######## design 1 ########
Design 1, met3 routing:
Scale: 4 px per um.
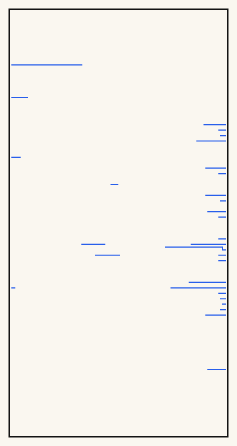
## config.mk

```make
export PLATFORM = sky130hd
export DESIGN_NAME = mc_control_fsm_flat
export DESIGN_NICKNAME = d
export VERILOG_FILES = /design/src/rtl/mc_ctrl_pkg.sv /design/src/rtl/mc_control_fsm_if.sv /design/src/rtl/mc_decode.sv /design/src/rtl/mc_control_fsm.sv /design/src/flat_wrapper.sv
export SDC_FILE = /design/constraint.sdc
export NUM_CORES = 1
export LEC_CHECK = 0
export CAP_MARGIN = 5
export CORE_ASPECT_RATIO = 2
export CORE_MARGIN = 1
export CORE_UTILIZATION = 30
export CTS_CLUSTER_SIZE = 30
export DETAILED_ROUTE_END_ITERATION = 16
export MAX_ROUTING_LAYER = met4
export PLACE_DENSITY = 0.63
export SLEW_MARGIN = 20
export SYNTH_ARGS = -nofsm -noshare
export SYNTH_HDL_FRONTEND = slang
export SYNTH_SLANG_ARGS = --single-unit
```

## constraint.sdc

```tcl
create_clock -name CLK -period 3.3 [get_ports CLK]
set_clock_uncertainty 0.05 [all_clocks]
set_input_delay 0.66 -clock CLK [delete_from_list [all_inputs] [get_ports CLK]]
set_output_delay 0.66 -clock CLK [all_outputs]
set_load 0.02 [all_outputs]
```

## src/rtl/mc_ctrl_pkg.sv

```systemverilog
// mc_ctrl_pkg: shared types and encodings for the multi-cycle control unit.
//   state_t  - control FSM states
//   iclass_t - decoded instruction class
//   ctrl_t   - bundle of Moore control outputs
//   OP_*, ALU_*, SRCB_*, PC_* - opcode and datapath select encodings
//   *_LSB    - IR field bit positions
package mc_ctrl_pkg;

    typedef enum logic [3:0] {
        S_IDLE, S_FETCH, S_DECODE, S_EXEC_R, S_EXEC_I, S_WB_ALU, S_MEM_ADDR,
        S_MEM_RD, S_WB_MEM, S_MEM_WR, S_BRANCH, S_JUMP, S_HALT
    } state_t;

    typedef enum logic [2:0] {
        CLS_R, CLS_I, CLS_LW, CLS_SW, CLS_BR, CLS_J, CLS_HALT, CLS_ILL
    } iclass_t;

    localparam logic [3:0] OP_R    = 4'h0;
    localparam logic [3:0] OP_ADDI = 4'h1;
    localparam logic [3:0] OP_LW   = 4'h2;
    localparam logic [3:0] OP_SW   = 4'h3;
    localparam logic [3:0] OP_BEQ  = 4'h4;
    localparam logic [3:0] OP_BNE  = 4'h5;
    localparam logic [3:0] OP_J    = 4'h6;
    localparam logic [3:0] OP_HALT = 4'hF;

    localparam logic [2:0] ALU_ADD   = 3'd0;
    localparam logic [2:0] ALU_SUB   = 3'd1;
    localparam logic [2:0] ALU_FUNCT = 3'd2;
    localparam logic [2:0] ALU_PASSB = 3'd3;

    localparam logic [1:0] SRCB_REG = 2'd0;
    localparam logic [1:0] SRCB_ONE = 2'd1;
    localparam logic [1:0] SRCB_IMM = 2'd2;

    localparam logic [1:0] PC_ALU    = 2'd0;
    localparam logic [1:0] PC_ALUOUT = 2'd1;
    localparam logic [1:0] PC_JUMP   = 2'd2;

    localparam int OPC_LSB = 12;
    localparam int RD_LSB  = 9;
    localparam int RS_LSB  = 6;
    localparam int RT_LSB  = 3;
    // BEQ/BNE differ only in opcode bit 0, which inverts the branch condition
    localparam int NE_BIT  = 12;

    typedef struct packed {
        logic       mem_req;
        logic       mem_we;
        logic       iord;
        logic       reg_write;
        logic       mem_to_reg;
        logic       branch;
        logic       alu_src_a;
        logic [1:0] alu_src_b;
        logic [2:0] alu_op;
        logic [1:0] pc_src;
        logic       halted;
    } ctrl_t;

endpackage

```

## src/rtl/mc_control_fsm_if.sv

```systemverilog
// mc_control_fsm_if: memory request/ready handshake between control unit and memory.
//   master (control unit): drives mem_req, mem_we, iord; samples mem_rdata, mem_ready
//   slave  (memory side):  the reverse
interface mc_control_fsm_if #(parameter int WORD_W = 16);
    logic              mem_req;
    logic              mem_we;
    logic              iord;
    logic              mem_ready;
    logic [WORD_W-1:0] mem_rdata;
    modport master (output mem_req, mem_we, iord, input mem_rdata, mem_ready);
    modport slave  (input mem_req, mem_we, iord, output mem_rdata, mem_ready);
endinterface

```

## src/rtl/mc_decode.sv

```systemverilog
// mc_decode: combinational opcode to instruction-class decode.
//   opcode - IR[15:12]
//   iclass - instruction class; unknown opcodes map to CLS_ILL
module mc_decode
    import mc_ctrl_pkg::*;
(
    input  logic [3:0] opcode,
    output iclass_t    iclass
);
    assign iclass = (opcode == OP_R)                         ? CLS_R    :
                    (opcode == OP_ADDI)                      ? CLS_I    :
                    (opcode == OP_LW)                        ? CLS_LW   :
                    (opcode == OP_SW)                        ? CLS_SW   :
                    (opcode == OP_BEQ || opcode == OP_BNE)   ? CLS_BR   :
                    (opcode == OP_J)                         ? CLS_J    :
                    (opcode == OP_HALT)                      ? CLS_HALT :
                                                               CLS_ILL;
endmodule

```

## src/rtl/mc_control_fsm.sv

```systemverilog
// mc_control_fsm: multi-cycle control unit for the 16-bit processor.
//   CLK, RST_N        - clock, async active-low reset
//   bus (master)      - memory handshake: mem_req/mem_we/iord out, mem_rdata/mem_ready in
//   alu_zero          - ALU zero flag, used in BRANCH
//   ir_out, reg_*     - latched instruction and register file addresses/strobe
//   memToReg, branch, alu_*, pc_* - datapath controls
//   halted            - core stopped
//   MC_PERF_COUNTERS_EN adds cycle_count / instr_count outputs.
// Control outputs are registered from the next state, so they line up with
// state_q; only pc_write is combinational because it gates on mem_ready/alu_zero.
module mc_control_fsm
    import mc_ctrl_pkg::*;
#(
    parameter int WORD_W = 16,
    parameter int REG_AW = 3
)
(
    input  logic                CLK,
    input  logic                RST_N,
    mc_control_fsm_if.master    bus,
    input  logic                alu_zero,
    output logic [WORD_W-1:0]   ir_out,
    output logic [REG_AW-1:0]   reg_readA_address,
    output logic [REG_AW-1:0]   reg_readB_address,
    output logic [REG_AW-1:0]   reg_write_address,
    output logic                reg_write,
    output logic                memToReg,
    output logic                branch,
    output logic                alu_src_a,
    output logic [1:0]          alu_src_b,
    output logic [2:0]          alu_op,
    output logic                pc_write,
    output logic [1:0]          pc_src,
    output logic                halted
`ifdef MC_PERF_COUNTERS_EN
    ,
    output logic [31:0]         cycle_count,
    output logic [31:0]         instr_count
`endif
);

    state_t            state_q, state_d;
    logic [WORD_W-1:0] ir_q, ir_d;
    ctrl_t             ctrl_q, ctrl_d;
    iclass_t           iclass;

    mc_decode u_decode (
        .opcode (ir_q[OPC_LSB +: 4]),
        .iclass (iclass)
    );

    function automatic ctrl_t ctrl_of(input state_t s);
        ctrl_t c;
        c = '0;
        case (s)
            S_FETCH:    begin c.mem_req = 1'b1; c.alu_src_b = SRCB_ONE; c.alu_op = ALU_ADD; c.pc_src = PC_ALU; end
            S_DECODE:   begin c.alu_src_b = SRCB_IMM; c.alu_op = ALU_ADD; end
            S_EXEC_R:   begin c.alu_src_a = 1'b1; c.alu_src_b = SRCB_REG; c.alu_op = ALU_FUNCT; end
            S_EXEC_I,
            S_MEM_ADDR: begin c.alu_src_a = 1'b1; c.alu_src_b = SRCB_IMM; c.alu_op = ALU_ADD; end
            S_WB_ALU:   c.reg_write = 1'b1;
            S_MEM_RD:   begin c.mem_req = 1'b1; c.iord = 1'b1; end
            S_WB_MEM:   begin c.reg_write = 1'b1; c.mem_to_reg = 1'b1; end
            S_MEM_WR:   begin c.mem_req = 1'b1; c.mem_we = 1'b1; c.iord = 1'b1; end
            S_BRANCH:   begin c.branch = 1'b1; c.alu_src_a = 1'b1; c.alu_src_b = SRCB_REG; c.alu_op = ALU_SUB; c.pc_src = PC_ALUOUT; end
            S_JUMP:     c.pc_src = PC_JUMP;
            S_HALT:     c.halted = 1'b1;
            default:    c = '0;
        endcase
        return c;
    endfunction

    always_comb begin
        state_d = state_q;
        ir_d    = ir_q;
        case (state_q)
            S_IDLE:     state_d = S_FETCH;
            S_FETCH:    if (bus.mem_ready) begin
                            state_d = S_DECODE;
                            ir_d    = bus.mem_rdata;
                        end
            S_DECODE:   state_d = (iclass == CLS_R)                      ? S_EXEC_R   :
                                  (iclass == CLS_I)                      ? S_EXEC_I   :
                                  (iclass == CLS_LW || iclass == CLS_SW) ? S_MEM_ADDR :
                                  (iclass == CLS_BR)                     ? S_BRANCH   :
                                  (iclass == CLS_J)                      ? S_JUMP     :
                                  (iclass == CLS_HALT)                   ? S_HALT     :
                                                                           S_FETCH;
            S_EXEC_R,
            S_EXEC_I:   state_d = S_WB_ALU;
            S_MEM_ADDR: state_d = (iclass == CLS_SW) ? S_MEM_WR : S_MEM_RD;
            S_MEM_RD:   if (bus.mem_ready) state_d = S_WB_MEM;
            S_MEM_WR:   if (bus.mem_ready) state_d = S_FETCH;
            S_HALT:     state_d = S_HALT;
            default:    state_d = S_FETCH;
        endcase
        ctrl_d = ctrl_of(state_d);
    end

    always_ff @(posedge CLK or negedge RST_N) begin
        if (!RST_N) begin
            state_q <= S_IDLE;
            ir_q    <= '0;
            ctrl_q  <= '0;
        end else begin
            state_q <= state_d;
            ir_q    <= ir_d;
            ctrl_q  <= ctrl_d;
        end
    end

    assign pc_write = (state_q == S_FETCH  && bus.mem_ready) ||
                      (state_q == S_BRANCH && (alu_zero ^ ir_q[NE_BIT])) ||
                      (state_q == S_JUMP);

    assign bus.mem_req        = ctrl_q.mem_req;
    assign bus.mem_we         = ctrl_q.mem_we;
    assign bus.iord           = ctrl_q.iord;
    assign reg_write          = ctrl_q.reg_write;
    assign memToReg           = ctrl_q.mem_to_reg;
    assign branch             = ctrl_q.branch;
    assign alu_src_a          = ctrl_q.alu_src_a;
    assign alu_src_b          = ctrl_q.alu_src_b;
    assign alu_op             = ctrl_q.alu_op;
    assign pc_src             = ctrl_q.pc_src;
    assign halted             = ctrl_q.halted;
    assign ir_out             = ir_q;
    assign reg_readA_address  = ir_q[RS_LSB +: REG_AW];
    assign reg_readB_address  = ir_q[RT_LSB +: REG_AW];
    assign reg_write_address  = ir_q[RD_LSB +: REG_AW];

`ifdef MC_PERF_COUNTERS_EN
    logic [31:0] cycle_q, cycle_d, instr_q, instr_d;

    always_comb begin
        cycle_d = (state_q != S_IDLE && state_q != S_HALT) ? cycle_q + 32'd1 : cycle_q;
        instr_d = (state_q == S_FETCH && bus.mem_ready) ? instr_q + 32'd1 : instr_q;
    end

    always_ff @(posedge CLK or negedge RST_N) begin
        if (!RST_N) begin
            cycle_q <= '0;
            instr_q <= '0;
        end else begin
            cycle_q <= cycle_d;
            instr_q <= instr_d;
        end
    end

    assign cycle_count = cycle_q;
    assign instr_count = instr_q;
`endif

endmodule

```

## src/flat_wrapper.sv

```systemverilog
// flat-port wrapper written by rule: the top's interface ports become plain ports
module mc_control_fsm_flat import mc_ctrl_pkg::*;
#(
    parameter int WORD_W = 16,
    parameter int REG_AW = 3
)
  (CLK, RST_N, alu_zero, ir_out, reg_readA_address, reg_readB_address, reg_write_address, reg_write, memToReg, branch, alu_src_a, alu_src_b, alu_op, pc_write, pc_src, halted, bus_mem_req, bus_mem_we, bus_iord, bus_mem_rdata, bus_mem_ready);
  mc_control_fsm_if #(.WORD_W(WORD_W)) bus_i ();
  input  logic CLK;
  input  logic RST_N;
  input  logic alu_zero;
  output logic [WORD_W-1:0] ir_out;
  output logic [REG_AW-1:0] reg_readA_address;
  output logic [REG_AW-1:0] reg_readB_address;
  output logic [REG_AW-1:0] reg_write_address;
  output logic reg_write;
  output logic memToReg;
  output logic branch;
  output logic alu_src_a;
  output logic [1:0] alu_src_b;
  output logic [2:0] alu_op;
  output logic pc_write;
  output logic [1:0] pc_src;
  output logic halted;
  output wire logic [$bits(bus_i.mem_req)-1:0] bus_mem_req;
  output wire logic [$bits(bus_i.mem_we)-1:0] bus_mem_we;
  output wire logic [$bits(bus_i.iord)-1:0] bus_iord;
  input wire logic [$bits(bus_i.mem_rdata)-1:0] bus_mem_rdata;
  input wire logic [$bits(bus_i.mem_ready)-1:0] bus_mem_ready;
  assign bus_mem_req = bus_i.mem_req;
  assign bus_mem_we = bus_i.mem_we;
  assign bus_iord = bus_i.iord;
  assign bus_i.mem_rdata = bus_mem_rdata;
  assign bus_i.mem_ready = bus_mem_ready;
  mc_control_fsm #(.WORD_W(WORD_W), .REG_AW(REG_AW)) u_core (.CLK(CLK), .RST_N(RST_N), .bus(bus_i), .alu_zero(alu_zero), .ir_out(ir_out), .reg_readA_address(reg_readA_address), .reg_readB_address(reg_readB_address), .reg_write_address(reg_write_address), .reg_write(reg_write), .memToReg(memToReg), .branch(branch), .alu_src_a(alu_src_a), .alu_src_b(alu_src_b), .alu_op(alu_op), .pc_write(pc_write), .pc_src(pc_src), .halted(halted));
endmodule
```

==> results.txt <==
run metrics: Min Hold Slack 389.0 ps, Post-Syn Area per Cell 11.71 um^2, Data buffer area share 26.27%, first-pass GRT wire length 5658 um, ant diodes 0, sequential logic power 0.736 mW, initial antenna violation count 0, die width 54.27 um, largest class flip-flops and latches, fin nets 210, Critical Path Source Type primary input, logic gate share of total power 49.9%, adder share 0%, status finished clean, # DRC 0
About 'met3 routing' of design 1:
share of all routed wire = 3.8%
main direction = horizontal
DR vias: 1,195
final WL: 3583 um

[final timing paths]
kind	endpoint	slack [ps]	cells past startpoint	start
max	pc_write	370	5	bus_mem_ready
min	u_core.ir_out[3]	390	1	RST_N
max reg2reg	u_core.alu_src_a	1420	5	u_core.state_q[1]
min reg2reg	u_core.ir_out[1]	450	1	u_core.ir_out[1]
max in group asynchronous	u_core.ir_out[12]	2330	1	RST_N
min in group CLK	u_core.ir_out[1]	450	1	u_core.ir_out[1]

######## design 2 ########
Design 2, placement by cell class:
Scale: 2 px per um.
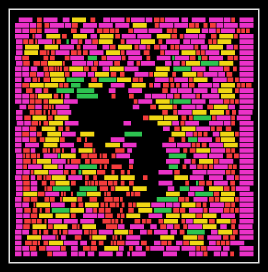
Design 2, placement view:
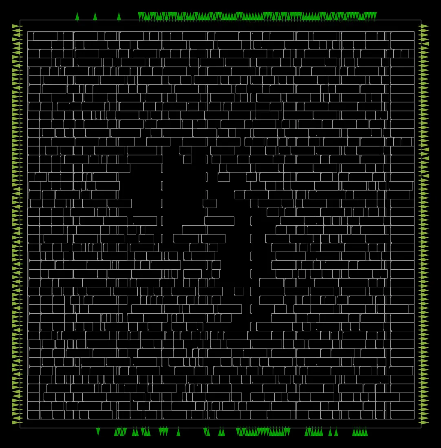
$ cat config.mk
export PLATFORM = sky130hd
export DESIGN_NAME = mem_arbiter
export DESIGN_NICKNAME = d
export VERILOG_FILES = /design/src/rtl/mem_arbiter_pkg.sv /design/src/rtl/mem_arbiter.sv
export SDC_FILE = /design/constraint.sdc
export NUM_CORES = 1
export LEC_CHECK = 0
export CORE_AREA = 2 2 122 124
export CTS_CLUSTER_SIZE = 8
export DETAILED_ROUTE_END_ITERATION = 6
export DIE_AREA = 0 0 124 126
export PLACE_DENSITY = 0.81
export SLEW_MARGIN = 20
export SYNTH_ARGS = -nofsm -noshare
export SYNTH_HDL_FRONTEND = slang
export SYNTH_SLANG_ARGS = --single-unit
$ cat constraint.sdc
create_clock -name clock -period 2.6 [get_ports clock]
set_input_delay 0.65 -clock clock [delete_from_list [all_inputs] [get_ports clock]]
set_output_delay 0.65 -clock clock [all_outputs]
set_load 0.1 [all_outputs]
$ cat src/rtl/mem_arbiter_pkg.sv
// Shared types and sizes for the icache/dcache miss arbiter.
// Line and thread widths follow the core configuration.
package mem_arbiter_pkg;

  localparam int THR_PER_CORE_WIDTH      = 2;
  localparam int ICACHE_LINE_WIDTH       = 64;
  localparam int MEM_ARB_TIMEOUT_DEFAULT = 255;

  typedef struct packed {
    logic [31:0] addr;
    logic        wr;
  } memory_request_t;

  typedef enum logic [1:0] {
    IDLE,
    ISSUE,
    WAIT,
    RESP
  } mem_arb_state_t;

  typedef enum logic {
    SRC_IC,
    SRC_DC
  } mem_arb_src_t;

endpackage

$ cat src/rtl/mem_arbiter.sv
// Two-way round-robin arbiter funnelling icache/dcache misses
// to main memory, one transaction in flight, with timeout.
module mem_arbiter
  import mem_arbiter_pkg::*;
#(
  parameter int TIMEOUT_CYCLES = MEM_ARB_TIMEOUT_DEFAULT
) (
  input  logic                          clock,
  input  logic                          reset,

  input  logic                          ic_req_valid,
  input  memory_request_t               ic_req_info,
  input  logic [THR_PER_CORE_WIDTH-1:0] ic_req_thread_id,
  output logic                          ic_req_grant,
  output logic                          ic_rsp_valid,
  output logic [ICACHE_LINE_WIDTH-1:0]  ic_rsp_data,
  output logic [THR_PER_CORE_WIDTH-1:0] ic_rsp_thread_id,
  output logic                          ic_rsp_bus_error,

  input  logic                          dc_req_valid,
  input  memory_request_t               dc_req_info,
  input  logic [THR_PER_CORE_WIDTH-1:0] dc_req_thread_id,
  output logic                          dc_req_grant,
  output logic                          dc_rsp_valid,
  output logic [ICACHE_LINE_WIDTH-1:0]  dc_rsp_data,
  output logic [THR_PER_CORE_WIDTH-1:0] dc_rsp_thread_id,
  output logic                          dc_rsp_bus_error,

  output logic                          mm_req_valid,
  output memory_request_t               mm_req_info,
  input  logic                          mm_req_ready,
  input  logic                          mm_rsp_valid,
  input  logic [ICACHE_LINE_WIDTH-1:0]  mm_rsp_data,
  input  logic                          mm_rsp_bus_error,

  output logic                          stray_rsp
);

  localparam logic [7:0] TO_LAST = 8'(TIMEOUT_CYCLES - 1);

  mem_arb_state_t                r_state;
  mem_arb_state_t                w_state_nxt;
  mem_arb_src_t                  r_src;
  mem_arb_src_t                  r_rr_last;
  memory_request_t               r_info;
  logic [THR_PER_CORE_WIDTH-1:0] r_thr;
  logic [ICACHE_LINE_WIDTH-1:0]  r_data;
  logic                          r_berr;
  logic                          r_stray;
  logic [7:0]                    r_cnt;

  logic w_gnt_ic;
  logic w_gnt_dc;
  logic w_gnt;
  logic w_resp;

  // Ties go to whichever side was not granted last.
  always_comb begin
    w_gnt_ic = 1'b0;
    w_gnt_dc = 1'b0;
    if (r_state == IDLE && !reset) begin
      unique case ({ic_req_valid, dc_req_valid})
        2'b10:   w_gnt_ic = 1'b1;
        2'b01:   w_gnt_dc = 1'b1;
        2'b11: begin
          if (r_rr_last == SRC_DC) w_gnt_ic = 1'b1;
          else                     w_gnt_dc = 1'b1;
        end
        default: ;
      endcase
    end
  end

  assign w_gnt = w_gnt_ic | w_gnt_dc;

  always_comb begin
    w_state_nxt = r_state;
    unique case (r_state)
      IDLE:    if (w_gnt) w_state_nxt = ISSUE;
      ISSUE:   if (mm_req_ready) w_state_nxt = WAIT;
      WAIT: begin
        if (mm_rsp_valid || r_cnt == TO_LAST)
          w_state_nxt = RESP;
      end
      RESP:    w_state_nxt = IDLE;
      default: w_state_nxt = IDLE;
    endcase
  end

  always_ff @(posedge clock) begin
    if (reset) begin
      r_state   <= IDLE;
      r_src     <= SRC_IC;
      r_rr_last <= SRC_DC;
      r_info    <= '0;
      r_thr     <= '0;
      r_data    <= '0;
      r_berr    <= 1'b0;
      r_stray   <= 1'b0;
      r_cnt     <= '0;
    end else begin
      r_state <= w_state_nxt;
      if (w_gnt) begin
        r_src     <= w_gnt_ic ? SRC_IC : SRC_DC;
        r_rr_last <= w_gnt_ic ? SRC_IC : SRC_DC;
        r_info    <= w_gnt_ic ? ic_req_info : dc_req_info;
        r_thr     <= w_gnt_ic ? ic_req_thread_id
                              : dc_req_thread_id;
      end
      if (r_state == ISSUE && mm_req_ready)
        r_cnt <= '0;
      // A response in the final cycle beats the timeout.
      if (r_state == WAIT) begin
        if (mm_rsp_valid) begin
          r_data <= mm_rsp_data;
          r_berr <= mm_rsp_bus_error;
        end else if (r_cnt == TO_LAST) begin
          r_data <= '0;
          r_berr <= 1'b1;
        end else begin
          r_cnt <= r_cnt + 8'd1;
        end
      end
      if (mm_rsp_valid && r_state != WAIT)
        r_stray <= 1'b1;
    end
  end

  assign ic_req_grant = w_gnt_ic;
  assign dc_req_grant = w_gnt_dc;

  assign mm_req_valid = (r_state == ISSUE);
  assign mm_req_info  = mm_req_valid ? r_info : '0;

  assign w_resp = (r_state == RESP);

  assign ic_rsp_valid     = w_resp && (r_src == SRC_IC);
  assign ic_rsp_data      = ic_rsp_valid ? r_data : '0;
  assign ic_rsp_thread_id = ic_rsp_valid ? r_thr : '0;
  assign ic_rsp_bus_error = ic_rsp_valid & r_berr;

  assign dc_rsp_valid     = w_resp && (r_src == SRC_DC);
  assign dc_rsp_data      = dc_rsp_valid ? r_data : '0;
  assign dc_rsp_thread_id = dc_rsp_valid ? r_thr : '0;
  assign dc_rsp_bus_error = dc_rsp_valid & r_berr;

  assign stray_rsp = r_stray;

endmodule
==> results.txt <==
run metrics: status finished clean, ant diodes 1, r2r setup slk 510 ps, Top Ports 314, fp util 38.09%, Data buffer area share 45.53%, adder share 1.607%, die width 124 um, Area growth, synth to finish 105.5%, Post-Syn Area per Cell 9.351 um^2, Post-Synthesis Cells 583, ys async rst share 0%, Leak 4.711 nW, period utilisation layout 96.23%, logic area 2985 um^2, Port Buf Inserts 313, CP Cell Sequence ha_2, nor2b_4, buf_12, clkbuf_16, and2_1, buf_12, die height 126 um, fmax 399.7 MHz, hold buffer count at cts 0, Power Total 7.407 mW, yosys xor share 0.1607%, TritonCTS buffer count 17, minimum clock period 2502 ps, final hold violations 0
## Picture notes: 'placement by cell class' of design 2
green -> clock drivers and dummy loads  # cells 32, share of their area 5.4%
yellow -> sequential cells  # cells 113, share of their area 21%
magenta -> remaining buffers and delay cells  # cells 331, share of their area 46%
red -> combinational and other logic  # cells 415, share of their area 27%
placement row count: 44
cell area after layout: 11,200 um^2
post-layout util: 78.26%

## Picture notes: 'placement view' of design 2
core area: 14,310 um^2
sequential cell area share: 20.22%

path summary, 6_finish.rpt:
check,cells past startpoint,end,startpoint
max,6,ic_rsp_data[5],r_state[0]
min,2,stray_rsp,stray_rsp
max reg2reg,7,r_thr[0],r_state[1]
min reg2reg,2,stray_rsp,stray_rsp
sequential cells by signal (all words and copies together) (netlist names):
name,flops
r_thr,2
r_state,2
r_src,1
r_cnt,8
r_rr_last,1
r_info,33
stray_rsp,1
r_data,64
r_berr,1
power by group:
part	internal, mW	switching [mW]
clock network	1.56	0.759
registers	2.04	0.201
logic	1.14	1.71
total	4.73	2.67

######## design 3 ########
`src/rtl/bist_fail_log_pkg.sv`:
```
// ---------------------------------------------------------------------------
// bist_fail_log_pkg
// Shared parameters for the BIST fail-logging slice: the SRAM address width
// the BIST marches over, the simulation clock period, default sizing for the
// fail-address log, and the state encoding of the logging FSM.
// ---------------------------------------------------------------------------
package bist_fail_log_pkg;

    // Geometry of the 256x4 SRAM under test and the common clock period.
    localparam int SRAM_ADDR_WIDTH = 8;
    localparam int CLK_PERIOD      = 10;

    // Default sizing of the fail-address log.
    localparam int LOG_ADDR_W = SRAM_ADDR_WIDTH;
    localparam int LOG_DEPTH  = 8;
    localparam int LOG_PTR_W  = $clog2(LOG_DEPTH);
    localparam int LOG_CNT_W  = 9;

    // Logging FSM: waiting for a start, capturing fails, or finished.
    typedef enum logic [1:0] {
        LOG_IDLE    = 2'd0,
        LOG_LOGGING = 2'd1,
        LOG_DONE    = 2'd2
    } log_state_t;

endpackage

```
`src/rtl/bist_fail_fifo.sv`:
```
// ---------------------------------------------------------------------------
// bist_fail_fifo
// DEPTH x ADDR_W synchronous FIFO holding failing SRAM addresses.
// Ports:
//   clk, rst          clock, asynchronous active-high reset
//   clear             synchronous flush of pointers and count (wins over all)
//   push, push_data   write request and data
//   pop               read request
//   rd_data, rd_valid registered read port, rd_valid pulses one cycle
//   count             entries currently held (0..DEPTH)
//   full, empty       occupancy flags
// A pop on an empty FIFO is ignored. A push on a full FIFO is accepted only
// when a pop frees the slot in the same cycle.
// ---------------------------------------------------------------------------
module bist_fail_fifo #(
    parameter int DEPTH  = 8,
    parameter int PTR_W  = 3,
    parameter int ADDR_W = 8
) (
    input  logic              clk,
    input  logic              rst,
    input  logic              clear,
    input  logic              push,
    input  logic [ADDR_W-1:0] push_data,
    input  logic              pop,
    output logic [ADDR_W-1:0] rd_data,
    output logic              rd_valid,
    output logic [PTR_W:0]    count,
    output logic              full,
    output logic              empty
);

    logic [ADDR_W-1:0] mem [DEPTH];
    logic [PTR_W-1:0]  wr_ptr;
    logic [PTR_W-1:0]  rd_ptr;
    logic              do_pop;
    logic              do_push;

    assign empty = (count == '0);
    assign full  = (count == (PTR_W+1)'(DEPTH));

    // Clear suppresses both sides so a flush cycle never moves data.
    assign do_pop  = pop && !empty && !clear;
    assign do_push = push && (!full || do_pop) && !clear;

    // Storage array; no reset needed since count gates every read.
    always_ff @(posedge clk) begin
        if (do_push) begin
            mem[wr_ptr] <= push_data;
        end
    end

    // Pointers, occupancy and the registered read port. Pointers wrap
    // naturally because DEPTH is a power of two.
    always_ff @(posedge clk or posedge rst) begin
        if (rst) begin
            wr_ptr   <= '0;
            rd_ptr   <= '0;
            count    <= '0;
            rd_data  <= '0;
            rd_valid <= 1'b0;
        end else if (clear) begin
            wr_ptr   <= '0;
            rd_ptr   <= '0;
            count    <= '0;
            rd_valid <= 1'b0;
        end else begin
            rd_valid <= do_pop;
            if (do_pop) begin
                rd_data <= mem[rd_ptr];
                rd_ptr  <= rd_ptr + 1'b1;
            end
            if (do_push) begin
                wr_ptr <= wr_ptr + 1'b1;
            end
            case ({do_push, do_pop})
                2'b10:   count <= count + 1'b1;
                2'b01:   count <= count - 1'b1;
                default: count <= count;
            endcase
        end
    end

endmodule

```
`src/rtl/bist_fail_log.sv`:
```
// ---------------------------------------------------------------------------
// bist_fail_log
// Receiving end of the BIST fail-report interface. Captures distinct failing
// SRAM addresses into a small FIFO while the BIST is running, counts fail
// events (saturating) and flags dropped events, and lets the host pop the
// logged addresses at any time.
// Ports:
//   clk, rst               clock, asynchronous active-high reset
//   bist_start, bist_done  BIST control strobes (start clears and arms)
//   fail, fail_addr        per-cycle compare mismatch and its address
//   rd_en                  host pop request
//   rd_data, rd_valid      popped address, valid one cycle after rd_en
//   log_count, empty, full log occupancy
//   fail_count             distinct fail events since arm, saturating
//   overflow               sticky: an event was dropped on a full log
//   busy, pass             FSM in LOGGING / finished with zero fails
// ---------------------------------------------------------------------------
module bist_fail_log
    import bist_fail_log_pkg::*;
#(
    parameter int ADDR_W = LOG_ADDR_W,
    parameter int DEPTH  = LOG_DEPTH,
    parameter int PTR_W  = LOG_PTR_W,
    parameter int CNT_W  = LOG_CNT_W
) (
    input  logic              clk,
    input  logic              rst,
    input  logic              bist_start,
    input  logic              bist_done,
    input  logic              fail,
    input  logic [ADDR_W-1:0] fail_addr,
    input  logic              rd_en,
    output logic [ADDR_W-1:0] rd_data,
    output logic              rd_valid,
    output logic [PTR_W:0]    log_count,
    output logic [CNT_W-1:0]  fail_count,
    output logic              overflow,
    output logic              empty,
    output logic              full,
    output logic              busy,
    output logic              pass
);

    log_state_t        state;
    logic [ADDR_W-1:0] last_addr;
    logic              last_valid;
    logic              fail_event;
    logic              pop_ok;
    logic              push_ok;

    // A fail held high on the same address across consecutive cycles is one
    // event; any change of address or a gap with fail=0 starts a new one.
    assign fail_event = (state == LOG_LOGGING) && !bist_start && fail &&
                        !(last_valid && (fail_addr == last_addr));

    // A pop in the same cycle frees a slot, so a full log can still accept.
    assign pop_ok  = rd_en && !empty;
    assign push_ok = fail_event && (!full || pop_ok);

    assign busy = (state == LOG_LOGGING);
    assign pass = (state == LOG_DONE) && (fail_count == '0);

    bist_fail_fifo #(
        .DEPTH  (DEPTH),
        .PTR_W  (PTR_W),
        .ADDR_W (ADDR_W)
    ) u_fifo (
        .clk       (clk),
        .rst       (rst),
        .clear     (bist_start),
        .push      (push_ok),
        .push_data (fail_addr),
        .pop       (rd_en),
        .rd_data   (rd_data),
        .rd_valid  (rd_valid),
        .count     (log_count),
        .full      (full),
        .empty     (empty)
    );

    // Control FSM plus the dedup tracker, event counter and overflow flag.
    // bist_start re-arms from any state and outranks every other input.
    always_ff @(posedge clk or posedge rst) begin
        if (rst) begin
            state      <= LOG_IDLE;
            last_addr  <= '0;
            last_valid <= 1'b0;
            fail_count <= '0;
            overflow   <= 1'b0;
        end else if (bist_start) begin
            state      <= LOG_LOGGING;
            last_valid <= 1'b0;
            fail_count <= '0;
            overflow   <= 1'b0;
        end else begin
            if (fail) begin
                last_addr  <= fail_addr;
                last_valid <= 1'b1;
            end else begin
                last_valid <= 1'b0;
            end

            if (fail_event) begin
                if (fail_count != '1) begin
                    fail_count <= fail_count + 1'b1;
                end
                if (!push_ok) begin
                    overflow <= 1'b1;
                end
            end

            case (state)
                LOG_IDLE:    state <= LOG_IDLE;
                LOG_LOGGING: if (bist_done) state <= LOG_DONE;
                LOG_DONE:    state <= LOG_DONE;
                default:     state <= LOG_IDLE;
            endcase
        end
    end

endmodule
```
`config.mk`:
```
export PLATFORM = sky130hd
export DESIGN_NAME = bist_fail_log
export DESIGN_NICKNAME = d
export VERILOG_FILES = /design/src/rtl/bist_fail_log_pkg.sv /design/src/rtl/bist_fail_fifo.sv /design/src/rtl/bist_fail_log.sv
export SDC_FILE = /design/constraint.sdc
export NUM_CORES = 1
export LEC_CHECK = 0
export CAP_MARGIN = 20
export CORE_AREA = 2 2 89 100
export DETAILED_ROUTE_END_ITERATION = 10
export DIE_AREA = 0 0 91 102
export HOLD_SLACK_MARGIN = 0.08
export PLACE_DENSITY_LB_ADDON = 0.08
export SLEW_MARGIN = 0
export SYNTH_ARGS = -nofsm -noshare
export SYNTH_HDL_FRONTEND = slang
export SYNTH_SLANG_ARGS = --single-unit
```
`constraint.sdc`:
```
create_clock -name clk -period 3.37 [get_ports clk]
set_input_delay 0.674 -clock clk [delete_from_list [all_inputs] [get_ports clk]]
set_output_delay 0.674 -clock clk [all_outputs]
set_load 0.005 [all_outputs]
```
Design 3, wiring by layer:
Scale: 4 px per um. Only two layers are drawn.
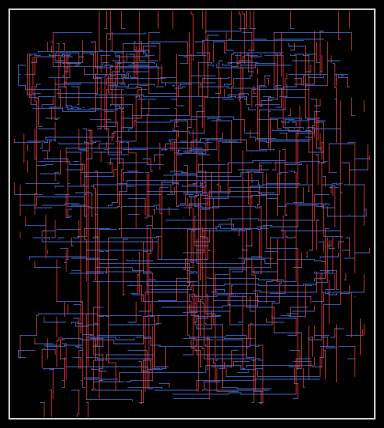
red -> metal 2  # wire length 3,700 um
blue -> metal 1  # wire length 3,610 um
Total GRT Usage: 17.71%
mean routed wirelength per cell: 16.27 um
DR vias: 2,444

==> results.txt <==
run metrics: Layout Cells excl Fill 466, core area 8233 um^2, ys async rst share 38.46%, Critical Path Source Type primary input, HP Start u_fifo.rd_data[7], Post-Synthesis Cells 291, placed cell areas 5076 um^2, OpenROAD warnings 28, Data buffer area share 10.38%, status finished clean, r2r setup slk 750 ps, die width 91 um, chip area in the Yosys report 4454 um^2, final WL 7580 um, Post-Syn Area per Cell 15.31 um^2, Reg2Reg Depth 10, worst rel slew slack 45.44%, Top Ports 41, worst r2r dst u_fifo.count[3], logic share of the area 27.03%, # Cells Yosys 291
==> per-layer routing <==
layer | global-route usage [%] | up-vias | wire length, um
li1 | - | 1179 | -
met4 | 6.294 | 0 | 94
met2 | 27.75 | 32 | 3697
met1 | 25.74 | 1227 | 3606
met5 | 0 | - | 0
met3 | 2.802 | 6 | 181
==> power by group through the flow <==
stage	registers (mW)	clock network (mW)	logic [mW]
6_report	1.55	0.858	0.789
5_1_grt	1.57	0.940	0.881
4_1_cts	1.55	0.878	0.808
3_5_place_dp	1.58	0	0.806
3_3_place_gp	1.58	0	0.791
2_1_floorplan	1.55	0	0.511

######## design 4 ########
--- src/rtl/keystroke_scheduler_if.sv ---
// Key-event handshake between keystroke_scheduler (master) and core (slave).
// key_release exists only when KEY_RELEASE_EVENT_EN is defined.
interface keystroke_scheduler_if;
    logic [3:0] key_code;
    logic       key_valid;
    logic       key_ready;
`ifdef KEY_RELEASE_EVENT_EN
    logic       key_release;

    modport master (output key_code, output key_valid, output key_release, input key_ready);
    modport slave  (input key_code, input key_valid, input key_release, output key_ready);
`else
    modport master (output key_code, output key_valid, input key_ready);
    modport slave  (input key_code, input key_valid, output key_ready);
`endif
endinterface

--- src/rtl/keystroke_scheduler.sv ---
// Debounces 12 raw key lines, detects presses, arbitrates lowest-index-first into an event FIFO.
// Optional macro KEY_RELEASE_EVENT_EN also queues release events, flagged on key_release.
module keystroke_scheduler #(
    parameter int DEBOUNCE_CYCLES = 16,
    parameter int FIFO_DEPTH      = 4
) (
    input  logic                  clk,
    input  logic                  rst_n,
    input  logic [11:0]           keystroke,
    output logic [11:0]           key_held,
    output logic                  overflow,
    keystroke_scheduler_if.master evt
);
    localparam int PW = $clog2(FIFO_DEPTH);
    localparam int CW = PW + 1;
`ifdef KEY_RELEASE_EVENT_EN
    localparam int EW = 5;
`else
    localparam int EW = 4;
`endif
    localparam logic [15:0]   DB_LAST  = 16'(DEBOUNCE_CYCLES - 1);
    localparam logic [CW-1:0] FULL_CNT = CW'(FIFO_DEPTH);

    logic [11:0]   ks_meta_q, ks_s_q;
    logic [11:0]   held_q, held_d, held_prev_q;
    logic [15:0]   cnt_q [12];
    logic [15:0]   cnt_d [12];
    logic [11:0]   rise, pend_q, pend_d, clr;
    logic          ovf_q, ovf_d;
    logic [EW-1:0] mem_q [FIFO_DEPTH];
    logic [PW-1:0] wr_ptr_q, wr_ptr_d, rd_ptr_q, rd_ptr_d;
    logic [CW-1:0] count_q, count_d;
    logic          pop, push, can_push;
    logic [3:0]    sel_idx;
    logic [EW-1:0] push_data;
`ifdef KEY_RELEASE_EVENT_EN
    logic [11:0]   fall, pend_rel_q, pend_rel_d, clr_rel;
    logic          sel_rel;
`endif

    assign key_held      = held_q;
    assign overflow      = ovf_q;
    assign rise          = held_q & ~held_prev_q;
    assign evt.key_valid = (count_q != '0);
    assign evt.key_code  = mem_q[rd_ptr_q][3:0];
`ifdef KEY_RELEASE_EVENT_EN
    assign fall            = ~held_q & held_prev_q;
    assign evt.key_release = mem_q[rd_ptr_q][4];
`endif

    // Debounce: a level change is accepted only after DEBOUNCE_CYCLES consecutive mismatches
    always_comb begin
        for (int i = 0; i < 12; i++) begin
            held_d[i] = held_q[i];
            cnt_d[i]  = cnt_q[i];
            if (ks_s_q[i] == held_q[i]) begin
                cnt_d[i] = '0;
            end else if (cnt_q[i] == DB_LAST) begin
                held_d[i] = ~held_q[i];
                cnt_d[i]  = '0;
            end else begin
                cnt_d[i] = cnt_q[i] + 16'd1;
            end
        end
    end

    // Arbiter: presses beat releases, lower index beats higher; descending scan so the lowest wins
    always_comb begin
        pop      = evt.key_valid && evt.key_ready;
        can_push = (count_q != FULL_CNT) || pop;
        push     = 1'b0;
        sel_idx  = '0;
        clr      = '0;
`ifdef KEY_RELEASE_EVENT_EN
        sel_rel  = 1'b0;
        clr_rel  = '0;
        if (can_push) begin
            for (int i = 11; i >= 0; i--) begin
                if (pend_rel_q[i]) begin
                    push    = 1'b1;
                    sel_rel = 1'b1;
                    sel_idx = 4'(i);
                end
            end
        end
`endif
        if (can_push) begin
            for (int i = 11; i >= 0; i--) begin
                if (pend_q[i]) begin
                    push    = 1'b1;
                    sel_idx = 4'(i);
`ifdef KEY_RELEASE_EVENT_EN
                    sel_rel = 1'b0;
`endif
                end
            end
        end
`ifdef KEY_RELEASE_EVENT_EN
        if (push && sel_rel) clr_rel[sel_idx] = 1'b1;
        if (push && !sel_rel) clr[sel_idx] = 1'b1;
        push_data = {sel_rel, sel_idx};
`else
        if (push) clr[sel_idx] = 1'b1;
        push_data = sel_idx;
`endif
    end

    // A second edge on a still-pending key is dropped and flagged
    always_comb begin
        pend_d = (pend_q & ~clr) | rise;
        ovf_d  = ovf_q | (|(pend_q & ~clr & rise));
`ifdef KEY_RELEASE_EVENT_EN
        pend_rel_d = (pend_rel_q & ~clr_rel) | fall;
        ovf_d      = ovf_d | (|(pend_rel_q & ~clr_rel & fall));
`endif
    end

    always_comb begin
        wr_ptr_d = push ? wr_ptr_q + PW'(1) : wr_ptr_q;
        rd_ptr_d = pop  ? rd_ptr_q + PW'(1) : rd_ptr_q;
        case ({push, pop})
            2'b10:   count_d = count_q + CW'(1);
            2'b01:   count_d = count_q - CW'(1);
            default: count_d = count_q;
        endcase
    end

    always_ff @(posedge clk) begin
        if (!rst_n) begin
            ks_meta_q   <= '0;
            ks_s_q      <= '0;
            held_q      <= '0;
            held_prev_q <= '0;
            pend_q      <= '0;
            ovf_q       <= 1'b0;
            wr_ptr_q    <= '0;
            rd_ptr_q    <= '0;
            count_q     <= '0;
            for (int i = 0; i < 12; i++) cnt_q[i] <= '0;
            for (int j = 0; j < FIFO_DEPTH; j++) mem_q[j] <= '0;
`ifdef KEY_RELEASE_EVENT_EN
            pend_rel_q  <= '0;
`endif
        end else begin
            ks_meta_q   <= keystroke;
            ks_s_q      <= ks_meta_q;
            held_q      <= held_d;
            held_prev_q <= held_q;
            pend_q      <= pend_d;
            ovf_q       <= ovf_d;
            wr_ptr_q    <= wr_ptr_d;
            rd_ptr_q    <= rd_ptr_d;
            count_q     <= count_d;
            for (int i = 0; i < 12; i++) cnt_q[i] <= cnt_d[i];
            if (push) mem_q[wr_ptr_q] <= push_data;
`ifdef KEY_RELEASE_EVENT_EN
            pend_rel_q  <= pend_rel_d;
`endif
        end
    end
endmodule

--- src/flat_wrapper.sv ---
// flat-port wrapper written by rule: the top's interface ports become plain ports
module keystroke_scheduler_flat 
#(
    parameter int DEBOUNCE_CYCLES = 16,
    parameter int FIFO_DEPTH      = 4
)
  (clk, rst_n, keystroke, key_held, overflow, evt_key_code, evt_key_valid, evt_key_ready);
  keystroke_scheduler_if evt_i ();
  input  logic clk;
  input  logic rst_n;
  input  logic [11:0] keystroke;
  output logic [11:0] key_held;
  output logic overflow;
  output wire logic [$bits(evt_i.key_code)-1:0] evt_key_code;
  output wire logic [$bits(evt_i.key_valid)-1:0] evt_key_valid;
  input wire logic [$bits(evt_i.key_ready)-1:0] evt_key_ready;
  assign evt_key_code = evt_i.key_code;
  assign evt_key_valid = evt_i.key_valid;
  assign evt_i.key_ready = evt_key_ready;
  keystroke_scheduler #(.DEBOUNCE_CYCLES(DEBOUNCE_CYCLES), .FIFO_DEPTH(FIFO_DEPTH)) u_core (.clk(clk), .rst_n(rst_n), .keystroke(keystroke), .key_held(key_held), .overflow(overflow), .evt(evt_i));
endmodule
--- config.mk ---
export PLATFORM = sky130hd
export DESIGN_NAME = keystroke_scheduler_flat
export DESIGN_NICKNAME = d
export VERILOG_FILES = /design/src/rtl/keystroke_scheduler_if.sv /design/src/rtl/keystroke_scheduler.sv /design/src/flat_wrapper.sv
export SDC_FILE = /design/constraint.sdc
export NUM_CORES = 1
export LEC_CHECK = 0
export ABC_CLOCK_PERIOD_IN_PS = 3100
export CORE_MARGIN = 2
export CORE_UTILIZATION = 30
export DETAILED_ROUTE_END_ITERATION = 8
export DONT_BUFFER_PORTS = 1
export PLACE_DENSITY = 0.49
export SKIP_CTS_REPAIR_TIMING = 1
export SYNTH_ARGS = -nofsm -noshare
export SYNTH_HDL_FRONTEND = slang
export SYNTH_SLANG_ARGS = --single-unit
--- constraint.sdc ---
create_clock -name clk -period 3.1 [get_ports clk]
set_input_delay 0.31 -clock clk [delete_from_list [all_inputs] [get_ports clk]]
set_output_delay 0.31 -clock clk [all_outputs]
set_load 0.02 [all_outputs]
Design 4, met3 routing:
Scale: 2 px per um.
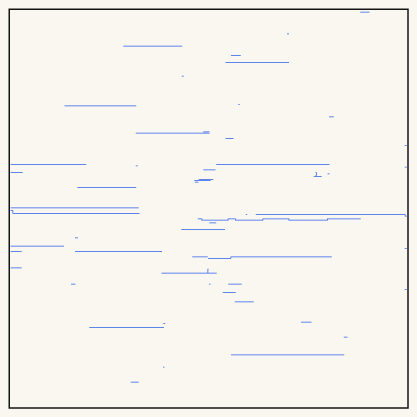
nets with wire on the layer = 30
longest straight run = 74.5 um
final WL: 22,070 um
DR vias: 8,098

==> results.txt <==
run metrics: status finished clean, Top reg by flops u_core.cnt_q, HP Start rst_n, Metal-1 WL 11,020 um, count of cell types in the netlist 52, fmax 377.7 MHz, Syn. warnings 0, TritonCTS buffer count 30, Data buffer area share 1.306%, Post-Syn Area per Cell 9.146 um^2, logic gate share of total power 1.2%, slowest stage cell, crit path nor4_1, met1 Use GR 15.28%, top cell type's share of synthesized area 46.17%, # Cells Yosys 1,242, Routed Antenna Nets 0, initial DRC count 417, Seq share, synth 50.40%, ant diodes 0, placed cell areas 11,900 um^2, Worst-path clk slew 60 ps, H-tree levels 1, Pwr Density 557.6 nW/um^2, MaxCap Viol Count 0, Signal inverters 40, fp util 30.30%, Reg power frac 50.2%
Yosys cell counts, drive strengths merged (9+ instances only):
cell	count
dfxtp	262
nor2	237
xor2	101
nand3	85
nand2	60
xnor2	60
and3	43
nor4	42
a21oi	39
inv	39
and2	38
nand4	33
o21ai	30
or3	29
clkbuf	27
edfxtp	16
ha	13
mux2i	12
nor2b	9
cell families after synthesis:
family	count (synthesis)	share of synthesized area (%)
simple gates	611	26.64
flops	278	50.40
xor+xnor	161	12.41
compound gates	90	4.604
buf+inv	72	2.478
mux	16	1.850
fa+ha+maj	14	1.608

######## design 5 ########
## src/rtl/sfx_player_if.sv

```systemverilog
// Control/sample bundle between the ball logic, the sound-effect player and the DAC pins.
// master: event/enable source and sample consumer; slave: the player.
interface sfx_player_if;
  logic       enable;
  logic       play_sound1;
  logic       play_sound2;
  logic [3:0] tono;
  logic       busy;
  logic [1:0] note;

  modport master (
    output enable, play_sound1, play_sound2,
    input  tono, busy, note
  );

  modport slave (
    input  enable, play_sound1, play_sound2,
    output tono, busy, note
  );
endinterface

```

## src/rtl/sfx_player.sv

```systemverilog
// Sound-effect sequencer: paddle hit plays DO, brick hit plays MI then SOL, as 4-bit sine samples.
// Optional macro SFX_FADE_EN: halve the amplitude around midscale for the second half of each note.
module sfx_player #(
  parameter int unsigned DIV_DO  = 2986,
  parameter int unsigned DIV_MI  = 2369,
  parameter int unsigned DIV_SOL = 1993,
  parameter int unsigned DUR     = 2500000
) (
  input logic         clk,
  input logic         reset_button,
  sfx_player_if.slave sfx
);

  localparam int unsigned DIV_MAX =
    (DIV_DO > DIV_MI) ? ((DIV_DO > DIV_SOL) ? DIV_DO : DIV_SOL)
                      : ((DIV_MI > DIV_SOL) ? DIV_MI : DIV_SOL);
  localparam int unsigned SW = $clog2(DIV_MAX);
  localparam int unsigned DW = $clog2(DUR);

  // round(7.5 + 7.5*sin(2*pi*k/32))
  localparam logic [3:0] SINE [32] = '{
    4'd8,  4'd9,  4'd10, 4'd12, 4'd13, 4'd14, 4'd14, 4'd15,
    4'd15, 4'd15, 4'd14, 4'd14, 4'd13, 4'd12, 4'd10, 4'd9,
    4'd8,  4'd6,  4'd5,  4'd3,  4'd2,  4'd1,  4'd1,  4'd0,
    4'd0,  4'd0,  4'd1,  4'd1,  4'd2,  4'd3,  4'd5,  4'd6
  };

  typedef enum logic [1:0] {
    IDLE   = 2'd0,
    S1_DO  = 2'd1,
    S2_MI  = 2'd2,
    S2_SOL = 2'd3
  } state_t;

  state_t        state, state_nxt;
  logic          enter;
  logic [2:0]    s1_sync, s2_sync;
  logic          trig1, trig2;
  logic [DW-1:0] dur_cnt;
  logic [SW-1:0] step_cnt, step_max;
  logic [4:0]    addr;
  logic          dur_last, step_last;
  logic [3:0]    raw, sample;

  always_comb begin
    step_max = '0;
    case (state)
      S1_DO:   step_max = SW'(DIV_DO - 1);
      S2_MI:   step_max = SW'(DIV_MI - 1);
      S2_SOL:  step_max = SW'(DIV_SOL - 1);
      default: step_max = '0;
    endcase
  end

  assign dur_last  = (dur_cnt == DW'(DUR - 1));
  assign step_last = (step_cnt == step_max);

  // trig2 outranks trig1; trig1 only (re)starts sfx1 when sfx2 is not playing
  always_comb begin
    state_nxt = state;
    enter     = 1'b0;
    if (!sfx.enable) begin
      state_nxt = IDLE;
    end else if (trig2) begin
      state_nxt = S2_MI;
      enter     = 1'b1;
    end else if (trig1 && (state == IDLE || state == S1_DO)) begin
      state_nxt = S1_DO;
      enter     = 1'b1;
    end else if (dur_last) begin
      case (state)
        S1_DO:   state_nxt = IDLE;
        S2_MI: begin
          state_nxt = S2_SOL;
          enter     = 1'b1;
        end
        S2_SOL:  state_nxt = IDLE;
        default: state_nxt = IDLE;
      endcase
    end
  end

  always_comb begin
    raw = SINE[addr];
`ifdef SFX_FADE_EN
    sample = (dur_cnt >= DW'(DUR / 2)) ? (4'd4 + {1'b0, raw[3:1]}) : raw;
`else
    sample = raw;
`endif
  end

  always_ff @(posedge clk or negedge reset_button) begin
    if (!reset_button) begin
      s1_sync  <= '0;
      s2_sync  <= '0;
      trig1    <= 1'b0;
      trig2    <= 1'b0;
      state    <= IDLE;
      sfx.busy <= 1'b0;
      sfx.note <= 2'd0;
      sfx.tono <= 4'd8;
      dur_cnt  <= '0;
      step_cnt <= '0;
      addr     <= '0;
    end else begin
      s1_sync <= {s1_sync[1:0], sfx.play_sound1};
      s2_sync <= {s2_sync[1:0], sfx.play_sound2};
      trig1   <= s1_sync[1] & ~s1_sync[2];
      trig2   <= s2_sync[1] & ~s2_sync[2];

      state    <= state_nxt;
      sfx.busy <= (state_nxt != IDLE);
      sfx.note <= state_nxt;

      if (enter || state_nxt == IDLE) begin
        dur_cnt  <= '0;
        step_cnt <= '0;
        addr     <= '0;
      end else begin
        dur_cnt <= dur_cnt + 1'b1;
        if (step_last) begin
          step_cnt <= '0;
          addr     <= addr + 1'b1;
        end else begin
          step_cnt <= step_cnt + 1'b1;
        end
      end

      // sample lags the address by one cycle; mute forces midscale immediately
      if (!sfx.enable || state == IDLE)
        sfx.tono <= 4'd8;
      else
        sfx.tono <= sample;
    end
  end

endmodule
```

## src/flat_wrapper.sv

```systemverilog
// flat-port wrapper written by rule: the top's interface ports become plain ports
module sfx_player_flat 
#(
  parameter int unsigned DIV_DO  = 2986,
  parameter int unsigned DIV_MI  = 2369,
  parameter int unsigned DIV_SOL = 1993,
  parameter int unsigned DUR     = 2500000
)
  (clk, reset_button, sfx_enable, sfx_play_sound1, sfx_play_sound2, sfx_tono, sfx_busy, sfx_note);
  sfx_player_if sfx_i ();
  input logic clk;
  input logic reset_button;
  input wire logic [$bits(sfx_i.enable)-1:0] sfx_enable;
  input wire logic [$bits(sfx_i.play_sound1)-1:0] sfx_play_sound1;
  input wire logic [$bits(sfx_i.play_sound2)-1:0] sfx_play_sound2;
  output wire logic [$bits(sfx_i.tono)-1:0] sfx_tono;
  output wire logic [$bits(sfx_i.busy)-1:0] sfx_busy;
  output wire logic [$bits(sfx_i.note)-1:0] sfx_note;
  assign sfx_i.enable = sfx_enable;
  assign sfx_i.play_sound1 = sfx_play_sound1;
  assign sfx_i.play_sound2 = sfx_play_sound2;
  assign sfx_tono = sfx_i.tono;
  assign sfx_busy = sfx_i.busy;
  assign sfx_note = sfx_i.note;
  sfx_player #(.DIV_DO(DIV_DO), .DIV_MI(DIV_MI), .DIV_SOL(DIV_SOL), .DUR(DUR)) u_core (.clk(clk), .reset_button(reset_button), .sfx(sfx_i));
endmodule
```

## config.mk

```make
export PLATFORM = sky130hd
export DESIGN_NAME = sfx_player_flat
export DESIGN_NICKNAME = d
export VERILOG_FILES = /design/src/rtl/sfx_player_if.sv /design/src/rtl/sfx_player.sv /design/src/flat_wrapper.sv
export SDC_FILE = /design/constraint.sdc
export NUM_CORES = 1
export LEC_CHECK = 0
export CORE_MARGIN = 1.5
export CORE_UTILIZATION = 60
export CTS_CLUSTER_DIAMETER = 60
export DETAILED_ROUTE_END_ITERATION = 8
export PLACE_DENSITY = 0.79
export SLEW_MARGIN = 20
export SYNTH_ARGS = -nofsm -noshare
export SYNTH_HDL_FRONTEND = slang
export SYNTH_SLANG_ARGS = --single-unit
```

## constraint.sdc

```tcl
create_clock -name clk -period 2.9 [get_ports clk]
set_input_delay 0.435 -clock clk [delete_from_list [all_inputs] [get_ports clk]]
set_output_delay 0.435 -clock clk [all_outputs]
set_load 0.1 [all_outputs]
```

Design 5, placement view:
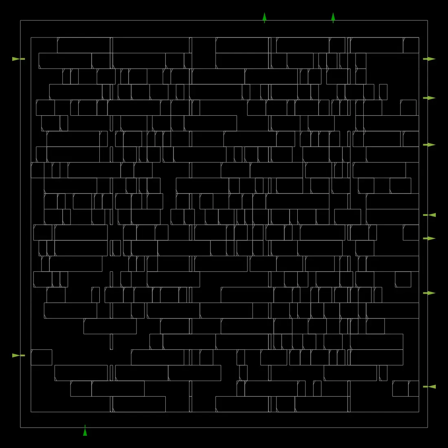
core area: 4414 um^2
placement row count: 24
post-layout util: 67.89%

==> results.txt <==
run metrics: placed wire-length estimate 3284 um, largest class flip-flops and latches, # DRC 0, vias in the first global route 1,978, OpenROAD warnings 33, Top Ports 12, top cells by area in the synthesized netlist dfrtp_1 48%, xor2_1 7.3%, nor2_1 6.9%, ha_1 5.4%, xnor2_1 3.8%, adder share 5.415%, MaxCap Viol Count 0, die height 70.98 um, fp util 62.81%, CP Cell Sequence inv_1, ha_1, o21bai_1, xor2_1, nand3_4, nand3_1, nor2_1, postcts setup bufs 0, status finished clean, yosys xor share 11.06%, Area growth, synth to finish 8.077%, logic gate share of total power 9.5%, Setup crit end u_core.step_cnt[7], Top reg by flops u_core.dur_cnt, stages on the worst setup path 7, worst-margin pin slew 635.9 ps, area taken by flip-flops and latches 1353 um^2, TritonCTS buffer count 5, slowest stage cell, crit path dfrtp_1
Design 5, met3 routing:
Scale: 6 px per um.
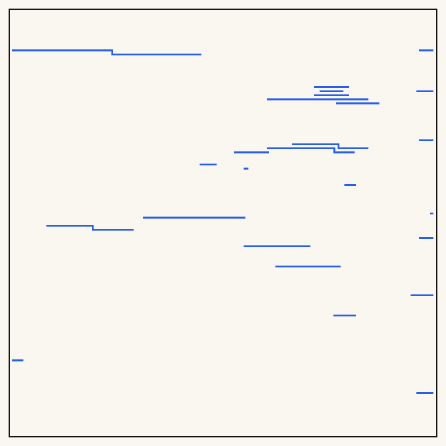
nets with wire on the layer = 21
share of all routed wire = 3.8%
longest straight run = 16.8 um
wire length on this layer = 181 um
main direction = horizontal
final WL: 4779 um
met3 usage: 6.553%
DR vias: 1,950

-- power by group through the flow --
stage	Sequential (mW)	Combinational, mW	Clock (mW)
finish	0.775	0.135	0.511
global route	0.777	0.149	0.563
CTS	0.774	0.137	0.530
detailed placement	0.789	0.135	0
global placement	0.789	0.133	0
floorplan	0.811	0.0730	0
-- per-layer routing --
layer	GRT usage (%)	vias up
met5	0	-
li1	-	962
met1	27.88	945
met3	6.553	7
met2	36.86	36
met4	7.547	0

######## design 6 ########
Design 6, placement view:
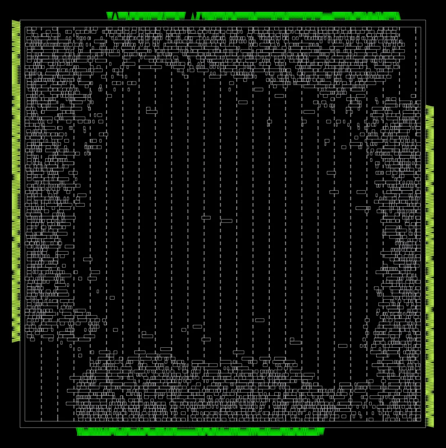
Design 6, wiring by layer:
Scale: 1 px per um. Only two layers are drawn.
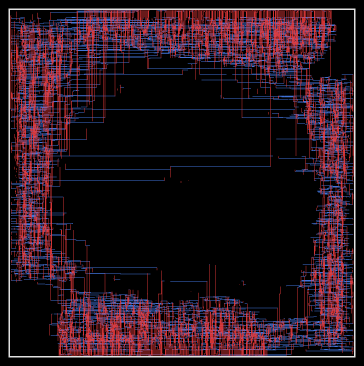
Design 6, met3 routing:
Scale: 1 px per um.
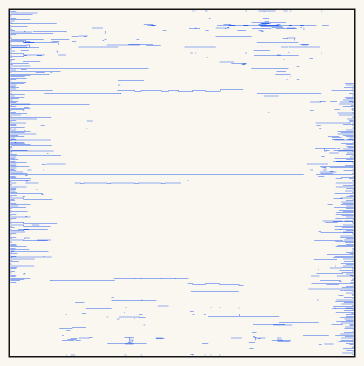
### config.mk
export PLATFORM = sky130hd
export DESIGN_NAME = axis_rr_arbiter
export DESIGN_NICKNAME = d
export VERILOG_FILES = /design/src/rtl/axis_rr_arbiter.sv
export SDC_FILE = /design/constraint.sdc
export NUM_CORES = 1
export LEC_CHECK = 0
export ABC_AREA = 1
export CAP_MARGIN = 10
export CORE_AREA = 4 4 340 342
export DETAILED_ROUTE_END_ITERATION = 7
export DIE_AREA = 0 0 344 346
export SKIP_LAST_GASP = 1
export SLEW_MARGIN = 20
export SYNTH_ARGS = -nofsm -noshare
export SYNTH_HDL_FRONTEND = slang
export SYNTH_SLANG_ARGS = --single-unit
### constraint.sdc
create_clock -name axis_aclk -period 2.65 [get_ports axis_aclk]
set_input_delay 0.53 -clock axis_aclk [delete_from_list [all_inputs] [get_ports axis_aclk]]
set_output_delay 0.53 -clock axis_aclk [all_outputs]
set_load 0.05 [all_outputs]
### src/rtl/axis_rr_arbiter.sv
// axis_rr_arbiter: merges two AXI-Stream packet sources onto one output with
// packet-level round-robin arbitration. Packets never interleave; one idle
// arbitration cycle separates consecutive packets. The output is one register
// stage, so an accepted input beat appears on m_axis_* one cycle later.
//
// Optional feature: define AXIS_ARB_PKT_CNT_EN to add 32-bit wrapping packet
// counters pkt_cnt_0 / pkt_cnt_1 (count of accepted beats with tlast=1).
//
// state | meaning
// ------+-------------------------------------------------------------
// IDLE  | no packet in flight; pick a source from the current tvalids
// GNT0  | port 0 owns the output until its tlast beat is accepted
// GNT1  | port 1 owns the output until its tlast beat is accepted

module axis_rr_arbiter #(
    parameter int DATA_W = 256,
    parameter int KEEP_W = DATA_W / 8
) (
    input  logic              axis_aclk,
    input  logic              axis_aresetn,

    input  logic              s0_axis_tvalid,
    output logic              s0_axis_tready,
    input  logic              s0_axis_tlast,
    input  logic [DATA_W-1:0] s0_axis_tdata,
    input  logic [KEEP_W-1:0] s0_axis_tkeep,

    input  logic              s1_axis_tvalid,
    output logic              s1_axis_tready,
    input  logic              s1_axis_tlast,
    input  logic [DATA_W-1:0] s1_axis_tdata,
    input  logic [KEEP_W-1:0] s1_axis_tkeep,

    output logic              m_axis_tvalid,
    input  logic              m_axis_tready,
    output logic              m_axis_tlast,
    output logic [DATA_W-1:0] m_axis_tdata,
    output logic [KEEP_W-1:0] m_axis_tkeep,
    output logic              m_axis_tid,

    output logic [1:0]        arb_gnt
`ifdef AXIS_ARB_PKT_CNT_EN
    ,
    output logic [31:0]       pkt_cnt_0,
    output logic [31:0]       pkt_cnt_1
`endif
);

    localparam logic [1:0] IDLE = 2'd0;
    localparam logic [1:0] GNT0 = 2'd1;
    localparam logic [1:0] GNT1 = 2'd2;

    logic [1:0] state;
    logic [1:0] state_nxt;
    logic       last_gnt;
    logic       out_free;
    logic       acc0;
    logic       acc1;

    // The output register can take a beat when empty or draining this cycle.
    assign out_free       = !m_axis_tvalid || m_axis_tready;
    assign s0_axis_tready = (state == GNT0) && out_free;
    assign s1_axis_tready = (state == GNT1) && out_free;
    assign acc0           = s0_axis_tvalid && s0_axis_tready;
    assign acc1           = s1_axis_tvalid && s1_axis_tready;
    assign arb_gnt        = {state == GNT1, state == GNT0};

    // Next-state: arbitrate only in IDLE; release grant on the tlast beat.
    always_comb begin
        state_nxt = state;
        case (state)
            IDLE: begin
                if (s0_axis_tvalid && s1_axis_tvalid) begin
                    state_nxt = last_gnt ? GNT0 : GNT1;
                end else if (s0_axis_tvalid) begin
                    state_nxt = GNT0;
                end else if (s1_axis_tvalid) begin
                    state_nxt = GNT1;
                end
            end
            GNT0: begin
                if (acc0 && s0_axis_tlast) begin
                    state_nxt = IDLE;
                end
            end
            GNT1: begin
                if (acc1 && s1_axis_tlast) begin
                    state_nxt = IDLE;
                end
            end
            default: state_nxt = IDLE;
        endcase
    end

    // State register and round-robin history (reset to 1 so port 0 wins first tie).
    always_ff @(posedge axis_aclk or negedge axis_aresetn) begin
        if (!axis_aresetn) begin
            state    <= IDLE;
            last_gnt <= 1'b1;
        end else begin
            state <= state_nxt;
            if (state == IDLE && state_nxt == GNT0) begin
                last_gnt <= 1'b0;
            end else if (state == IDLE && state_nxt == GNT1) begin
                last_gnt <= 1'b1;
            end
        end
    end

    // Output register: load on accept (also when draining), else clear on handshake.
    always_ff @(posedge axis_aclk or negedge axis_aresetn) begin
        if (!axis_aresetn) begin
            m_axis_tvalid <= 1'b0;
            m_axis_tlast  <= 1'b0;
            m_axis_tid    <= 1'b0;
            m_axis_tdata  <= '0;
            m_axis_tkeep  <= '0;
        end else if (acc0) begin
            m_axis_tvalid <= 1'b1;
            m_axis_tlast  <= s0_axis_tlast;
            m_axis_tid    <= 1'b0;
            m_axis_tdata  <= s0_axis_tdata;
            m_axis_tkeep  <= s0_axis_tkeep;
        end else if (acc1) begin
            m_axis_tvalid <= 1'b1;
            m_axis_tlast  <= s1_axis_tlast;
            m_axis_tid    <= 1'b1;
            m_axis_tdata  <= s1_axis_tdata;
            m_axis_tkeep  <= s1_axis_tkeep;
        end else if (m_axis_tready) begin
            m_axis_tvalid <= 1'b0;
        end
    end

`ifdef AXIS_ARB_PKT_CNT_EN
    // Per-port completed-packet counters, wrapping at 2^32.
    always_ff @(posedge axis_aclk or negedge axis_aresetn) begin
        if (!axis_aresetn) begin
            pkt_cnt_0 <= '0;
            pkt_cnt_1 <= '0;
        end else begin
            if (acc0 && s0_axis_tlast) begin
                pkt_cnt_0 <= pkt_cnt_0 + 32'd1;
            end
            if (acc1 && s1_axis_tlast) begin
                pkt_cnt_1 <= pkt_cnt_1 + 32'd1;
            end
        end
    end
`endif

endmodule

==> results.txt <==
run metrics: status finished clean, Clk pwr share 15.0%, sw power 18.08 mW, Main synth FF type dfrtp_1, fmax 401.0 MHz, Seq share, synth 43.24%, adder share 0%, logic gate share of total power 61.7%, Post-Synthesis Cells 2,534, FF-to-FF Start state[1], syn_nets 3,117, Routed Antenna Nets 0, Top Metal Used met5, core area 112,300 um^2, RSZ-0062 raised after global routing no, Max FO, Critical Path 2
About 'placement view' of design 6:
FILL cells: 12,312
placement row count: 123
post-layout util: 26.09%
# Taps: 1,500

About 'wiring by layer' of design 6:
blue -> metal 1  # wire length 35.3 mm
red -> metal 2  # wire length 40.6 mm
final WL: 85,890 um
Total GRT Usage: 13.65%
mean routed wirelength per cell: 17.48 um
DR vias: 19,737

About 'met3 routing' of design 6:
wire length on this layer = 7,470 um
longest straight run = 293 um
share of all routed wire = 8.7%
met3 usage: 3.766%

## layout make-up
| cell class | count | area, um^2 | share of cell area (%) |
|---|---|---|---|
| inverter | 585 | 2203 | 7.516 |
| antenna | 8 | 20.02 | 0.06829 |
| clock buffer | 60 | 1185 | 4.042 |
| clock inverter | 10 | 61.31 | 0.2091 |
| timing repair buffer | 991 | 9967 | 34.00 |
| sequential | 294 | 7358 | 25.10 |
| tap | 1500 | 1877 | 6.402 |
| multi-input combinational | 1465 | 6643 | 22.66 |

######## design 7 ########
Design 7, where the registers sit:
Scale: 6 px per um. Other sequential cells in the stronger grey, the rest of the logic in the fainter grey.
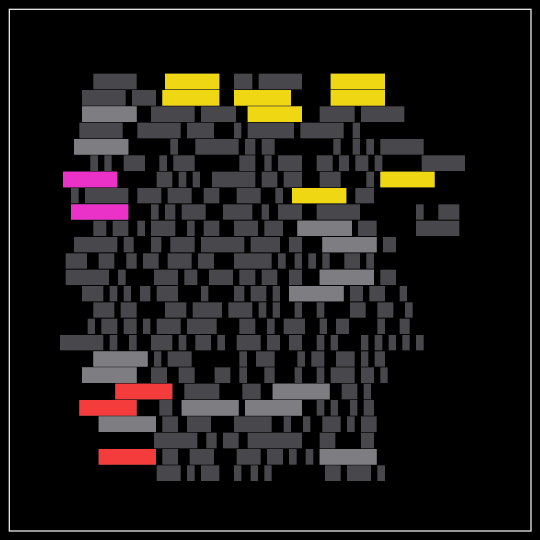
Design 7, wiring by layer:
Scale: 4 px per um. Only two layers are drawn.
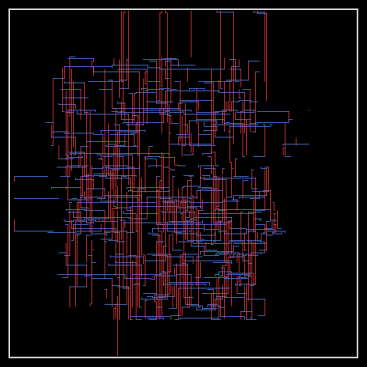
[src/rtl/clk_ctrl_seq_if.sv]
// Console/SAC signal bundle for the power-up and clock-control sequencer.
// No valid/ready pairs here: con_run_h is a level, con_step_h acts on its rising edge, and m_clk_enable_h is a one-cycle completion pulse from the clock generator.
interface clk_ctrl_seq_if;
  logic       con_run_h;
  logic       con_step_h;
  logic       m_clk_enable_h;
  logic       sac_reset_h;
  logic       mseq_init_l;
  logic [1:0] clk_ctrl_h;
  logic       addr_inh_l;
  logic       step_busy_h;
  logic       step_tmo_h;
  logic [7:0] step_cnt_h;

  // master: the sequencer itself; slave: console plus SAC/clock-generator side
  modport master (
    input  con_run_h, con_step_h, m_clk_enable_h,
    output sac_reset_h, mseq_init_l, clk_ctrl_h, addr_inh_l,
    output step_busy_h, step_tmo_h, step_cnt_h
  );

  modport slave (
    output con_run_h, con_step_h, m_clk_enable_h,
    input  sac_reset_h, mseq_init_l, clk_ctrl_h, addr_inh_l,
    input  step_busy_h, step_tmo_h, step_cnt_h
  );
endinterface

[src/rtl/clk_ctrl_seq.sv]
// Power-up reset sequencer and run/halt/single-step clock controller for the SAC.
// Runs on the CPU oscillator; every output is registered from the next-state decode.
module clk_ctrl_seq #(
  parameter int RESET_CYC = 16,
  parameter int INIT_CYC  = 8,
  parameter int STEP_TMO  = 255
) (
  input  logic              cpu_osc_in_h,
  input  logic              pwr_reset_h,
  clk_ctrl_seq_if.master    bus,
  output logic [2:0]        state_dbg
);

  typedef enum logic [2:0] {
    RST_HOLD  = 3'd0,
    INIT      = 3'd1,
    HALTED    = 3'd2,
    RUN       = 3'd3,
    STEP      = 3'd4,
    STEP_WAIT = 3'd5
  } state_t;

  localparam logic [1:0] CC_RUN  = 2'b00;
  localparam logic [1:0] CC_STOP = 2'b01;
  localparam logic [1:0] CC_STEP = 2'b10;

  // One down-counter is shared by the reset hold, init hold and step timeout phases.
  localparam int MAX_A   = (RESET_CYC > INIT_CYC) ? RESET_CYC : INIT_CYC;
  localparam int MAX_CYC = (MAX_A > STEP_TMO) ? MAX_A : STEP_TMO;
  localparam int CW      = $clog2(MAX_CYC + 1);

  localparam logic [CW-1:0] RESET_LOAD = CW'(RESET_CYC - 1);
  localparam logic [CW-1:0] INIT_LOAD  = CW'(INIT_CYC - 1);
  localparam logic [CW-1:0] TMO_LOAD   = CW'(STEP_TMO - 1);

  state_t        state_q, state_d;
  logic [CW-1:0] cnt_q, cnt_d;
  logic [7:0]    step_cnt_q, step_cnt_d;
  logic          tmo_q, tmo_d;
  logic          step_q;
  logic          step_edge;

  logic          sac_reset_q, sac_reset_d;
  logic          mseq_init_l_q, mseq_init_l_d;
  logic [1:0]    clk_ctrl_q, clk_ctrl_d;
  logic          addr_inh_l_q, addr_inh_l_d;
  logic          busy_q, busy_d;

  always_comb begin
    state_d    = state_q;
    cnt_d      = cnt_q;
    step_cnt_d = step_cnt_q;
    tmo_d      = tmo_q;
    step_edge  = bus.con_step_h & ~step_q;

    case (state_q)
      RST_HOLD: begin
        if (cnt_q == '0) begin
          state_d = INIT;
          cnt_d   = INIT_LOAD;
        end else begin
          cnt_d = cnt_q - 1'b1;
        end
      end
      INIT: begin
        if (cnt_q == '0) state_d = HALTED;
        else             cnt_d   = cnt_q - 1'b1;
      end
      HALTED: begin
        // Run wins over a simultaneous step edge; that edge is simply dropped.
        if (bus.con_run_h) begin
          state_d = RUN;
        end else if (step_edge) begin
          state_d = STEP;
          tmo_d   = 1'b0;
        end
      end
      RUN: begin
        if (!bus.con_run_h) state_d = HALTED;
      end
      STEP: begin
        state_d = STEP_WAIT;
        cnt_d   = TMO_LOAD;
      end
      STEP_WAIT: begin
        // Completion is checked first so an enable on the last cycle is not a timeout.
        if (bus.m_clk_enable_h) begin
          step_cnt_d = step_cnt_q + 8'd1;
          state_d    = HALTED;
        end else if (cnt_q == '0) begin
          tmo_d   = 1'b1;
          state_d = HALTED;
        end else begin
          cnt_d = cnt_q - 1'b1;
        end
      end
      default: begin
        state_d = RST_HOLD;
        cnt_d   = RESET_LOAD;
      end
    endcase

    sac_reset_d   = (state_d == RST_HOLD);
    mseq_init_l_d = !((state_d == RST_HOLD) || (state_d == INIT));
    addr_inh_l_d  = mseq_init_l_d;
    busy_d        = (state_d == STEP) || (state_d == STEP_WAIT);
    clk_ctrl_d    = CC_STOP;
    if (state_d == RUN)  clk_ctrl_d = CC_RUN;
    if (state_d == STEP) clk_ctrl_d = CC_STEP;
  end

  always_ff @(posedge cpu_osc_in_h or posedge pwr_reset_h) begin
    if (pwr_reset_h) begin
      state_q       <= RST_HOLD;
      cnt_q         <= RESET_LOAD;
      step_cnt_q    <= 8'd0;
      tmo_q         <= 1'b0;
      step_q        <= 1'b0;
      sac_reset_q   <= 1'b1;
      mseq_init_l_q <= 1'b0;
      clk_ctrl_q    <= CC_STOP;
      addr_inh_l_q  <= 1'b0;
      busy_q        <= 1'b0;
    end else begin
      state_q       <= state_d;
      cnt_q         <= cnt_d;
      step_cnt_q    <= step_cnt_d;
      tmo_q         <= tmo_d;
      step_q        <= bus.con_step_h;
      sac_reset_q   <= sac_reset_d;
      mseq_init_l_q <= mseq_init_l_d;
      clk_ctrl_q    <= clk_ctrl_d;
      addr_inh_l_q  <= addr_inh_l_d;
      busy_q        <= busy_d;
    end
  end

  assign bus.sac_reset_h = sac_reset_q;
  assign bus.mseq_init_l = mseq_init_l_q;
  assign bus.clk_ctrl_h  = clk_ctrl_q;
  assign bus.addr_inh_l  = addr_inh_l_q;
  assign bus.step_busy_h = busy_q;
  assign bus.step_tmo_h  = tmo_q;
  assign bus.step_cnt_h  = step_cnt_q;
  assign state_dbg       = state_q;

endmodule

[src/flat_wrapper.sv]
// flat-port wrapper written by rule: the top's interface ports become plain ports
module clk_ctrl_seq_flat 
#(
  parameter int RESET_CYC = 16,
  parameter int INIT_CYC  = 8,
  parameter int STEP_TMO  = 255
)
  (cpu_osc_in_h, pwr_reset_h, state_dbg, bus_con_run_h, bus_con_step_h, bus_m_clk_enable_h, bus_sac_reset_h, bus_mseq_init_l, bus_clk_ctrl_h, bus_addr_inh_l, bus_step_busy_h, bus_step_tmo_h, bus_step_cnt_h);
  clk_ctrl_seq_if bus_i ();
  input  logic cpu_osc_in_h;
  input  logic pwr_reset_h;
  output logic [2:0] state_dbg;
  input wire logic [$bits(bus_i.con_run_h)-1:0] bus_con_run_h;
  input wire logic [$bits(bus_i.con_step_h)-1:0] bus_con_step_h;
  input wire logic [$bits(bus_i.m_clk_enable_h)-1:0] bus_m_clk_enable_h;
  output wire logic [$bits(bus_i.sac_reset_h)-1:0] bus_sac_reset_h;
  output wire logic [$bits(bus_i.mseq_init_l)-1:0] bus_mseq_init_l;
  output wire logic [$bits(bus_i.clk_ctrl_h)-1:0] bus_clk_ctrl_h;
  output wire logic [$bits(bus_i.addr_inh_l)-1:0] bus_addr_inh_l;
  output wire logic [$bits(bus_i.step_busy_h)-1:0] bus_step_busy_h;
  output wire logic [$bits(bus_i.step_tmo_h)-1:0] bus_step_tmo_h;
  output wire logic [$bits(bus_i.step_cnt_h)-1:0] bus_step_cnt_h;
  assign bus_i.con_run_h = bus_con_run_h;
  assign bus_i.con_step_h = bus_con_step_h;
  assign bus_i.m_clk_enable_h = bus_m_clk_enable_h;
  assign bus_sac_reset_h = bus_i.sac_reset_h;
  assign bus_mseq_init_l = bus_i.mseq_init_l;
  assign bus_clk_ctrl_h = bus_i.clk_ctrl_h;
  assign bus_addr_inh_l = bus_i.addr_inh_l;
  assign bus_step_busy_h = bus_i.step_busy_h;
  assign bus_step_tmo_h = bus_i.step_tmo_h;
  assign bus_step_cnt_h = bus_i.step_cnt_h;
  clk_ctrl_seq #(.RESET_CYC(RESET_CYC), .INIT_CYC(INIT_CYC), .STEP_TMO(STEP_TMO)) u_core (.cpu_osc_in_h(cpu_osc_in_h), .pwr_reset_h(pwr_reset_h), .bus(bus_i), .state_dbg(state_dbg));
endmodule
[config.mk]
export PLATFORM = sky130hd
export DESIGN_NAME = clk_ctrl_seq_flat
export DESIGN_NICKNAME = d
export VERILOG_FILES = /design/src/rtl/clk_ctrl_seq_if.sv /design/src/rtl/clk_ctrl_seq.sv /design/src/flat_wrapper.sv
export SDC_FILE = /design/constraint.sdc
export NUM_CORES = 1
export LEC_CHECK = 0
export ABC_AREA = 1
export CAP_MARGIN = 20
export CELL_PAD_IN_SITES_DETAIL_PLACEMENT = 1
export CELL_PAD_IN_SITES_GLOBAL_PLACEMENT = 2
export CORE_MARGIN = 8
export CORE_UTILIZATION = 29
export CTS_BUF_LIST = sky130_fd_sc_hd__clkbuf_8
export CTS_CLUSTER_SIZE = 30
export DETAILED_ROUTE_END_ITERATION = 8
export PLACE_DENSITY = 0.81
export SYNTH_ARGS = -nofsm -noshare
export SYNTH_HDL_FRONTEND = slang
export SYNTH_SLANG_ARGS = --single-unit
[constraint.sdc]
create_clock -name cpu_osc_in_h -period 1.4 [get_ports cpu_osc_in_h]
set_clock_uncertainty 0.05 [all_clocks]
set_input_delay 0.28 -clock cpu_osc_in_h [delete_from_list [all_inputs] [get_ports cpu_osc_in_h]]
set_output_delay 0.28 -clock cpu_osc_in_h [all_outputs]
set_load 0.05 [all_outputs]
==> results.txt <==
run metrics: vias per cell 4.641, core area 4786 um^2, syn_nets 182, Finish-stage setup viols 16, adder share 1.726%, Synth Cell Area 1450 um^2, crit end category register, grt ovf 0, Post-Syn Area per Cell 8.287 um^2, failing checks setup timing, AND-OR/OR-AND share of the synthesized area 3.796%, final RePlAce weighted congestion 0.8238, Post-Synthesis Cells 175, Setup crit end u_core.cnt_q[1], Critical Path Source Type register, Setup WS post-layout -110.7 ps, die area 7519 um^2, final setup TNS -1063 ps, placed cell areas 2167 um^2, postcts setup bufs 5, worst setup path start u_core.cnt_q[0], Sw Ratio 43.89%, Non-clk bufs 61, RSZ-0062 raised after global routing yes, sw power 2.022 mW, status complete, but fails checks
Notes on 'where the registers sit' of design 7 above:
yellow -> u_core.bus.step_cnt_h  # sequential cells 8, where top middle
magenta -> u_core.bus.clk_ctrl_h  # sequential cells 2
red -> u_core.state_dbg  # sequential cells 3
not coloured = 13
area taken by flip-flops and latches: 664.4 um^2
sequential logic power: 1.23 mW
sequential cell area share: 26.60%
post-layout util: 52.18%

Notes on 'wiring by layer' of design 7 above:
blue -> metal 1  # wire length 1,800 um
red -> metal 2  # wire length 2,610 um
Total GRT Usage: 12.39%
DR vias: 1,420

-- synth_stat cells (all sizes together) --
library cell,count,area (um^2)
nand4,5,46.29
nor2,20,120.1
dfrtp,20,500.5
buf,2,18.77
inv,20,77.58
a31oi,1,6.260
dfstp,6,157.7
ha,2,25.02
xor2,4,35.03
nand3,13,82.58
xnor2,5,43.79
nand2,65,272.8
nor3,3,15.01
o21ai,9,48.80
-- worst max-delay path, stage by stage (launching register included) --
cell	delay, ps
dfstp_2	390
inv_2	80
ha_4	150
nand2_4	60
nor2_4	230
nand2_4	90
buf_6	130
buf_4	130
nand3_4	60
nand2_4	40
o21ai_2	40

######## design 8 ########
Design 8, wiring by layer:
Scale: 3 px per um. Only two layers are drawn.
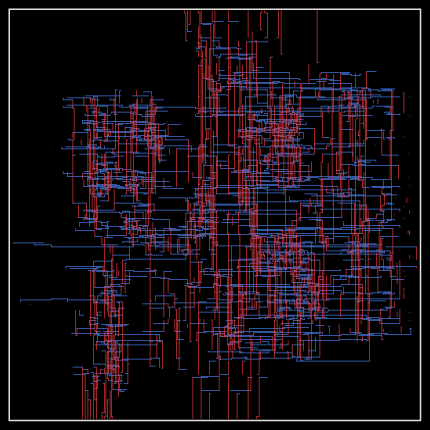
Design 8, placement view:
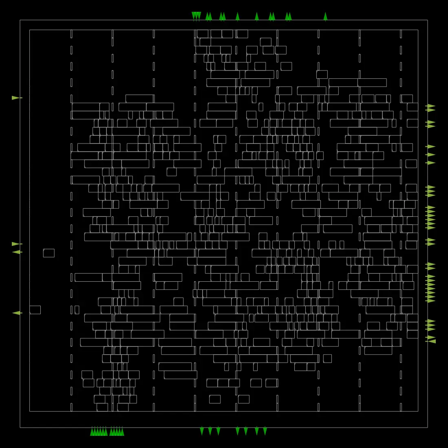
Design 8, placement by cell class:
Scale: 2 px per um.
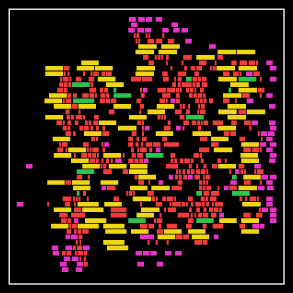
### src/rtl/player_mover.sv
// Grid-based player controller: decodes arrow-key make codes into a small
// command queue, checks each target cell against obstacle memory, and redraws the player.
module player_mover #(
    parameter int X_W        = 8,
    parameter int Y_W        = 7,
    parameter int X_MAX      = 159,
    parameter int Y_MAX      = 119,
    parameter int INIT_X     = 134,
    parameter int INIT_Y     = 119,
    parameter int STEP_TICKS = 2_500_000,
    parameter int FIFO_DEPTH = 4
) (
    input  logic           clk,
    input  logic           resetn,
    input  logic [7:0]     keycode,
    input  logic           key_valid,
    input  logic           key_make,
    input  logic           key_ext,
    output logic [X_W-1:0] obs_x,
    output logic [Y_W-1:0] obs_y,
    input  logic [2:0]     obs_mem,
    input  logic           draw_busy,
    output logic           plot,
    output logic [X_W-1:0] draw_x,
    output logic [Y_W-1:0] draw_y,
    output logic [2:0]     color_draw,
    output logic [X_W-1:0] xpos,
    output logic [Y_W-1:0] ypos,
    output logic           fifo_full,
    output logic           busy
);

    typedef enum logic [2:0] {
        S_IDLE, S_FETCH, S_WAIT, S_DECIDE, S_ERASE, S_DRAW, S_SLIDE
    } state_e;

    typedef enum logic [1:0] {D_LEFT, D_RIGHT, D_UP, D_DOWN} dir_e;

    localparam int PTR_W  = $clog2(FIFO_DEPTH);
    localparam int TICK_W = (STEP_TICKS > 1) ? $clog2(STEP_TICKS) : 1;
    localparam logic [TICK_W-1:0] TICK_LAST = TICK_W'(STEP_TICKS - 1);

    localparam logic [2:0] C_WALL   = 3'b000;
    localparam logic [2:0] C_ICE    = 3'b001;
    localparam logic [2:0] C_LAVA   = 3'b100;
    localparam logic [2:0] C_TRAIL  = 3'b101;
    localparam logic [2:0] C_PLAYER = 3'b010;

    // ---------------- key decode ----------------
    logic cmd_valid;
    dir_e cmd_dir;

    always_comb begin
        cmd_valid = 1'b0;
        cmd_dir   = D_LEFT;
        if (key_valid && key_make && key_ext) begin
            case (keycode)
                8'h6B: begin cmd_valid = 1'b1; cmd_dir = D_LEFT;  end
                8'h74: begin cmd_valid = 1'b1; cmd_dir = D_RIGHT; end
                8'h75: begin cmd_valid = 1'b1; cmd_dir = D_UP;    end
                8'h72: begin cmd_valid = 1'b1; cmd_dir = D_DOWN;  end
                default: ;
            endcase
        end
    end

    // ---------------- command FIFO ----------------
    logic [1:0]       fifo_mem [FIFO_DEPTH];
    logic [PTR_W-1:0] wr_ptr_q, wr_ptr_d, rd_ptr_q, rd_ptr_d;
    logic [PTR_W:0]   count_q, count_d;
    logic             push, pop, fifo_empty;

    assign fifo_empty = (count_q == '0);
    assign fifo_full  = (count_q == (PTR_W+1)'(FIFO_DEPTH));
    assign push       = cmd_valid && !fifo_full;

    always_comb begin
        wr_ptr_d = wr_ptr_q + PTR_W'(push);
        rd_ptr_d = rd_ptr_q + PTR_W'(pop);
        count_d  = count_q;
        if (push && !pop)      count_d = count_q + 1'b1;
        else if (pop && !push) count_d = count_q - 1'b1;
    end

    // NOTE: storage needs no reset; only the pointers and count define which entries are live.
    always_ff @(posedge clk) begin
        if (push) fifo_mem[wr_ptr_q] <= cmd_dir;
    end

    // ---------------- movement FSM ----------------
    state_e             state_q, state_d;
    dir_e               dir_q, dir_d;
    logic [X_W-1:0]     xpos_q, xpos_d, nx_q, nx_d, obs_x_q, obs_x_d;
    logic [Y_W-1:0]     ypos_q, ypos_d, ny_q, ny_d, obs_y_q, obs_y_d;
    logic               slide_q, slide_d;
    logic [TICK_W-1:0]  tick_q, tick_d;

    // One step from the current position, flagged invalid at the playfield edge.
    logic [X_W-1:0] tgt_x;
    logic [Y_W-1:0] tgt_y;
    logic           tgt_ok;

    always_comb begin
        tgt_x  = xpos_q;
        tgt_y  = ypos_q;
        tgt_ok = 1'b1;
        case (dir_q)
            D_LEFT:  if (xpos_q == '0) tgt_ok = 1'b0; else tgt_x = xpos_q - 1'b1;
            D_RIGHT: if (xpos_q >= X_W'(X_MAX)) tgt_ok = 1'b0; else tgt_x = xpos_q + 1'b1;
            D_UP:    if (ypos_q == '0) tgt_ok = 1'b0; else tgt_y = ypos_q - 1'b1;
            default: if (ypos_q >= Y_W'(Y_MAX)) tgt_ok = 1'b0; else tgt_y = ypos_q + 1'b1;
        endcase
    end

    // NOTE: every output of this block gets a default first, so no path can infer a latch.
    always_comb begin
        state_d    = state_q;
        dir_d      = dir_q;
        nx_d       = nx_q;
        ny_d       = ny_q;
        slide_d    = slide_q;
        tick_d     = tick_q;
        xpos_d     = xpos_q;
        ypos_d     = ypos_q;
        obs_x_d    = obs_x_q;
        obs_y_d    = obs_y_q;
        pop        = 1'b0;
        plot       = 1'b0;
        draw_x     = '0;
        draw_y     = '0;
        color_draw = '0;
        case (state_q)
            S_IDLE: begin
                if (!fifo_empty) begin
                    pop     = 1'b1;
                    dir_d   = dir_e'(fifo_mem[rd_ptr_q]);
                    state_d = S_FETCH;
                end
            end
            S_FETCH: begin
                if (tgt_ok) begin
                    obs_x_d = tgt_x;
                    obs_y_d = tgt_y;
                    state_d = S_WAIT;
                end else begin
                    slide_d = 1'b0;
                    state_d = S_IDLE;
                end
            end
            S_WAIT: state_d = S_DECIDE;
            S_DECIDE: begin
                // obs_x_q/obs_y_q still hold the target cell fetched two cycles ago.
                slide_d = (obs_mem == C_ICE);
                if (obs_mem == C_WALL) begin
                    state_d = S_IDLE;
                end else begin
                    if (obs_mem == C_LAVA) begin
                        nx_d = X_W'(INIT_X);
                        ny_d = Y_W'(INIT_Y);
                    end else begin
                        nx_d = obs_x_q;
                        ny_d = obs_y_q;
                    end
                    state_d = S_ERASE;
                end
            end
            S_ERASE: begin
                if (!draw_busy) begin
                    plot       = 1'b1;
                    draw_x     = xpos_q;
                    draw_y     = ypos_q;
                    color_draw = C_TRAIL;
                    state_d    = S_DRAW;
                end
            end
            S_DRAW: begin
                if (!draw_busy) begin
                    plot       = 1'b1;
                    draw_x     = nx_q;
                    draw_y     = ny_q;
                    color_draw = C_PLAYER;
                    xpos_d     = nx_q;
                    ypos_d     = ny_q;
                    state_d    = slide_q ? S_SLIDE : S_IDLE;
                end
            end
            S_SLIDE: begin
                if (tick_q == TICK_LAST) begin
                    tick_d  = '0;
                    state_d = S_FETCH;
                end else begin
                    tick_d = tick_q + 1'b1;
                end
            end
            default: state_d = S_IDLE;
        endcase
    end

    // NOTE: state registers use non-blocking assignments so every flop samples pre-edge values.
    always_ff @(posedge clk or negedge resetn) begin
        if (!resetn) begin
            state_q  <= S_IDLE;
            dir_q    <= D_LEFT;
            nx_q     <= X_W'(INIT_X);
            ny_q     <= Y_W'(INIT_Y);
            slide_q  <= 1'b0;
            tick_q   <= '0;
            xpos_q   <= X_W'(INIT_X);
            ypos_q   <= Y_W'(INIT_Y);
            obs_x_q  <= X_W'(INIT_X);
            obs_y_q  <= Y_W'(INIT_Y);
            wr_ptr_q <= '0;
            rd_ptr_q <= '0;
            count_q  <= '0;
        end else begin
            state_q  <= state_d;
            dir_q    <= dir_d;
            nx_q     <= nx_d;
            ny_q     <= ny_d;
            slide_q  <= slide_d;
            tick_q   <= tick_d;
            xpos_q   <= xpos_d;
            ypos_q   <= ypos_d;
            obs_x_q  <= obs_x_d;
            obs_y_q  <= obs_y_d;
            wr_ptr_q <= wr_ptr_d;
            rd_ptr_q <= rd_ptr_d;
            count_q  <= count_d;
        end
    end

    assign obs_x = obs_x_q;
    assign obs_y = obs_y_q;
    assign xpos  = xpos_q;
    assign ypos  = ypos_q;
    assign busy  = (state_q != S_IDLE);

endmodule

### config.mk
export PLATFORM = sky130hd
export DESIGN_NAME = player_mover
export DESIGN_NICKNAME = d
export VERILOG_FILES = /design/src/rtl/player_mover.sv
export SDC_FILE = /design/constraint.sdc
export NUM_CORES = 1
export LEC_CHECK = 0
export CORE_MARGIN = 3
export CORE_UTILIZATION = 30
export DETAILED_ROUTE_END_ITERATION = 6
export PLACE_DENSITY_LB_ADDON = 0.25
export SYNTH_ARGS = -nofsm -noshare
export SYNTH_HDL_FRONTEND = slang
export SYNTH_SLANG_ARGS = --single-unit
### constraint.sdc
create_clock -name clk -period 2.9 [get_ports clk]
set_clock_uncertainty 0.2 [all_clocks]
set_input_delay 0.435 -clock clk [delete_from_list [all_inputs] [get_ports clk]]
set_output_delay 0.435 -clock clk [all_outputs]
set_load 0.02 [all_outputs]
==> results.txt <==
run metrics: status finished clean, first-pass GRT wire length 21,580 um, Routed Antenna Nets 0, Signal inverters 24, worst vdd ir 0.4607 mV, worst r2r dst obs_x[0], # Cells Yosys 508, r2r setup slk 230 ps, vias per cell 5.120, Power Total 6.695 mW, OpenROAD warnings 30, largest class logic gates, Leak 2.672 nW, Main synth FF type dfrtp_1, Post-Synthesis Cells 508, Main logic family simple AND/OR/NAND/NOR gates, Top Metal Used met5, worst-margin pin slew 723.5 ps, latest clock arrival within the worst-skew pair 350 ps, # Taps 220
## Picture notes: 'wiring by layer' of design 8
blue -> metal 1  # wire length 5,790 um
red -> metal 2  # wire length 6,400 um
DR vias: 4,111
final WL: 13,020 um

## Picture notes: 'placement view' of design 8
placement row count: 47
Seq Cell Count: 88
sequential cell area share: 35.75%
core area: 16,640 um^2
FILL cells: 1,658

## Picture notes: 'placement by cell class' of design 8
red -> combinational and other logic  # cells 393, share of their area 44%
magenta -> remaining buffers and delay cells  # cells 86, share of their area 14%
green -> clock drivers and dummy loads  # cells 16, share of their area 4.8%
yellow -> sequential cells  # cells 88, share of their area 37%

[where the power goes]
| part | internal, mW | switching [mW] | leakage (nW) |
|---|---|---|---|
| clock | 0.667 | 0.504 | 0.146 |
| sequential | 1.78 | 0.579 | 1.06 |
| combinational | 1.51 | 1.65 | 1.46 |
| total | 3.96 | 2.73 | 2.67 |
[timing repair]
action / 4_1_cts / 5_1_grt
cloned: 0 / 0
hold buffers: 1 / 0
setup endpoints to repair: 1 / 18
buffers inserted: 0 / 0
resized: 1 / 2
endpoints found under the hold margin: 13 / 0

######## design 9 ########
### config.mk
export PLATFORM = sky130hd
export DESIGN_NAME = conv_anchor_ctrl
export DESIGN_NICKNAME = d
export VERILOG_FILES = /design/src/rtl/conv_anchor_ctrl_pkg.sv /design/src/rtl/conv_pos_counter.sv /design/src/rtl/conv_anchor_ctrl.sv
export SDC_FILE = /design/constraint.sdc
export NUM_CORES = 1
export LEC_CHECK = 0
export CAP_MARGIN = 5
export CORE_UTILIZATION = 30
export CTS_BUF_LIST = sky130_fd_sc_hd__clkbuf_2
export CTS_CLUSTER_DIAMETER = 150
export CTS_CLUSTER_SIZE = 25
export DETAILED_ROUTE_END_ITERATION = 16
export PLACE_DENSITY = 0.48
export SETUP_SLACK_MARGIN = 0.1
export SKIP_LAST_GASP = 1
export SLEW_MARGIN = 20
export SYNTH_ARGS = -nofsm -noshare
export SYNTH_HDL_FRONTEND = slang
export SYNTH_SLANG_ARGS = --single-unit
### constraint.sdc
create_clock -name clk -period 3.5 [get_ports clk]
set_input_delay 0.525 -clock clk [delete_from_list [all_inputs] [get_ports clk]]
set_output_delay 0.525 -clock clk [all_outputs]
set_load 0.005 [all_outputs]
### src/rtl/conv_anchor_ctrl_pkg.sv
// Shared definitions for the convolution anchor sequencer: FSM state encodings
// and the output-dimension helper used for elaboration-time parameter checks.
package conv_anchor_ctrl_pkg;

  typedef enum logic [1:0] {
    IDLE = 2'd0,
    RUN  = 2'd1,
    DONE = 2'd2
  } state_t;

  // Number of output positions along one axis for a valid (non-dilated) convolution.
  function automatic int conv_out_dim(input int img, input int wgt, input int strd, input int pad);
    return (img + 2 * pad - wgt) / strd + 1;
  endfunction

endpackage

### src/rtl/conv_pos_counter.sv
// Row-major 2-D position counter for the anchor sequencer: advances one column
// per enable, wraps to the next row, and flags the final position.
module conv_pos_counter
  import conv_anchor_ctrl_pkg::*;
#(
  parameter int rows  = 2,
  parameter int cols  = 2,
  parameter int idx_w = 16
) (
  input  logic             clk,
  input  logic             reset,
  input  logic             clr,
  input  logic             en,
  output logic [idx_w-1:0] row_idx,
  output logic [idx_w-1:0] col_idx,
  output logic             last
);

  localparam logic [idx_w-1:0] last_row = idx_w'(rows - 1);
  localparam logic [idx_w-1:0] last_col = idx_w'(cols - 1);
  localparam logic [idx_w-1:0] one_w    = idx_w'(1);

  logic [idx_w-1:0] row_reg;
  logic [idx_w-1:0] col_reg;

  assign row_idx = row_reg;
  assign col_idx = col_reg;
  assign last    = (row_reg == last_row) && (col_reg == last_col);

  always_ff @(posedge clk) begin
    if (reset || clr) begin
      row_reg <= '0;
      col_reg <= '0;
    end else if (en) begin
      if (col_reg == last_col) begin
        col_reg <= '0;
        // Wrapping past the last row returns the counter to the origin.
        row_reg <= (row_reg == last_row) ? '0 : row_reg + one_w;
      end else begin
        col_reg <= col_reg + one_w;
      end
    end
  end

endmodule

### src/rtl/conv_anchor_ctrl.sv
// Window sequencer: steps anchors over every output position, captures one
// float16 result per position. Build option: CONV_RESULT_RELU_EN clamps negatives to 0.
module conv_anchor_ctrl
  import conv_anchor_ctrl_pkg::*;
#(
  parameter int data_width    = 16,
  parameter int image_length  = 4,
  parameter int image_width   = 4,
  parameter int weight_length = 3,
  parameter int weight_width  = 3,
  parameter int stride        = 1,
  parameter int padding       = 0,
  parameter int result_length = 2,
  parameter int result_width  = 2
) (
  input  logic                                               clk,
  input  logic                                               reset,
  input  logic                                               start,
  input  logic                                               pe_valid,
  input  logic [data_width-1:0]                              pe_result,
  output logic                                               conv_en,
  output logic [data_width-1:0]                              anchor_2D,
  output logic [data_width-1:0]                              anchor_1D,
  output logic                                               busy,
  output logic                                               done,
  output logic [0:result_width*result_length*data_width-1]   result
);

  localparam int num_slots = result_width * result_length;
  localparam logic [data_width-1:0] stride_w  = data_width'(stride);
  localparam logic [data_width-1:0] one_w     = data_width'(1);
  localparam logic [data_width-1:0] last_col  = data_width'(result_length - 1);
  localparam logic [data_width-1:0] row_pitch = data_width'(result_length);

  if (conv_out_dim(image_length, weight_length, stride, padding) != result_length) begin : g_bad_length
    $error("result_length does not match image_length/weight_length/stride/padding");
  end
  if (conv_out_dim(image_width, weight_width, stride, padding) != result_width) begin : g_bad_width
    $error("result_width does not match image_width/weight_width/stride/padding");
  end

  state_t state_reg, state_next;

  logic                  conv_en_reg, conv_en_next;
  logic                  busy_reg, busy_next;
  logic                  done_reg, done_next;
  logic [data_width-1:0] anchor_2D_reg, anchor_2D_next;
  logic [data_width-1:0] anchor_1D_reg, anchor_1D_next;

  logic [data_width-1:0] row_idx, col_idx;
  logic                  pos_last;
  logic                  capture, start_accept;
  logic [data_width-1:0] slot_idx;
  logic [data_width-1:0] capture_data;

  assign capture      = (state_reg == RUN) && pe_valid;
  assign start_accept = (state_reg == IDLE) && start;
  assign slot_idx     = row_idx * row_pitch + col_idx;

`ifdef CONV_RESULT_RELU_EN
  assign capture_data = pe_result[data_width-1] ? '0 : pe_result;
`else
  assign capture_data = pe_result;
`endif

  conv_pos_counter #(
    .rows  (result_width),
    .cols  (result_length),
    .idx_w (data_width)
  ) u_pos_counter (
    .clk     (clk),
    .reset   (reset),
    .clr     (start_accept || (state_reg == DONE)),
    .en      (capture),
    .row_idx (row_idx),
    .col_idx (col_idx),
    .last    (pos_last)
  );

  always_ff @(posedge clk) begin
    if (reset) begin
      state_reg     <= IDLE;
      conv_en_reg   <= 1'b0;
      busy_reg      <= 1'b0;
      done_reg      <= 1'b0;
      anchor_2D_reg <= '0;
      anchor_1D_reg <= '0;
    end else begin
      state_reg     <= state_next;
      conv_en_reg   <= conv_en_next;
      busy_reg      <= busy_next;
      done_reg      <= done_next;
      anchor_2D_reg <= anchor_2D_next;
      anchor_1D_reg <= anchor_1D_next;
    end
  end

  always_comb begin
    state_next = state_reg;
    case (state_reg)
      IDLE:    if (start) state_next = RUN;
      RUN:     if (pe_valid && pos_last) state_next = DONE;
      DONE:    state_next = IDLE;
      default: state_next = IDLE;
    endcase
  end

  // Outputs are computed one cycle ahead so every port comes straight from a flop.
  always_comb begin
    conv_en_next   = (state_next == RUN);
    busy_next      = (state_next == RUN);
    done_next      = (state_next == DONE);
    anchor_2D_next = anchor_2D_reg;
    anchor_1D_next = anchor_1D_reg;
    if (state_next != RUN || start_accept) begin
      anchor_2D_next = '0;
      anchor_1D_next = '0;
    end else if (capture) begin
      if (col_idx == last_col) begin
        anchor_1D_next = '0;
        anchor_2D_next = (row_idx + one_w) * stride_w;
      end else begin
        anchor_1D_next = (col_idx + one_w) * stride_w;
      end
    end
  end

  assign conv_en   = conv_en_reg;
  assign busy      = busy_reg;
  assign done      = done_reg;
  assign anchor_2D = anchor_2D_reg;
  assign anchor_1D = anchor_1D_reg;

  // Element 0 sits at the most significant end of the ascending result vector.
  for (genvar gi = 0; gi < num_slots; gi++) begin : g_slot
    logic [data_width-1:0] slot_reg;
    always_ff @(posedge clk) begin
      if (reset || start_accept) begin
        slot_reg <= '0;
      end else if (capture && (slot_idx == data_width'(gi))) begin
        slot_reg <= capture_data;
      end
    end
    assign result[gi*data_width +: data_width] = slot_reg;
  end

endmodule

Design 9, placement view:
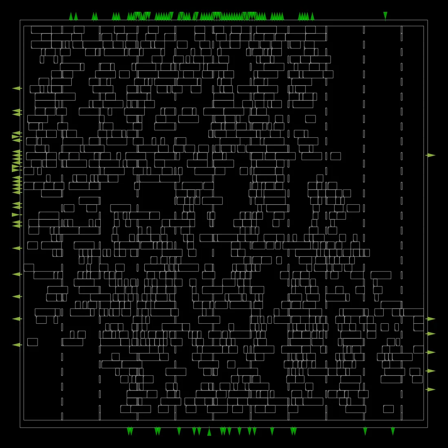
sequential cell area share: 32.20%
Layout Cells excl Fill: 1,137
placement row count: 53
FILL cells: 2,160
Seq Cell Count: 132

-- per-layer routing --
layer,global-route usage (%),vias up,wire length [um]
met2,27.26,109,8515
met3,3.792,19,671
met4,5.510,0,298
met5,0,-,0
met1,21.24,2620,8479
li1,-,2771,-
-- repair_timing --
action / CTS / global route
hold buffers: 0 / 0
setup endpoints to repair: 0 / 63
resized: 0 / 2
setup buffers: 0 / 8
-- worst max-delay path: stages, from the launching register on --
cell,delay [ps]
dfxtp_2,460
ha_1,190
inv_1,60
fa_1,390
nand2b_1,180
a21o_1,250
a211oi_1,280
mux2i_1,220
a31o_2,280
and4_1,210
buf_4,300
mux2i_1,210
==> results.txt <==
run metrics: die width 149.1 um, mean routed wirelength per cell 15.80 um, die height 149.1 um, final RePlAce weighted congestion 0.8206, RSZ-0062 raised after global routing no, top cell type's share of synthesized area 40.71%, Int Power 1.824 mW, Reg power frac 57.9%, DR vias 5,519, Sw Ratio 30.85%, fp util 30.78%, TritonCTS buffer count 17, Pwr Density 321.3 nW/um^2, final setup TNS 0 ps, status finished clean, Non-clk bufs 141

######## design 10 ########
Design 10, met3 routing:
Scale: 3 px per um.
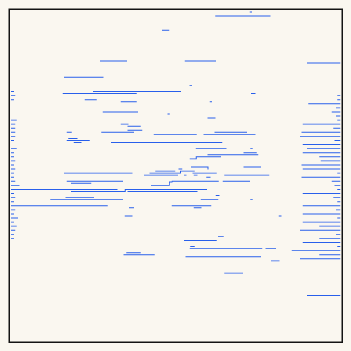
Design 10, where the registers sit:
Scale: 4 px per um. Other sequential cells in the stronger grey, the rest of the logic in the fainter grey.
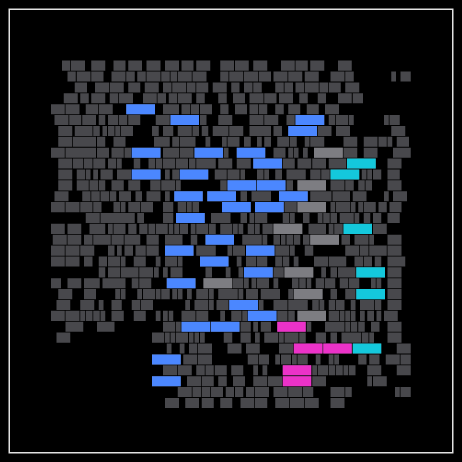
### src/rtl/cp0_if.sv
// M-stage to coprocessor-0 bus: exception requests, mfc0/mtc0 access,
// and the fetch-redirect outputs.
interface cp0_if;
    logic [5:0]  HWInt;
    logic [31:0] PC;
    logic        BD;
    logic        ExcValid;
    logic [4:0]  ExcCode;
    logic [4:0]  A1;
    logic [4:0]  A2;
    logic [31:0] DIn;
    logic        We;
    logic        EXLClr;
    logic        IntReq;
    logic [31:0] NPC_exc;
    logic [31:0] EPC;
    logic [31:0] DOut;

    modport master (
        output HWInt, PC, BD, ExcValid, ExcCode, A1, A2, DIn, We, EXLClr,
        input  IntReq, NPC_exc, EPC, DOut
    );

    modport slave (
        input  HWInt, PC, BD, ExcValid, ExcCode, A1, A2, DIn, We, EXLClr,
        output IntReq, NPC_exc, EPC, DOut
    );
endinterface

### src/rtl/cp0.sv
// Coprocessor-0: SR/Cause/EPC/PRId, interrupt/exception arbitration and
// the handler/eret redirect target for fetch.
module cp0 #(
    parameter logic [31:0] PRID    = 32'h0000_4D49,
    parameter logic [31:0] HANDLER = 32'h0000_4180
) (
    input  logic clk,
    input  logic reset,
    cp0_if.slave bus
);
    logic [5:0]  im;
    logic        exl;
    logic        ie;
    logic        cause_bd;
    logic [5:0]  ip;
    logic [4:0]  exc_code;
    logic [31:0] epc;

    logic        int_pend;
    logic        int_req;
    logic [31:0] epc_next;
    logic [31:0] sr_val;
    logic [31:0] cause_val;

    assign int_pend  = (|(bus.HWInt & im)) & ie & ~exl;
    assign int_req   = (int_pend | bus.ExcValid) & ~exl;
    // Delay-slot victims resume at the branch so the branch is re-executed.
    assign epc_next  = (bus.BD ? bus.PC - 32'd4 : bus.PC) & 32'hFFFF_FFFC;
    assign sr_val    = {16'b0, im, 8'b0, exl, ie};
    assign cause_val = {cause_bd, 15'b0, ip, 3'b0, exc_code, 2'b0};

    assign bus.IntReq  = int_req;
    assign bus.NPC_exc = int_req ? HANDLER : epc;
    assign bus.EPC     = epc;

    always_comb begin
        bus.DOut = 32'b0;
        case (bus.A1)
            5'd12:   bus.DOut = sr_val;
            5'd13:   bus.DOut = cause_val;
            5'd14:   bus.DOut = epc;
            5'd15:   bus.DOut = PRID;
            default: bus.DOut = 32'b0;
        endcase
    end

    always_ff @(posedge clk) begin
        if (reset) begin
            im       <= '0;
            exl      <= 1'b0;
            ie       <= 1'b0;
            cause_bd <= 1'b0;
            ip       <= '0;
            exc_code <= '0;
            epc      <= '0;
        end else begin
            ip <= bus.HWInt;
            if (int_req) begin
                // The flushed M instruction's mtc0 is dropped here.
                exl      <= 1'b1;
                cause_bd <= bus.BD;
                exc_code <= int_pend ? 5'd0 : bus.ExcCode;
                epc      <= epc_next;
            end else if (bus.We) begin
                case (bus.A2)
                    5'd12: begin
                        im  <= bus.DIn[15:10];
                        exl <= bus.DIn[1];
                        ie  <= bus.DIn[0];
                    end
                    5'd14:   epc <= {bus.DIn[31:2], 2'b00};
                    default: ;
                endcase
            end
            // eret wins over a same-cycle SR write's EXL bit.
            if (bus.EXLClr)
                exl <= 1'b0;
        end
    end
endmodule

### src/flat_wrapper.sv
// flat-port wrapper written by rule: the top's interface ports become plain ports
module cp0_flat 
#(
    parameter logic [31:0] PRID    = 32'h0000_4D49,
    parameter logic [31:0] HANDLER = 32'h0000_4180
)
  (clk, reset, bus_HWInt, bus_PC, bus_BD, bus_ExcValid, bus_ExcCode, bus_A1, bus_A2, bus_DIn, bus_We, bus_EXLClr, bus_IntReq, bus_NPC_exc, bus_EPC, bus_DOut);
  cp0_if bus_i ();
  input  logic clk;
  input  logic reset;
  input wire logic [$bits(bus_i.HWInt)-1:0] bus_HWInt;
  input wire logic [$bits(bus_i.PC)-1:0] bus_PC;
  input wire logic [$bits(bus_i.BD)-1:0] bus_BD;
  input wire logic [$bits(bus_i.ExcValid)-1:0] bus_ExcValid;
  input wire logic [$bits(bus_i.ExcCode)-1:0] bus_ExcCode;
  input wire logic [$bits(bus_i.A1)-1:0] bus_A1;
  input wire logic [$bits(bus_i.A2)-1:0] bus_A2;
  input wire logic [$bits(bus_i.DIn)-1:0] bus_DIn;
  input wire logic [$bits(bus_i.We)-1:0] bus_We;
  input wire logic [$bits(bus_i.EXLClr)-1:0] bus_EXLClr;
  output wire logic [$bits(bus_i.IntReq)-1:0] bus_IntReq;
  output wire logic [$bits(bus_i.NPC_exc)-1:0] bus_NPC_exc;
  output wire logic [$bits(bus_i.EPC)-1:0] bus_EPC;
  output wire logic [$bits(bus_i.DOut)-1:0] bus_DOut;
  assign bus_i.HWInt = bus_HWInt;
  assign bus_i.PC = bus_PC;
  assign bus_i.BD = bus_BD;
  assign bus_i.ExcValid = bus_ExcValid;
  assign bus_i.ExcCode = bus_ExcCode;
  assign bus_i.A1 = bus_A1;
  assign bus_i.A2 = bus_A2;
  assign bus_i.DIn = bus_DIn;
  assign bus_i.We = bus_We;
  assign bus_i.EXLClr = bus_EXLClr;
  assign bus_IntReq = bus_i.IntReq;
  assign bus_NPC_exc = bus_i.NPC_exc;
  assign bus_EPC = bus_i.EPC;
  assign bus_DOut = bus_i.DOut;
  cp0 #(.PRID(PRID), .HANDLER(HANDLER)) u_core (.clk(clk), .reset(reset), .bus(bus_i));
endmodule
### config.mk
export PLATFORM = sky130hd
export DESIGN_NAME = cp0_flat
export DESIGN_NICKNAME = d
export VERILOG_FILES = /design/src/rtl/cp0_if.sv /design/src/rtl/cp0.sv /design/src/flat_wrapper.sv
export SDC_FILE = /design/constraint.sdc
export NUM_CORES = 1
export LEC_CHECK = 0
export CAP_MARGIN = 20
export CORE_MARGIN = 10
export CORE_UTILIZATION = 40
export CTS_BUF_LIST = sky130_fd_sc_hd__clkbuf_8
export DETAILED_ROUTE_END_ITERATION = 12
export GPL_TIMING_DRIVEN = 0
export MAX_ROUTING_LAYER = met4
export PLACE_DENSITY = 0.84
export SYNTH_ARGS = -nofsm -noshare
export SYNTH_HDL_FRONTEND = slang
export SYNTH_SLANG_ARGS = --single-unit
### constraint.sdc
create_clock -name clk -period 2.6 [get_ports clk]
set_clock_uncertainty 0.2 [all_clocks]
set_input_delay 0.26 -clock clk [delete_from_list [all_inputs] [get_ports clk]]
set_output_delay 0.26 -clock clk [all_outputs]
set_load 0.005 [all_outputs]
==> results.txt <==
run metrics: CTS tree built, Critical Path AT 2060 ps, Port Buf Inserts 178, Setup WS post-layout 77.12 ps, EDFF count, synth 0, Critical Path RT 2140 ps, layout cells sized above 1 8.946%, Pre-antenna DRT Iters 5, CTS resizes 50, count leader, synth nand2_1, Simple-Gate Area Share 35.73%, placed cell areas 5195 um^2, status finished clean, DR vias 4,033, hold buffer count at cts 0, MaxCap Viol Count 0, worst hold path endpoint u_core.ip[5], GRT busiest layer met2, Worst-path clk slew 90 ps, Signal inverters 5, clk buf depth 2
## Picture notes: 'met3 routing' of design 10
main direction = horizontal
nets with wire on the layer = 129

## Picture notes: 'where the registers sit' of design 10
cyan -> u_core.ip  # sequential cells 6, where right middle
blue -> u_core.bus.EPC  # sequential cells 30
magenta -> u_core.exc_code  # sequential cells 5
not coloured = 9

-- cells by family after synthesis --
logic type | count (synthesis)
compound gates | 87
xor+xnor | 27
fa+ha+maj | 1
buf+inv | 39
flops | 50
mux | 9
other cells | 1
simple gates | 219
-- placed cells by master, fill, tap and decap left out, drive strengths merged, types with 14 or more instances in the layout --
cell type      count
clkdlybuf4s50    142
nand2             56
dfxtp             50
and2              45
nor2              38
a21oi             34
clkbuf            31
dlygate4sd2       28
xor2              15
buf               15
a221oi            15
nor3              14
-- critical path: cells and delay by family --
family                 cells  cell delay (ps)
and+or+nand+nor            3              550
buffers and inverters      3             1250

######## design 11 ########
Design 11, placement view:
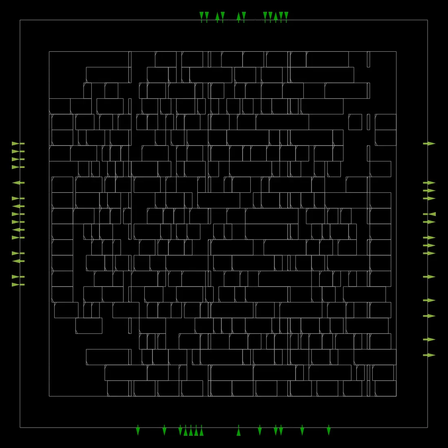
Design 11, placement by cell class:
Scale: 4 px per um.
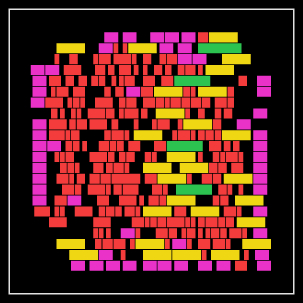
===== src/rtl/pc_sequencer_pkg.sv =====
// Shared types and constants for the program-counter sequencer.
// Holds the FSM state enum, branch-code encodings and default widths.
package pc_sequencer_pkg;

    typedef enum logic [1:0] {
        IDLE   = 2'b00,
        RUN    = 2'b01,
        HALTED = 2'b10
    } state_t;

    localparam logic [1:0] BR_NONE = 2'b00;
    localparam logic [1:0] BR_FWD  = 2'b01;
    localparam logic [1:0] BR_BWD  = 2'b10;

    localparam int PC_W_DEF  = 10;
    localparam int CNT_W_DEF = 16;

endpackage


===== src/rtl/pc_sequencer_pc_next.sv =====
// Combinational next-PC computation: sequential step or relative branch.
// Magnitude is zero-extended; arithmetic wraps modulo 2^PC_W.
module pc_next
    import pc_sequencer_pkg::*;
#(
    parameter int PC_W = PC_W_DEF
) (
    input  logic [PC_W-1:0] pc,
    input  logic [1:0]      branch_code,
    input  logic [7:0]      branch_mag,
    output logic [PC_W-1:0] next_pc
);

    logic [PC_W-1:0] mag_ext;

    assign mag_ext = PC_W'(branch_mag);

    always_comb begin
        next_pc = pc + PC_W'(1);
        unique case (branch_code)
            BR_FWD:  next_pc = pc + mag_ext;
            BR_BWD:  next_pc = pc - mag_ext;
            default: next_pc = pc + PC_W'(1);
        endcase
    end

endmodule


===== src/rtl/pc_sequencer.sv =====
// Instruction sequencer: IDLE/RUN/HALTED FSM, program counter and a
// saturating retired-instruction counter; all outputs come from registers.
module pc_sequencer
    import pc_sequencer_pkg::*;
#(
    parameter int PC_W  = PC_W_DEF,
    parameter int CNT_W = CNT_W_DEF
) (
    input  logic             Clk,
    input  logic             Reset,
    input  logic             Start,
    input  logic [PC_W-1:0]  StartAddr,
    input  logic             Stall,
    input  logic             Halt,
    input  logic [1:0]       BranchCode,
    input  logic [7:0]       BranchMag,
    output logic [PC_W-1:0]  PC,
    output logic             Running,
    output logic             Done,
    output logic [CNT_W-1:0] InstrCount
);

    state_t           state_p0, state_nxt;
    logic [PC_W-1:0]  pc_p0, pc_nxt, pc_step;
    logic [CNT_W-1:0] cnt_p0, cnt_nxt;

    function automatic logic [CNT_W-1:0] sat_inc(input logic [CNT_W-1:0] v);
        return (&v) ? v : v + CNT_W'(1);
    endfunction

    pc_next #(.PC_W(PC_W)) u_pc_next (
        .pc          (pc_p0),
        .branch_code (BranchCode),
        .branch_mag  (BranchMag),
        .next_pc     (pc_step)
    );

    always_comb begin
        state_nxt = state_p0;
        pc_nxt    = pc_p0;
        cnt_nxt   = cnt_p0;
        unique case (state_p0)
            RUN: begin
                // A stalled instruction is not retired, so halt/branch wait too
                if (!Stall) begin
                    cnt_nxt = sat_inc(cnt_p0);
                    if (Halt) state_nxt = HALTED;
                    else      pc_nxt    = pc_step;
                end
            end
            default: begin
                if (Start) begin
                    state_nxt = RUN;
                    pc_nxt    = StartAddr;
                    cnt_nxt   = '0;
                end
            end
        endcase
    end

    // stage p0: architectural state registers
    always_ff @(posedge Clk) begin
        if (Reset) begin
            state_p0 <= IDLE;
            pc_p0    <= '0;
            cnt_p0   <= '0;
        end else begin
            state_p0 <= state_nxt;
            pc_p0    <= pc_nxt;
            cnt_p0   <= cnt_nxt;
        end
    end

    assign PC         = pc_p0;
    assign InstrCount = cnt_p0;
    assign Running    = (state_p0 == RUN);
    assign Done       = (state_p0 == HALTED);

endmodule


===== config.mk =====
export PLATFORM = sky130hd
export DESIGN_NAME = pc_sequencer
export DESIGN_NICKNAME = d
export VERILOG_FILES = /design/src/rtl/pc_sequencer_pkg.sv /design/src/rtl/pc_sequencer_pc_next.sv /design/src/rtl/pc_sequencer.sv
export SDC_FILE = /design/constraint.sdc
export NUM_CORES = 1
export LEC_CHECK = 0
export CAP_MARGIN = 10
export CORE_MARGIN = 5
export CORE_UTILIZATION = 52
export CTS_BUF_LIST = sky130_fd_sc_hd__clkbuf_16
export CTS_CLUSTER_DIAMETER = 40
export DETAILED_ROUTE_END_ITERATION = 10
export HOLD_SLACK_MARGIN = 0.15
export PLACE_DENSITY = 0.86
export RECOVER_POWER = 50
export SLEW_MARGIN = 0
export SYNTH_ARGS = -nofsm -noshare
export SYNTH_HDL_FRONTEND = slang
export SYNTH_SLANG_ARGS = --single-unit

===== constraint.sdc =====
create_clock -name Clk -period 7.2 [get_ports Clk]
set_input_delay 1.44 -clock Clk [delete_from_list [all_inputs] [get_ports Clk]]
set_output_delay 1.44 -clock Clk [all_outputs]
set_load 0.005 [all_outputs]

==> results.txt <==
run metrics: Buf/Inv on CP 1, Slew Viols, Final 0, Crit path top cell by count xnor2_1, chip area in the Yosys report 1919 um^2, critical path's top delay family simple AND/OR/NAND/NOR gates, Synth Cell Area 1919 um^2, final setup TNS 0 ps, final hold violations 0, Pwr Density 177.4 nW/um^2, Clk pwr share 36.3%, Reg power frac 37.1%, status finished clean, Finish-stage setup viols 0, Area growth, synth to finish 33.83%, Worst-path clk slew 70 ps, die height 70.76 um
## Picture notes: 'placement view' of design 11
Seq Cell Count: 28
FILL cells: 295
# Taps: 48

## Picture notes: 'placement by cell class' of design 11
magenta -> remaining buffers and delay cells  # cells 52, share of their area 21%
red -> combinational and other logic  # cells 210, share of their area 53%
yellow -> sequential cells  # cells 28, share of their area 22%
green -> clock drivers and dummy loads  # cells 4, share of their area 4.2%
placement row count: 22
post-layout util: 71.24%
core area: 3606 um^2
sequential cell area share: 21.82%
cell area after layout: 2569 um^2

path summary, 6_finish.rpt:
path / end / slack, ps / cells past startpoint
setup reg to reg: PC[6] / 4990 / 10
hold reg to reg: PC[2] / 480 / 2
setup / recovery: PC[9] / 2970 / 13
hold / removal: PC[2] / 480 / 2
worst reg2reg max path, delay by kind of cell (launching register included):
| kind | cells | cell delay [ps] |
|---|---|---|
| AOI/OAI and AO/OA | 4 | 880 |
| xor gates and xnor gates | 1 | 130 |
| adders and majority gates | 2 | 570 |
| buffers and inverters | 2 | 130 |
| DFF | 1 | 320 |
| and+or+nand+nor | 1 | 60 |

######## design 12 ########
Design 12, placement view:
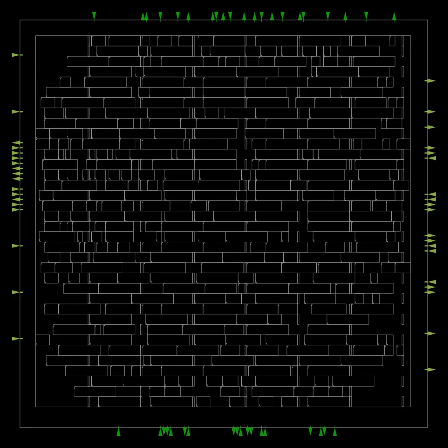
Design 12, met3 routing:
Scale: 3 px per um.
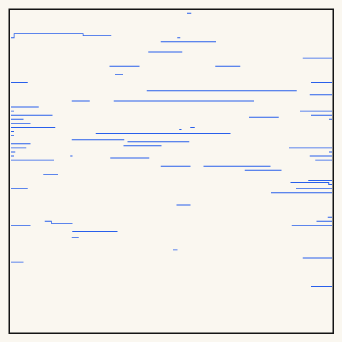
==> src/rtl/fifo_stream_reader_pkg.sv <==
// Shared constants and helpers for the sync_fifo stream reader.
package fifo_stream_reader_pkg;

  localparam int DEF_DATA_WIDTH = 32;
  localparam int DEF_BUF_DEPTH  = 4;

  // One-hot codes for the two protocol error kinds.
  localparam logic [1:0] ERR_UNSOLICITED = 2'b01;
  localparam logic [1:0] ERR_MISSING     = 2'b10;

  function automatic int cnt_w(input int depth);
    return $clog2(depth) + 1;
  endfunction

endpackage

==> src/rtl/fifo_reader_buf.sv <==
// Circular word buffer with read/write pointers and occupancy count.
module fifo_reader_buf
  import fifo_stream_reader_pkg::*;
#(
  parameter int DATA_WIDTH = DEF_DATA_WIDTH,
  parameter int DEPTH      = DEF_BUF_DEPTH
) (
  input  logic                      clk,
  input  logic                      rst_n,
  input  logic                      wr,
  input  logic [DATA_WIDTH-1:0]     wr_data,
  input  logic                      rd,
  output logic [cnt_w(DEPTH)-1:0]   count,
  output logic [DATA_WIDTH-1:0]     head_data
);

  localparam int PTR_W = $clog2(DEPTH);
  localparam int CNT_W = cnt_w(DEPTH);

  logic [DATA_WIDTH-1:0] mem [DEPTH];
  logic [PTR_W-1:0]      wr_ptr;
  logic [PTR_W-1:0]      rd_ptr;

  always_ff @(posedge clk or posedge rst_n) begin
    if (rst_n) begin
      wr_ptr <= '0;
      rd_ptr <= '0;
      count  <= '0;
    end else begin
      if (wr) wr_ptr <= wr_ptr + PTR_W'(1);
      if (rd) rd_ptr <= rd_ptr + PTR_W'(1);
      count <= count + CNT_W'(wr) - CNT_W'(rd);
    end
  end

  // Storage needs no reset; only entries below count are ever observed.
  always_ff @(posedge clk) begin
    if (wr) mem[wr_ptr] <= wr_data;
  end

  assign head_data = mem[rd_ptr];

endmodule

==> src/rtl/fifo_stream_reader.sv <==
// Pops a sync_fifo and re-presents the words as a valid/ready stream.
// Define FIFO_STREAM_READER_ERR_EN to build the sticky protocol checker on err_o.
module fifo_stream_reader
  import fifo_stream_reader_pkg::*;
#(
  parameter int DATA_WIDTH = DEF_DATA_WIDTH,
  parameter int BUF_DEPTH  = DEF_BUF_DEPTH
) (
  input  logic                          clk,
  input  logic                          rst_n,
  input  logic                          enable_i,
  input  logic                          fifo_empty_i,
  output logic                          fifo_rd_en_o,
  input  logic                          fifo_rd_data_vaild_i,
  input  logic [DATA_WIDTH-1:0]         fifo_rd_data_i,
  output logic                          m_valid_o,
  output logic [DATA_WIDTH-1:0]         m_data_o,
  input  logic                          m_ready_i,
  output logic [cnt_w(BUF_DEPTH)-1:0]   buf_cnt_o,
  output logic                          err_o
);

  localparam int CNT_W = cnt_w(BUF_DEPTH);

  logic                  inflight;
  logic                  capture;
  logic                  pop;
  logic [CNT_W:0]        occupancy;
  logic [CNT_W-1:0]      buf_cnt;
  logic [DATA_WIDTH-1:0] head_data;

  // A slot is reserved for every in-flight word, so the buffer cannot overflow.
  assign occupancy    = {1'b0, buf_cnt} + {{CNT_W{1'b0}}, inflight};
  assign fifo_rd_en_o = ~rst_n & enable_i & ~fifo_empty_i
                        & (occupancy < (CNT_W+1)'(BUF_DEPTH));

  // Words arriving with nothing in flight are discarded.
  assign capture   = fifo_rd_data_vaild_i & inflight;
  assign m_valid_o = (buf_cnt != '0);
  assign pop       = m_valid_o & m_ready_i;
  assign m_data_o  = m_valid_o ? head_data : '0;
  assign buf_cnt_o = buf_cnt;

  always_ff @(posedge clk or posedge rst_n) begin
    if (rst_n) inflight <= 1'b0;
    else       inflight <= fifo_rd_en_o;
  end

  fifo_reader_buf #(
    .DATA_WIDTH (DATA_WIDTH),
    .DEPTH      (BUF_DEPTH)
  ) u_buf (
    .clk       (clk),
    .rst_n     (rst_n),
    .wr        (capture),
    .wr_data   (fifo_rd_data_i),
    .rd        (pop),
    .count     (buf_cnt),
    .head_data (head_data)
  );

`ifdef FIFO_STREAM_READER_ERR_EN
  logic [1:0] err_kind;

  assign err_kind = ({2{fifo_rd_data_vaild_i & ~inflight}} & ERR_UNSOLICITED)
                  | ({2{~fifo_rd_data_vaild_i & inflight}} & ERR_MISSING);

  always_ff @(posedge clk or posedge rst_n) begin
    if (rst_n)          err_o <= 1'b0;
    else if (|err_kind) err_o <= 1'b1;
  end
`else
  assign err_o = 1'b0;
`endif

endmodule

==> config.mk <==
export PLATFORM = sky130hd
export DESIGN_NAME = fifo_stream_reader
export DESIGN_NICKNAME = d
export VERILOG_FILES = /design/src/rtl/fifo_stream_reader_pkg.sv /design/src/rtl/fifo_reader_buf.sv /design/src/rtl/fifo_stream_reader.sv
export SDC_FILE = /design/constraint.sdc
export NUM_CORES = 1
export LEC_CHECK = 0
export CAP_MARGIN = 20
export CORE_MARGIN = 4
export CORE_UTILIZATION = 54
export CTS_CLUSTER_SIZE = 16
export DETAILED_ROUTE_END_ITERATION = 6
export PLACE_DENSITY_LB_ADDON = 0.15
export SETUP_SLACK_MARGIN = 0.3
export SYNTH_ARGS = -nofsm -noshare
export SYNTH_HDL_FRONTEND = slang
export SYNTH_HIERARCHICAL = 1
export SYNTH_SLANG_ARGS = --single-unit
==> constraint.sdc <==
create_clock -name clk -period 2.3 [get_ports clk]
set_input_delay 0.345 -clock clk [delete_from_list [all_inputs] [get_ports clk]]
set_output_delay 0.345 -clock clk [all_outputs]
set_load 0.01 [all_outputs]
==> results.txt <==
run metrics: status complete, but fails checks, failing checks setup timing, sw power 2.449 mW, stages on the worst setup path 6, Setup Crit Path Kind reg -> out, leading area contributor after synthesis edfxtp_1, # Cells Yosys 246, Top Ports 76, Finish-stage setup viols 31, Setup WS post-layout -131.7 ps, final setup TNS -2156 ps, Root Buffer clkbuf_8, final hold violations 0, Main logic family multiplexers, met2 GRT Util 31.22%
## Picture notes: 'placement view' of design 12
FILL cells: 520
# Taps: 133
sequential cell area share: 54.53%

## Picture notes: 'met3 routing' of design 12
share of all routed wire = 6.1%
nets with wire on the layer = 50
longest straight run = 49.7 um
wire length on this layer = 641 um
main direction = horizontal

==> logic make-up (layout without fill, tap and decap cells) <==
family	after synthesis	count (layout)
xor gates and xnor gates	5	5
adders and majority gates	7	7
other	1	1
buffers and inverters	21	158
DFF	136	136
AOI/OAI and AO/OA	2	2
muxes	32	32
and+or+nand+nor	42	42
==> cells in the final DEF (no fill, tap or decap), types with 7 or more instances in the layout <==
cell type / n
clkbuf_16: 16
buf_6: 30
buf_2: 15
nor2b_4: 18
buf_12: 11
inv_1: 7
buf_4: 16
edfxtp_1: 128
mux4_2: 32
nor2b_1: 15
clkdlybuf4s50_1: 38


==> screenshots <==
Placement view.
Plate I
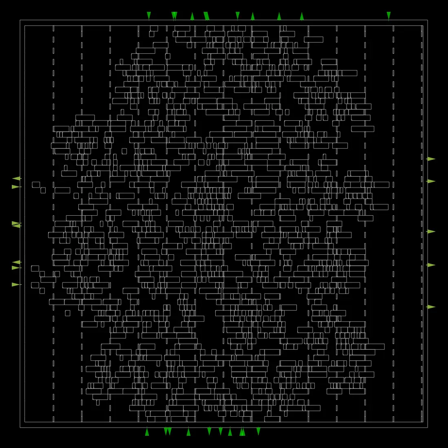
Plate II
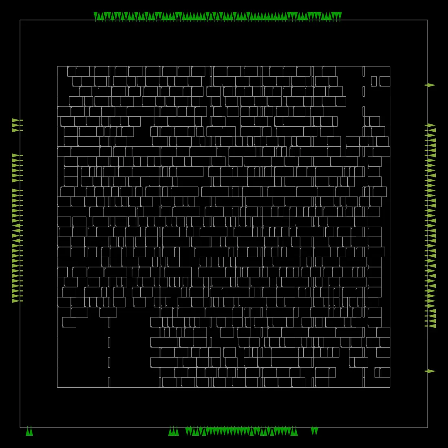
Plate III
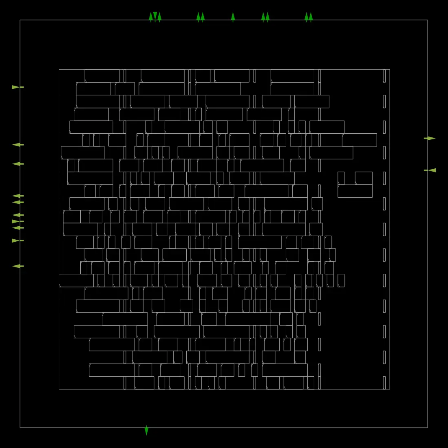
Plate IV
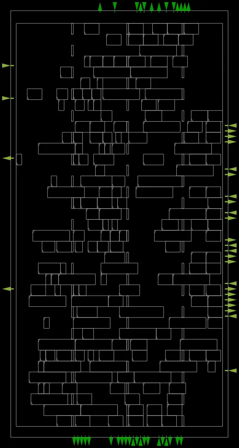
Plate V
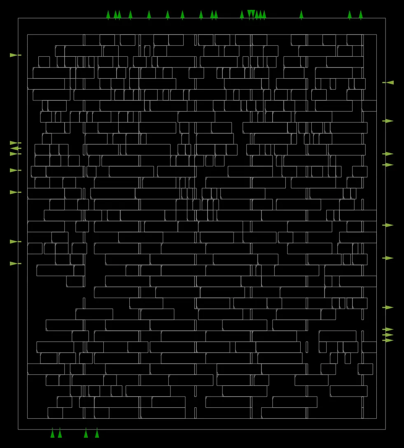
Plate III comes from design 7.
Plate II comes from design 10.
Plate I comes from design 4.
Plate IV comes from design 1.
Plate V comes from design 3.
- fewest cells: Plate IV
- most cells: Plate I


==> gallery <==
Placement by cell class.
picture 1
Scale: 2 px per um.
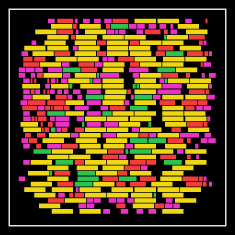
picture 2
Scale: 2 px per um.
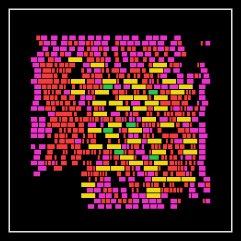
picture 3
Scale: 1.5 px per um.
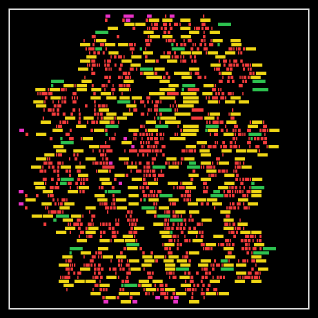
picture 4
Scale: 4 px per um.
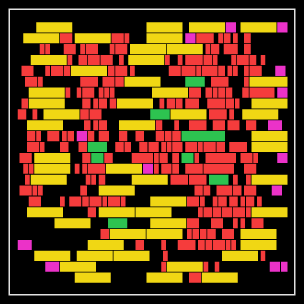
picture 5
Scale: 1 px per um.
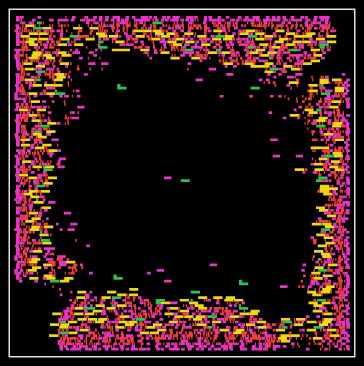
picture 6
Scale: 3 px per um.
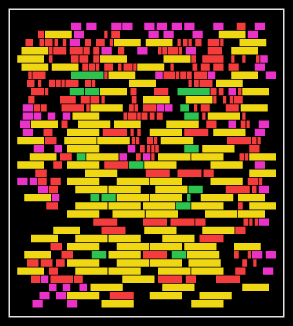
- design 6 = picture 5
- design 12 = picture 1
- design 4 = picture 3
- design 3 = picture 6
- design 10 = picture 2
- design 5 = picture 4
Of these, largest die: picture 5
Of these, most cells: picture 5

No activity file was given, so power comes from the tool's default toggle rates.
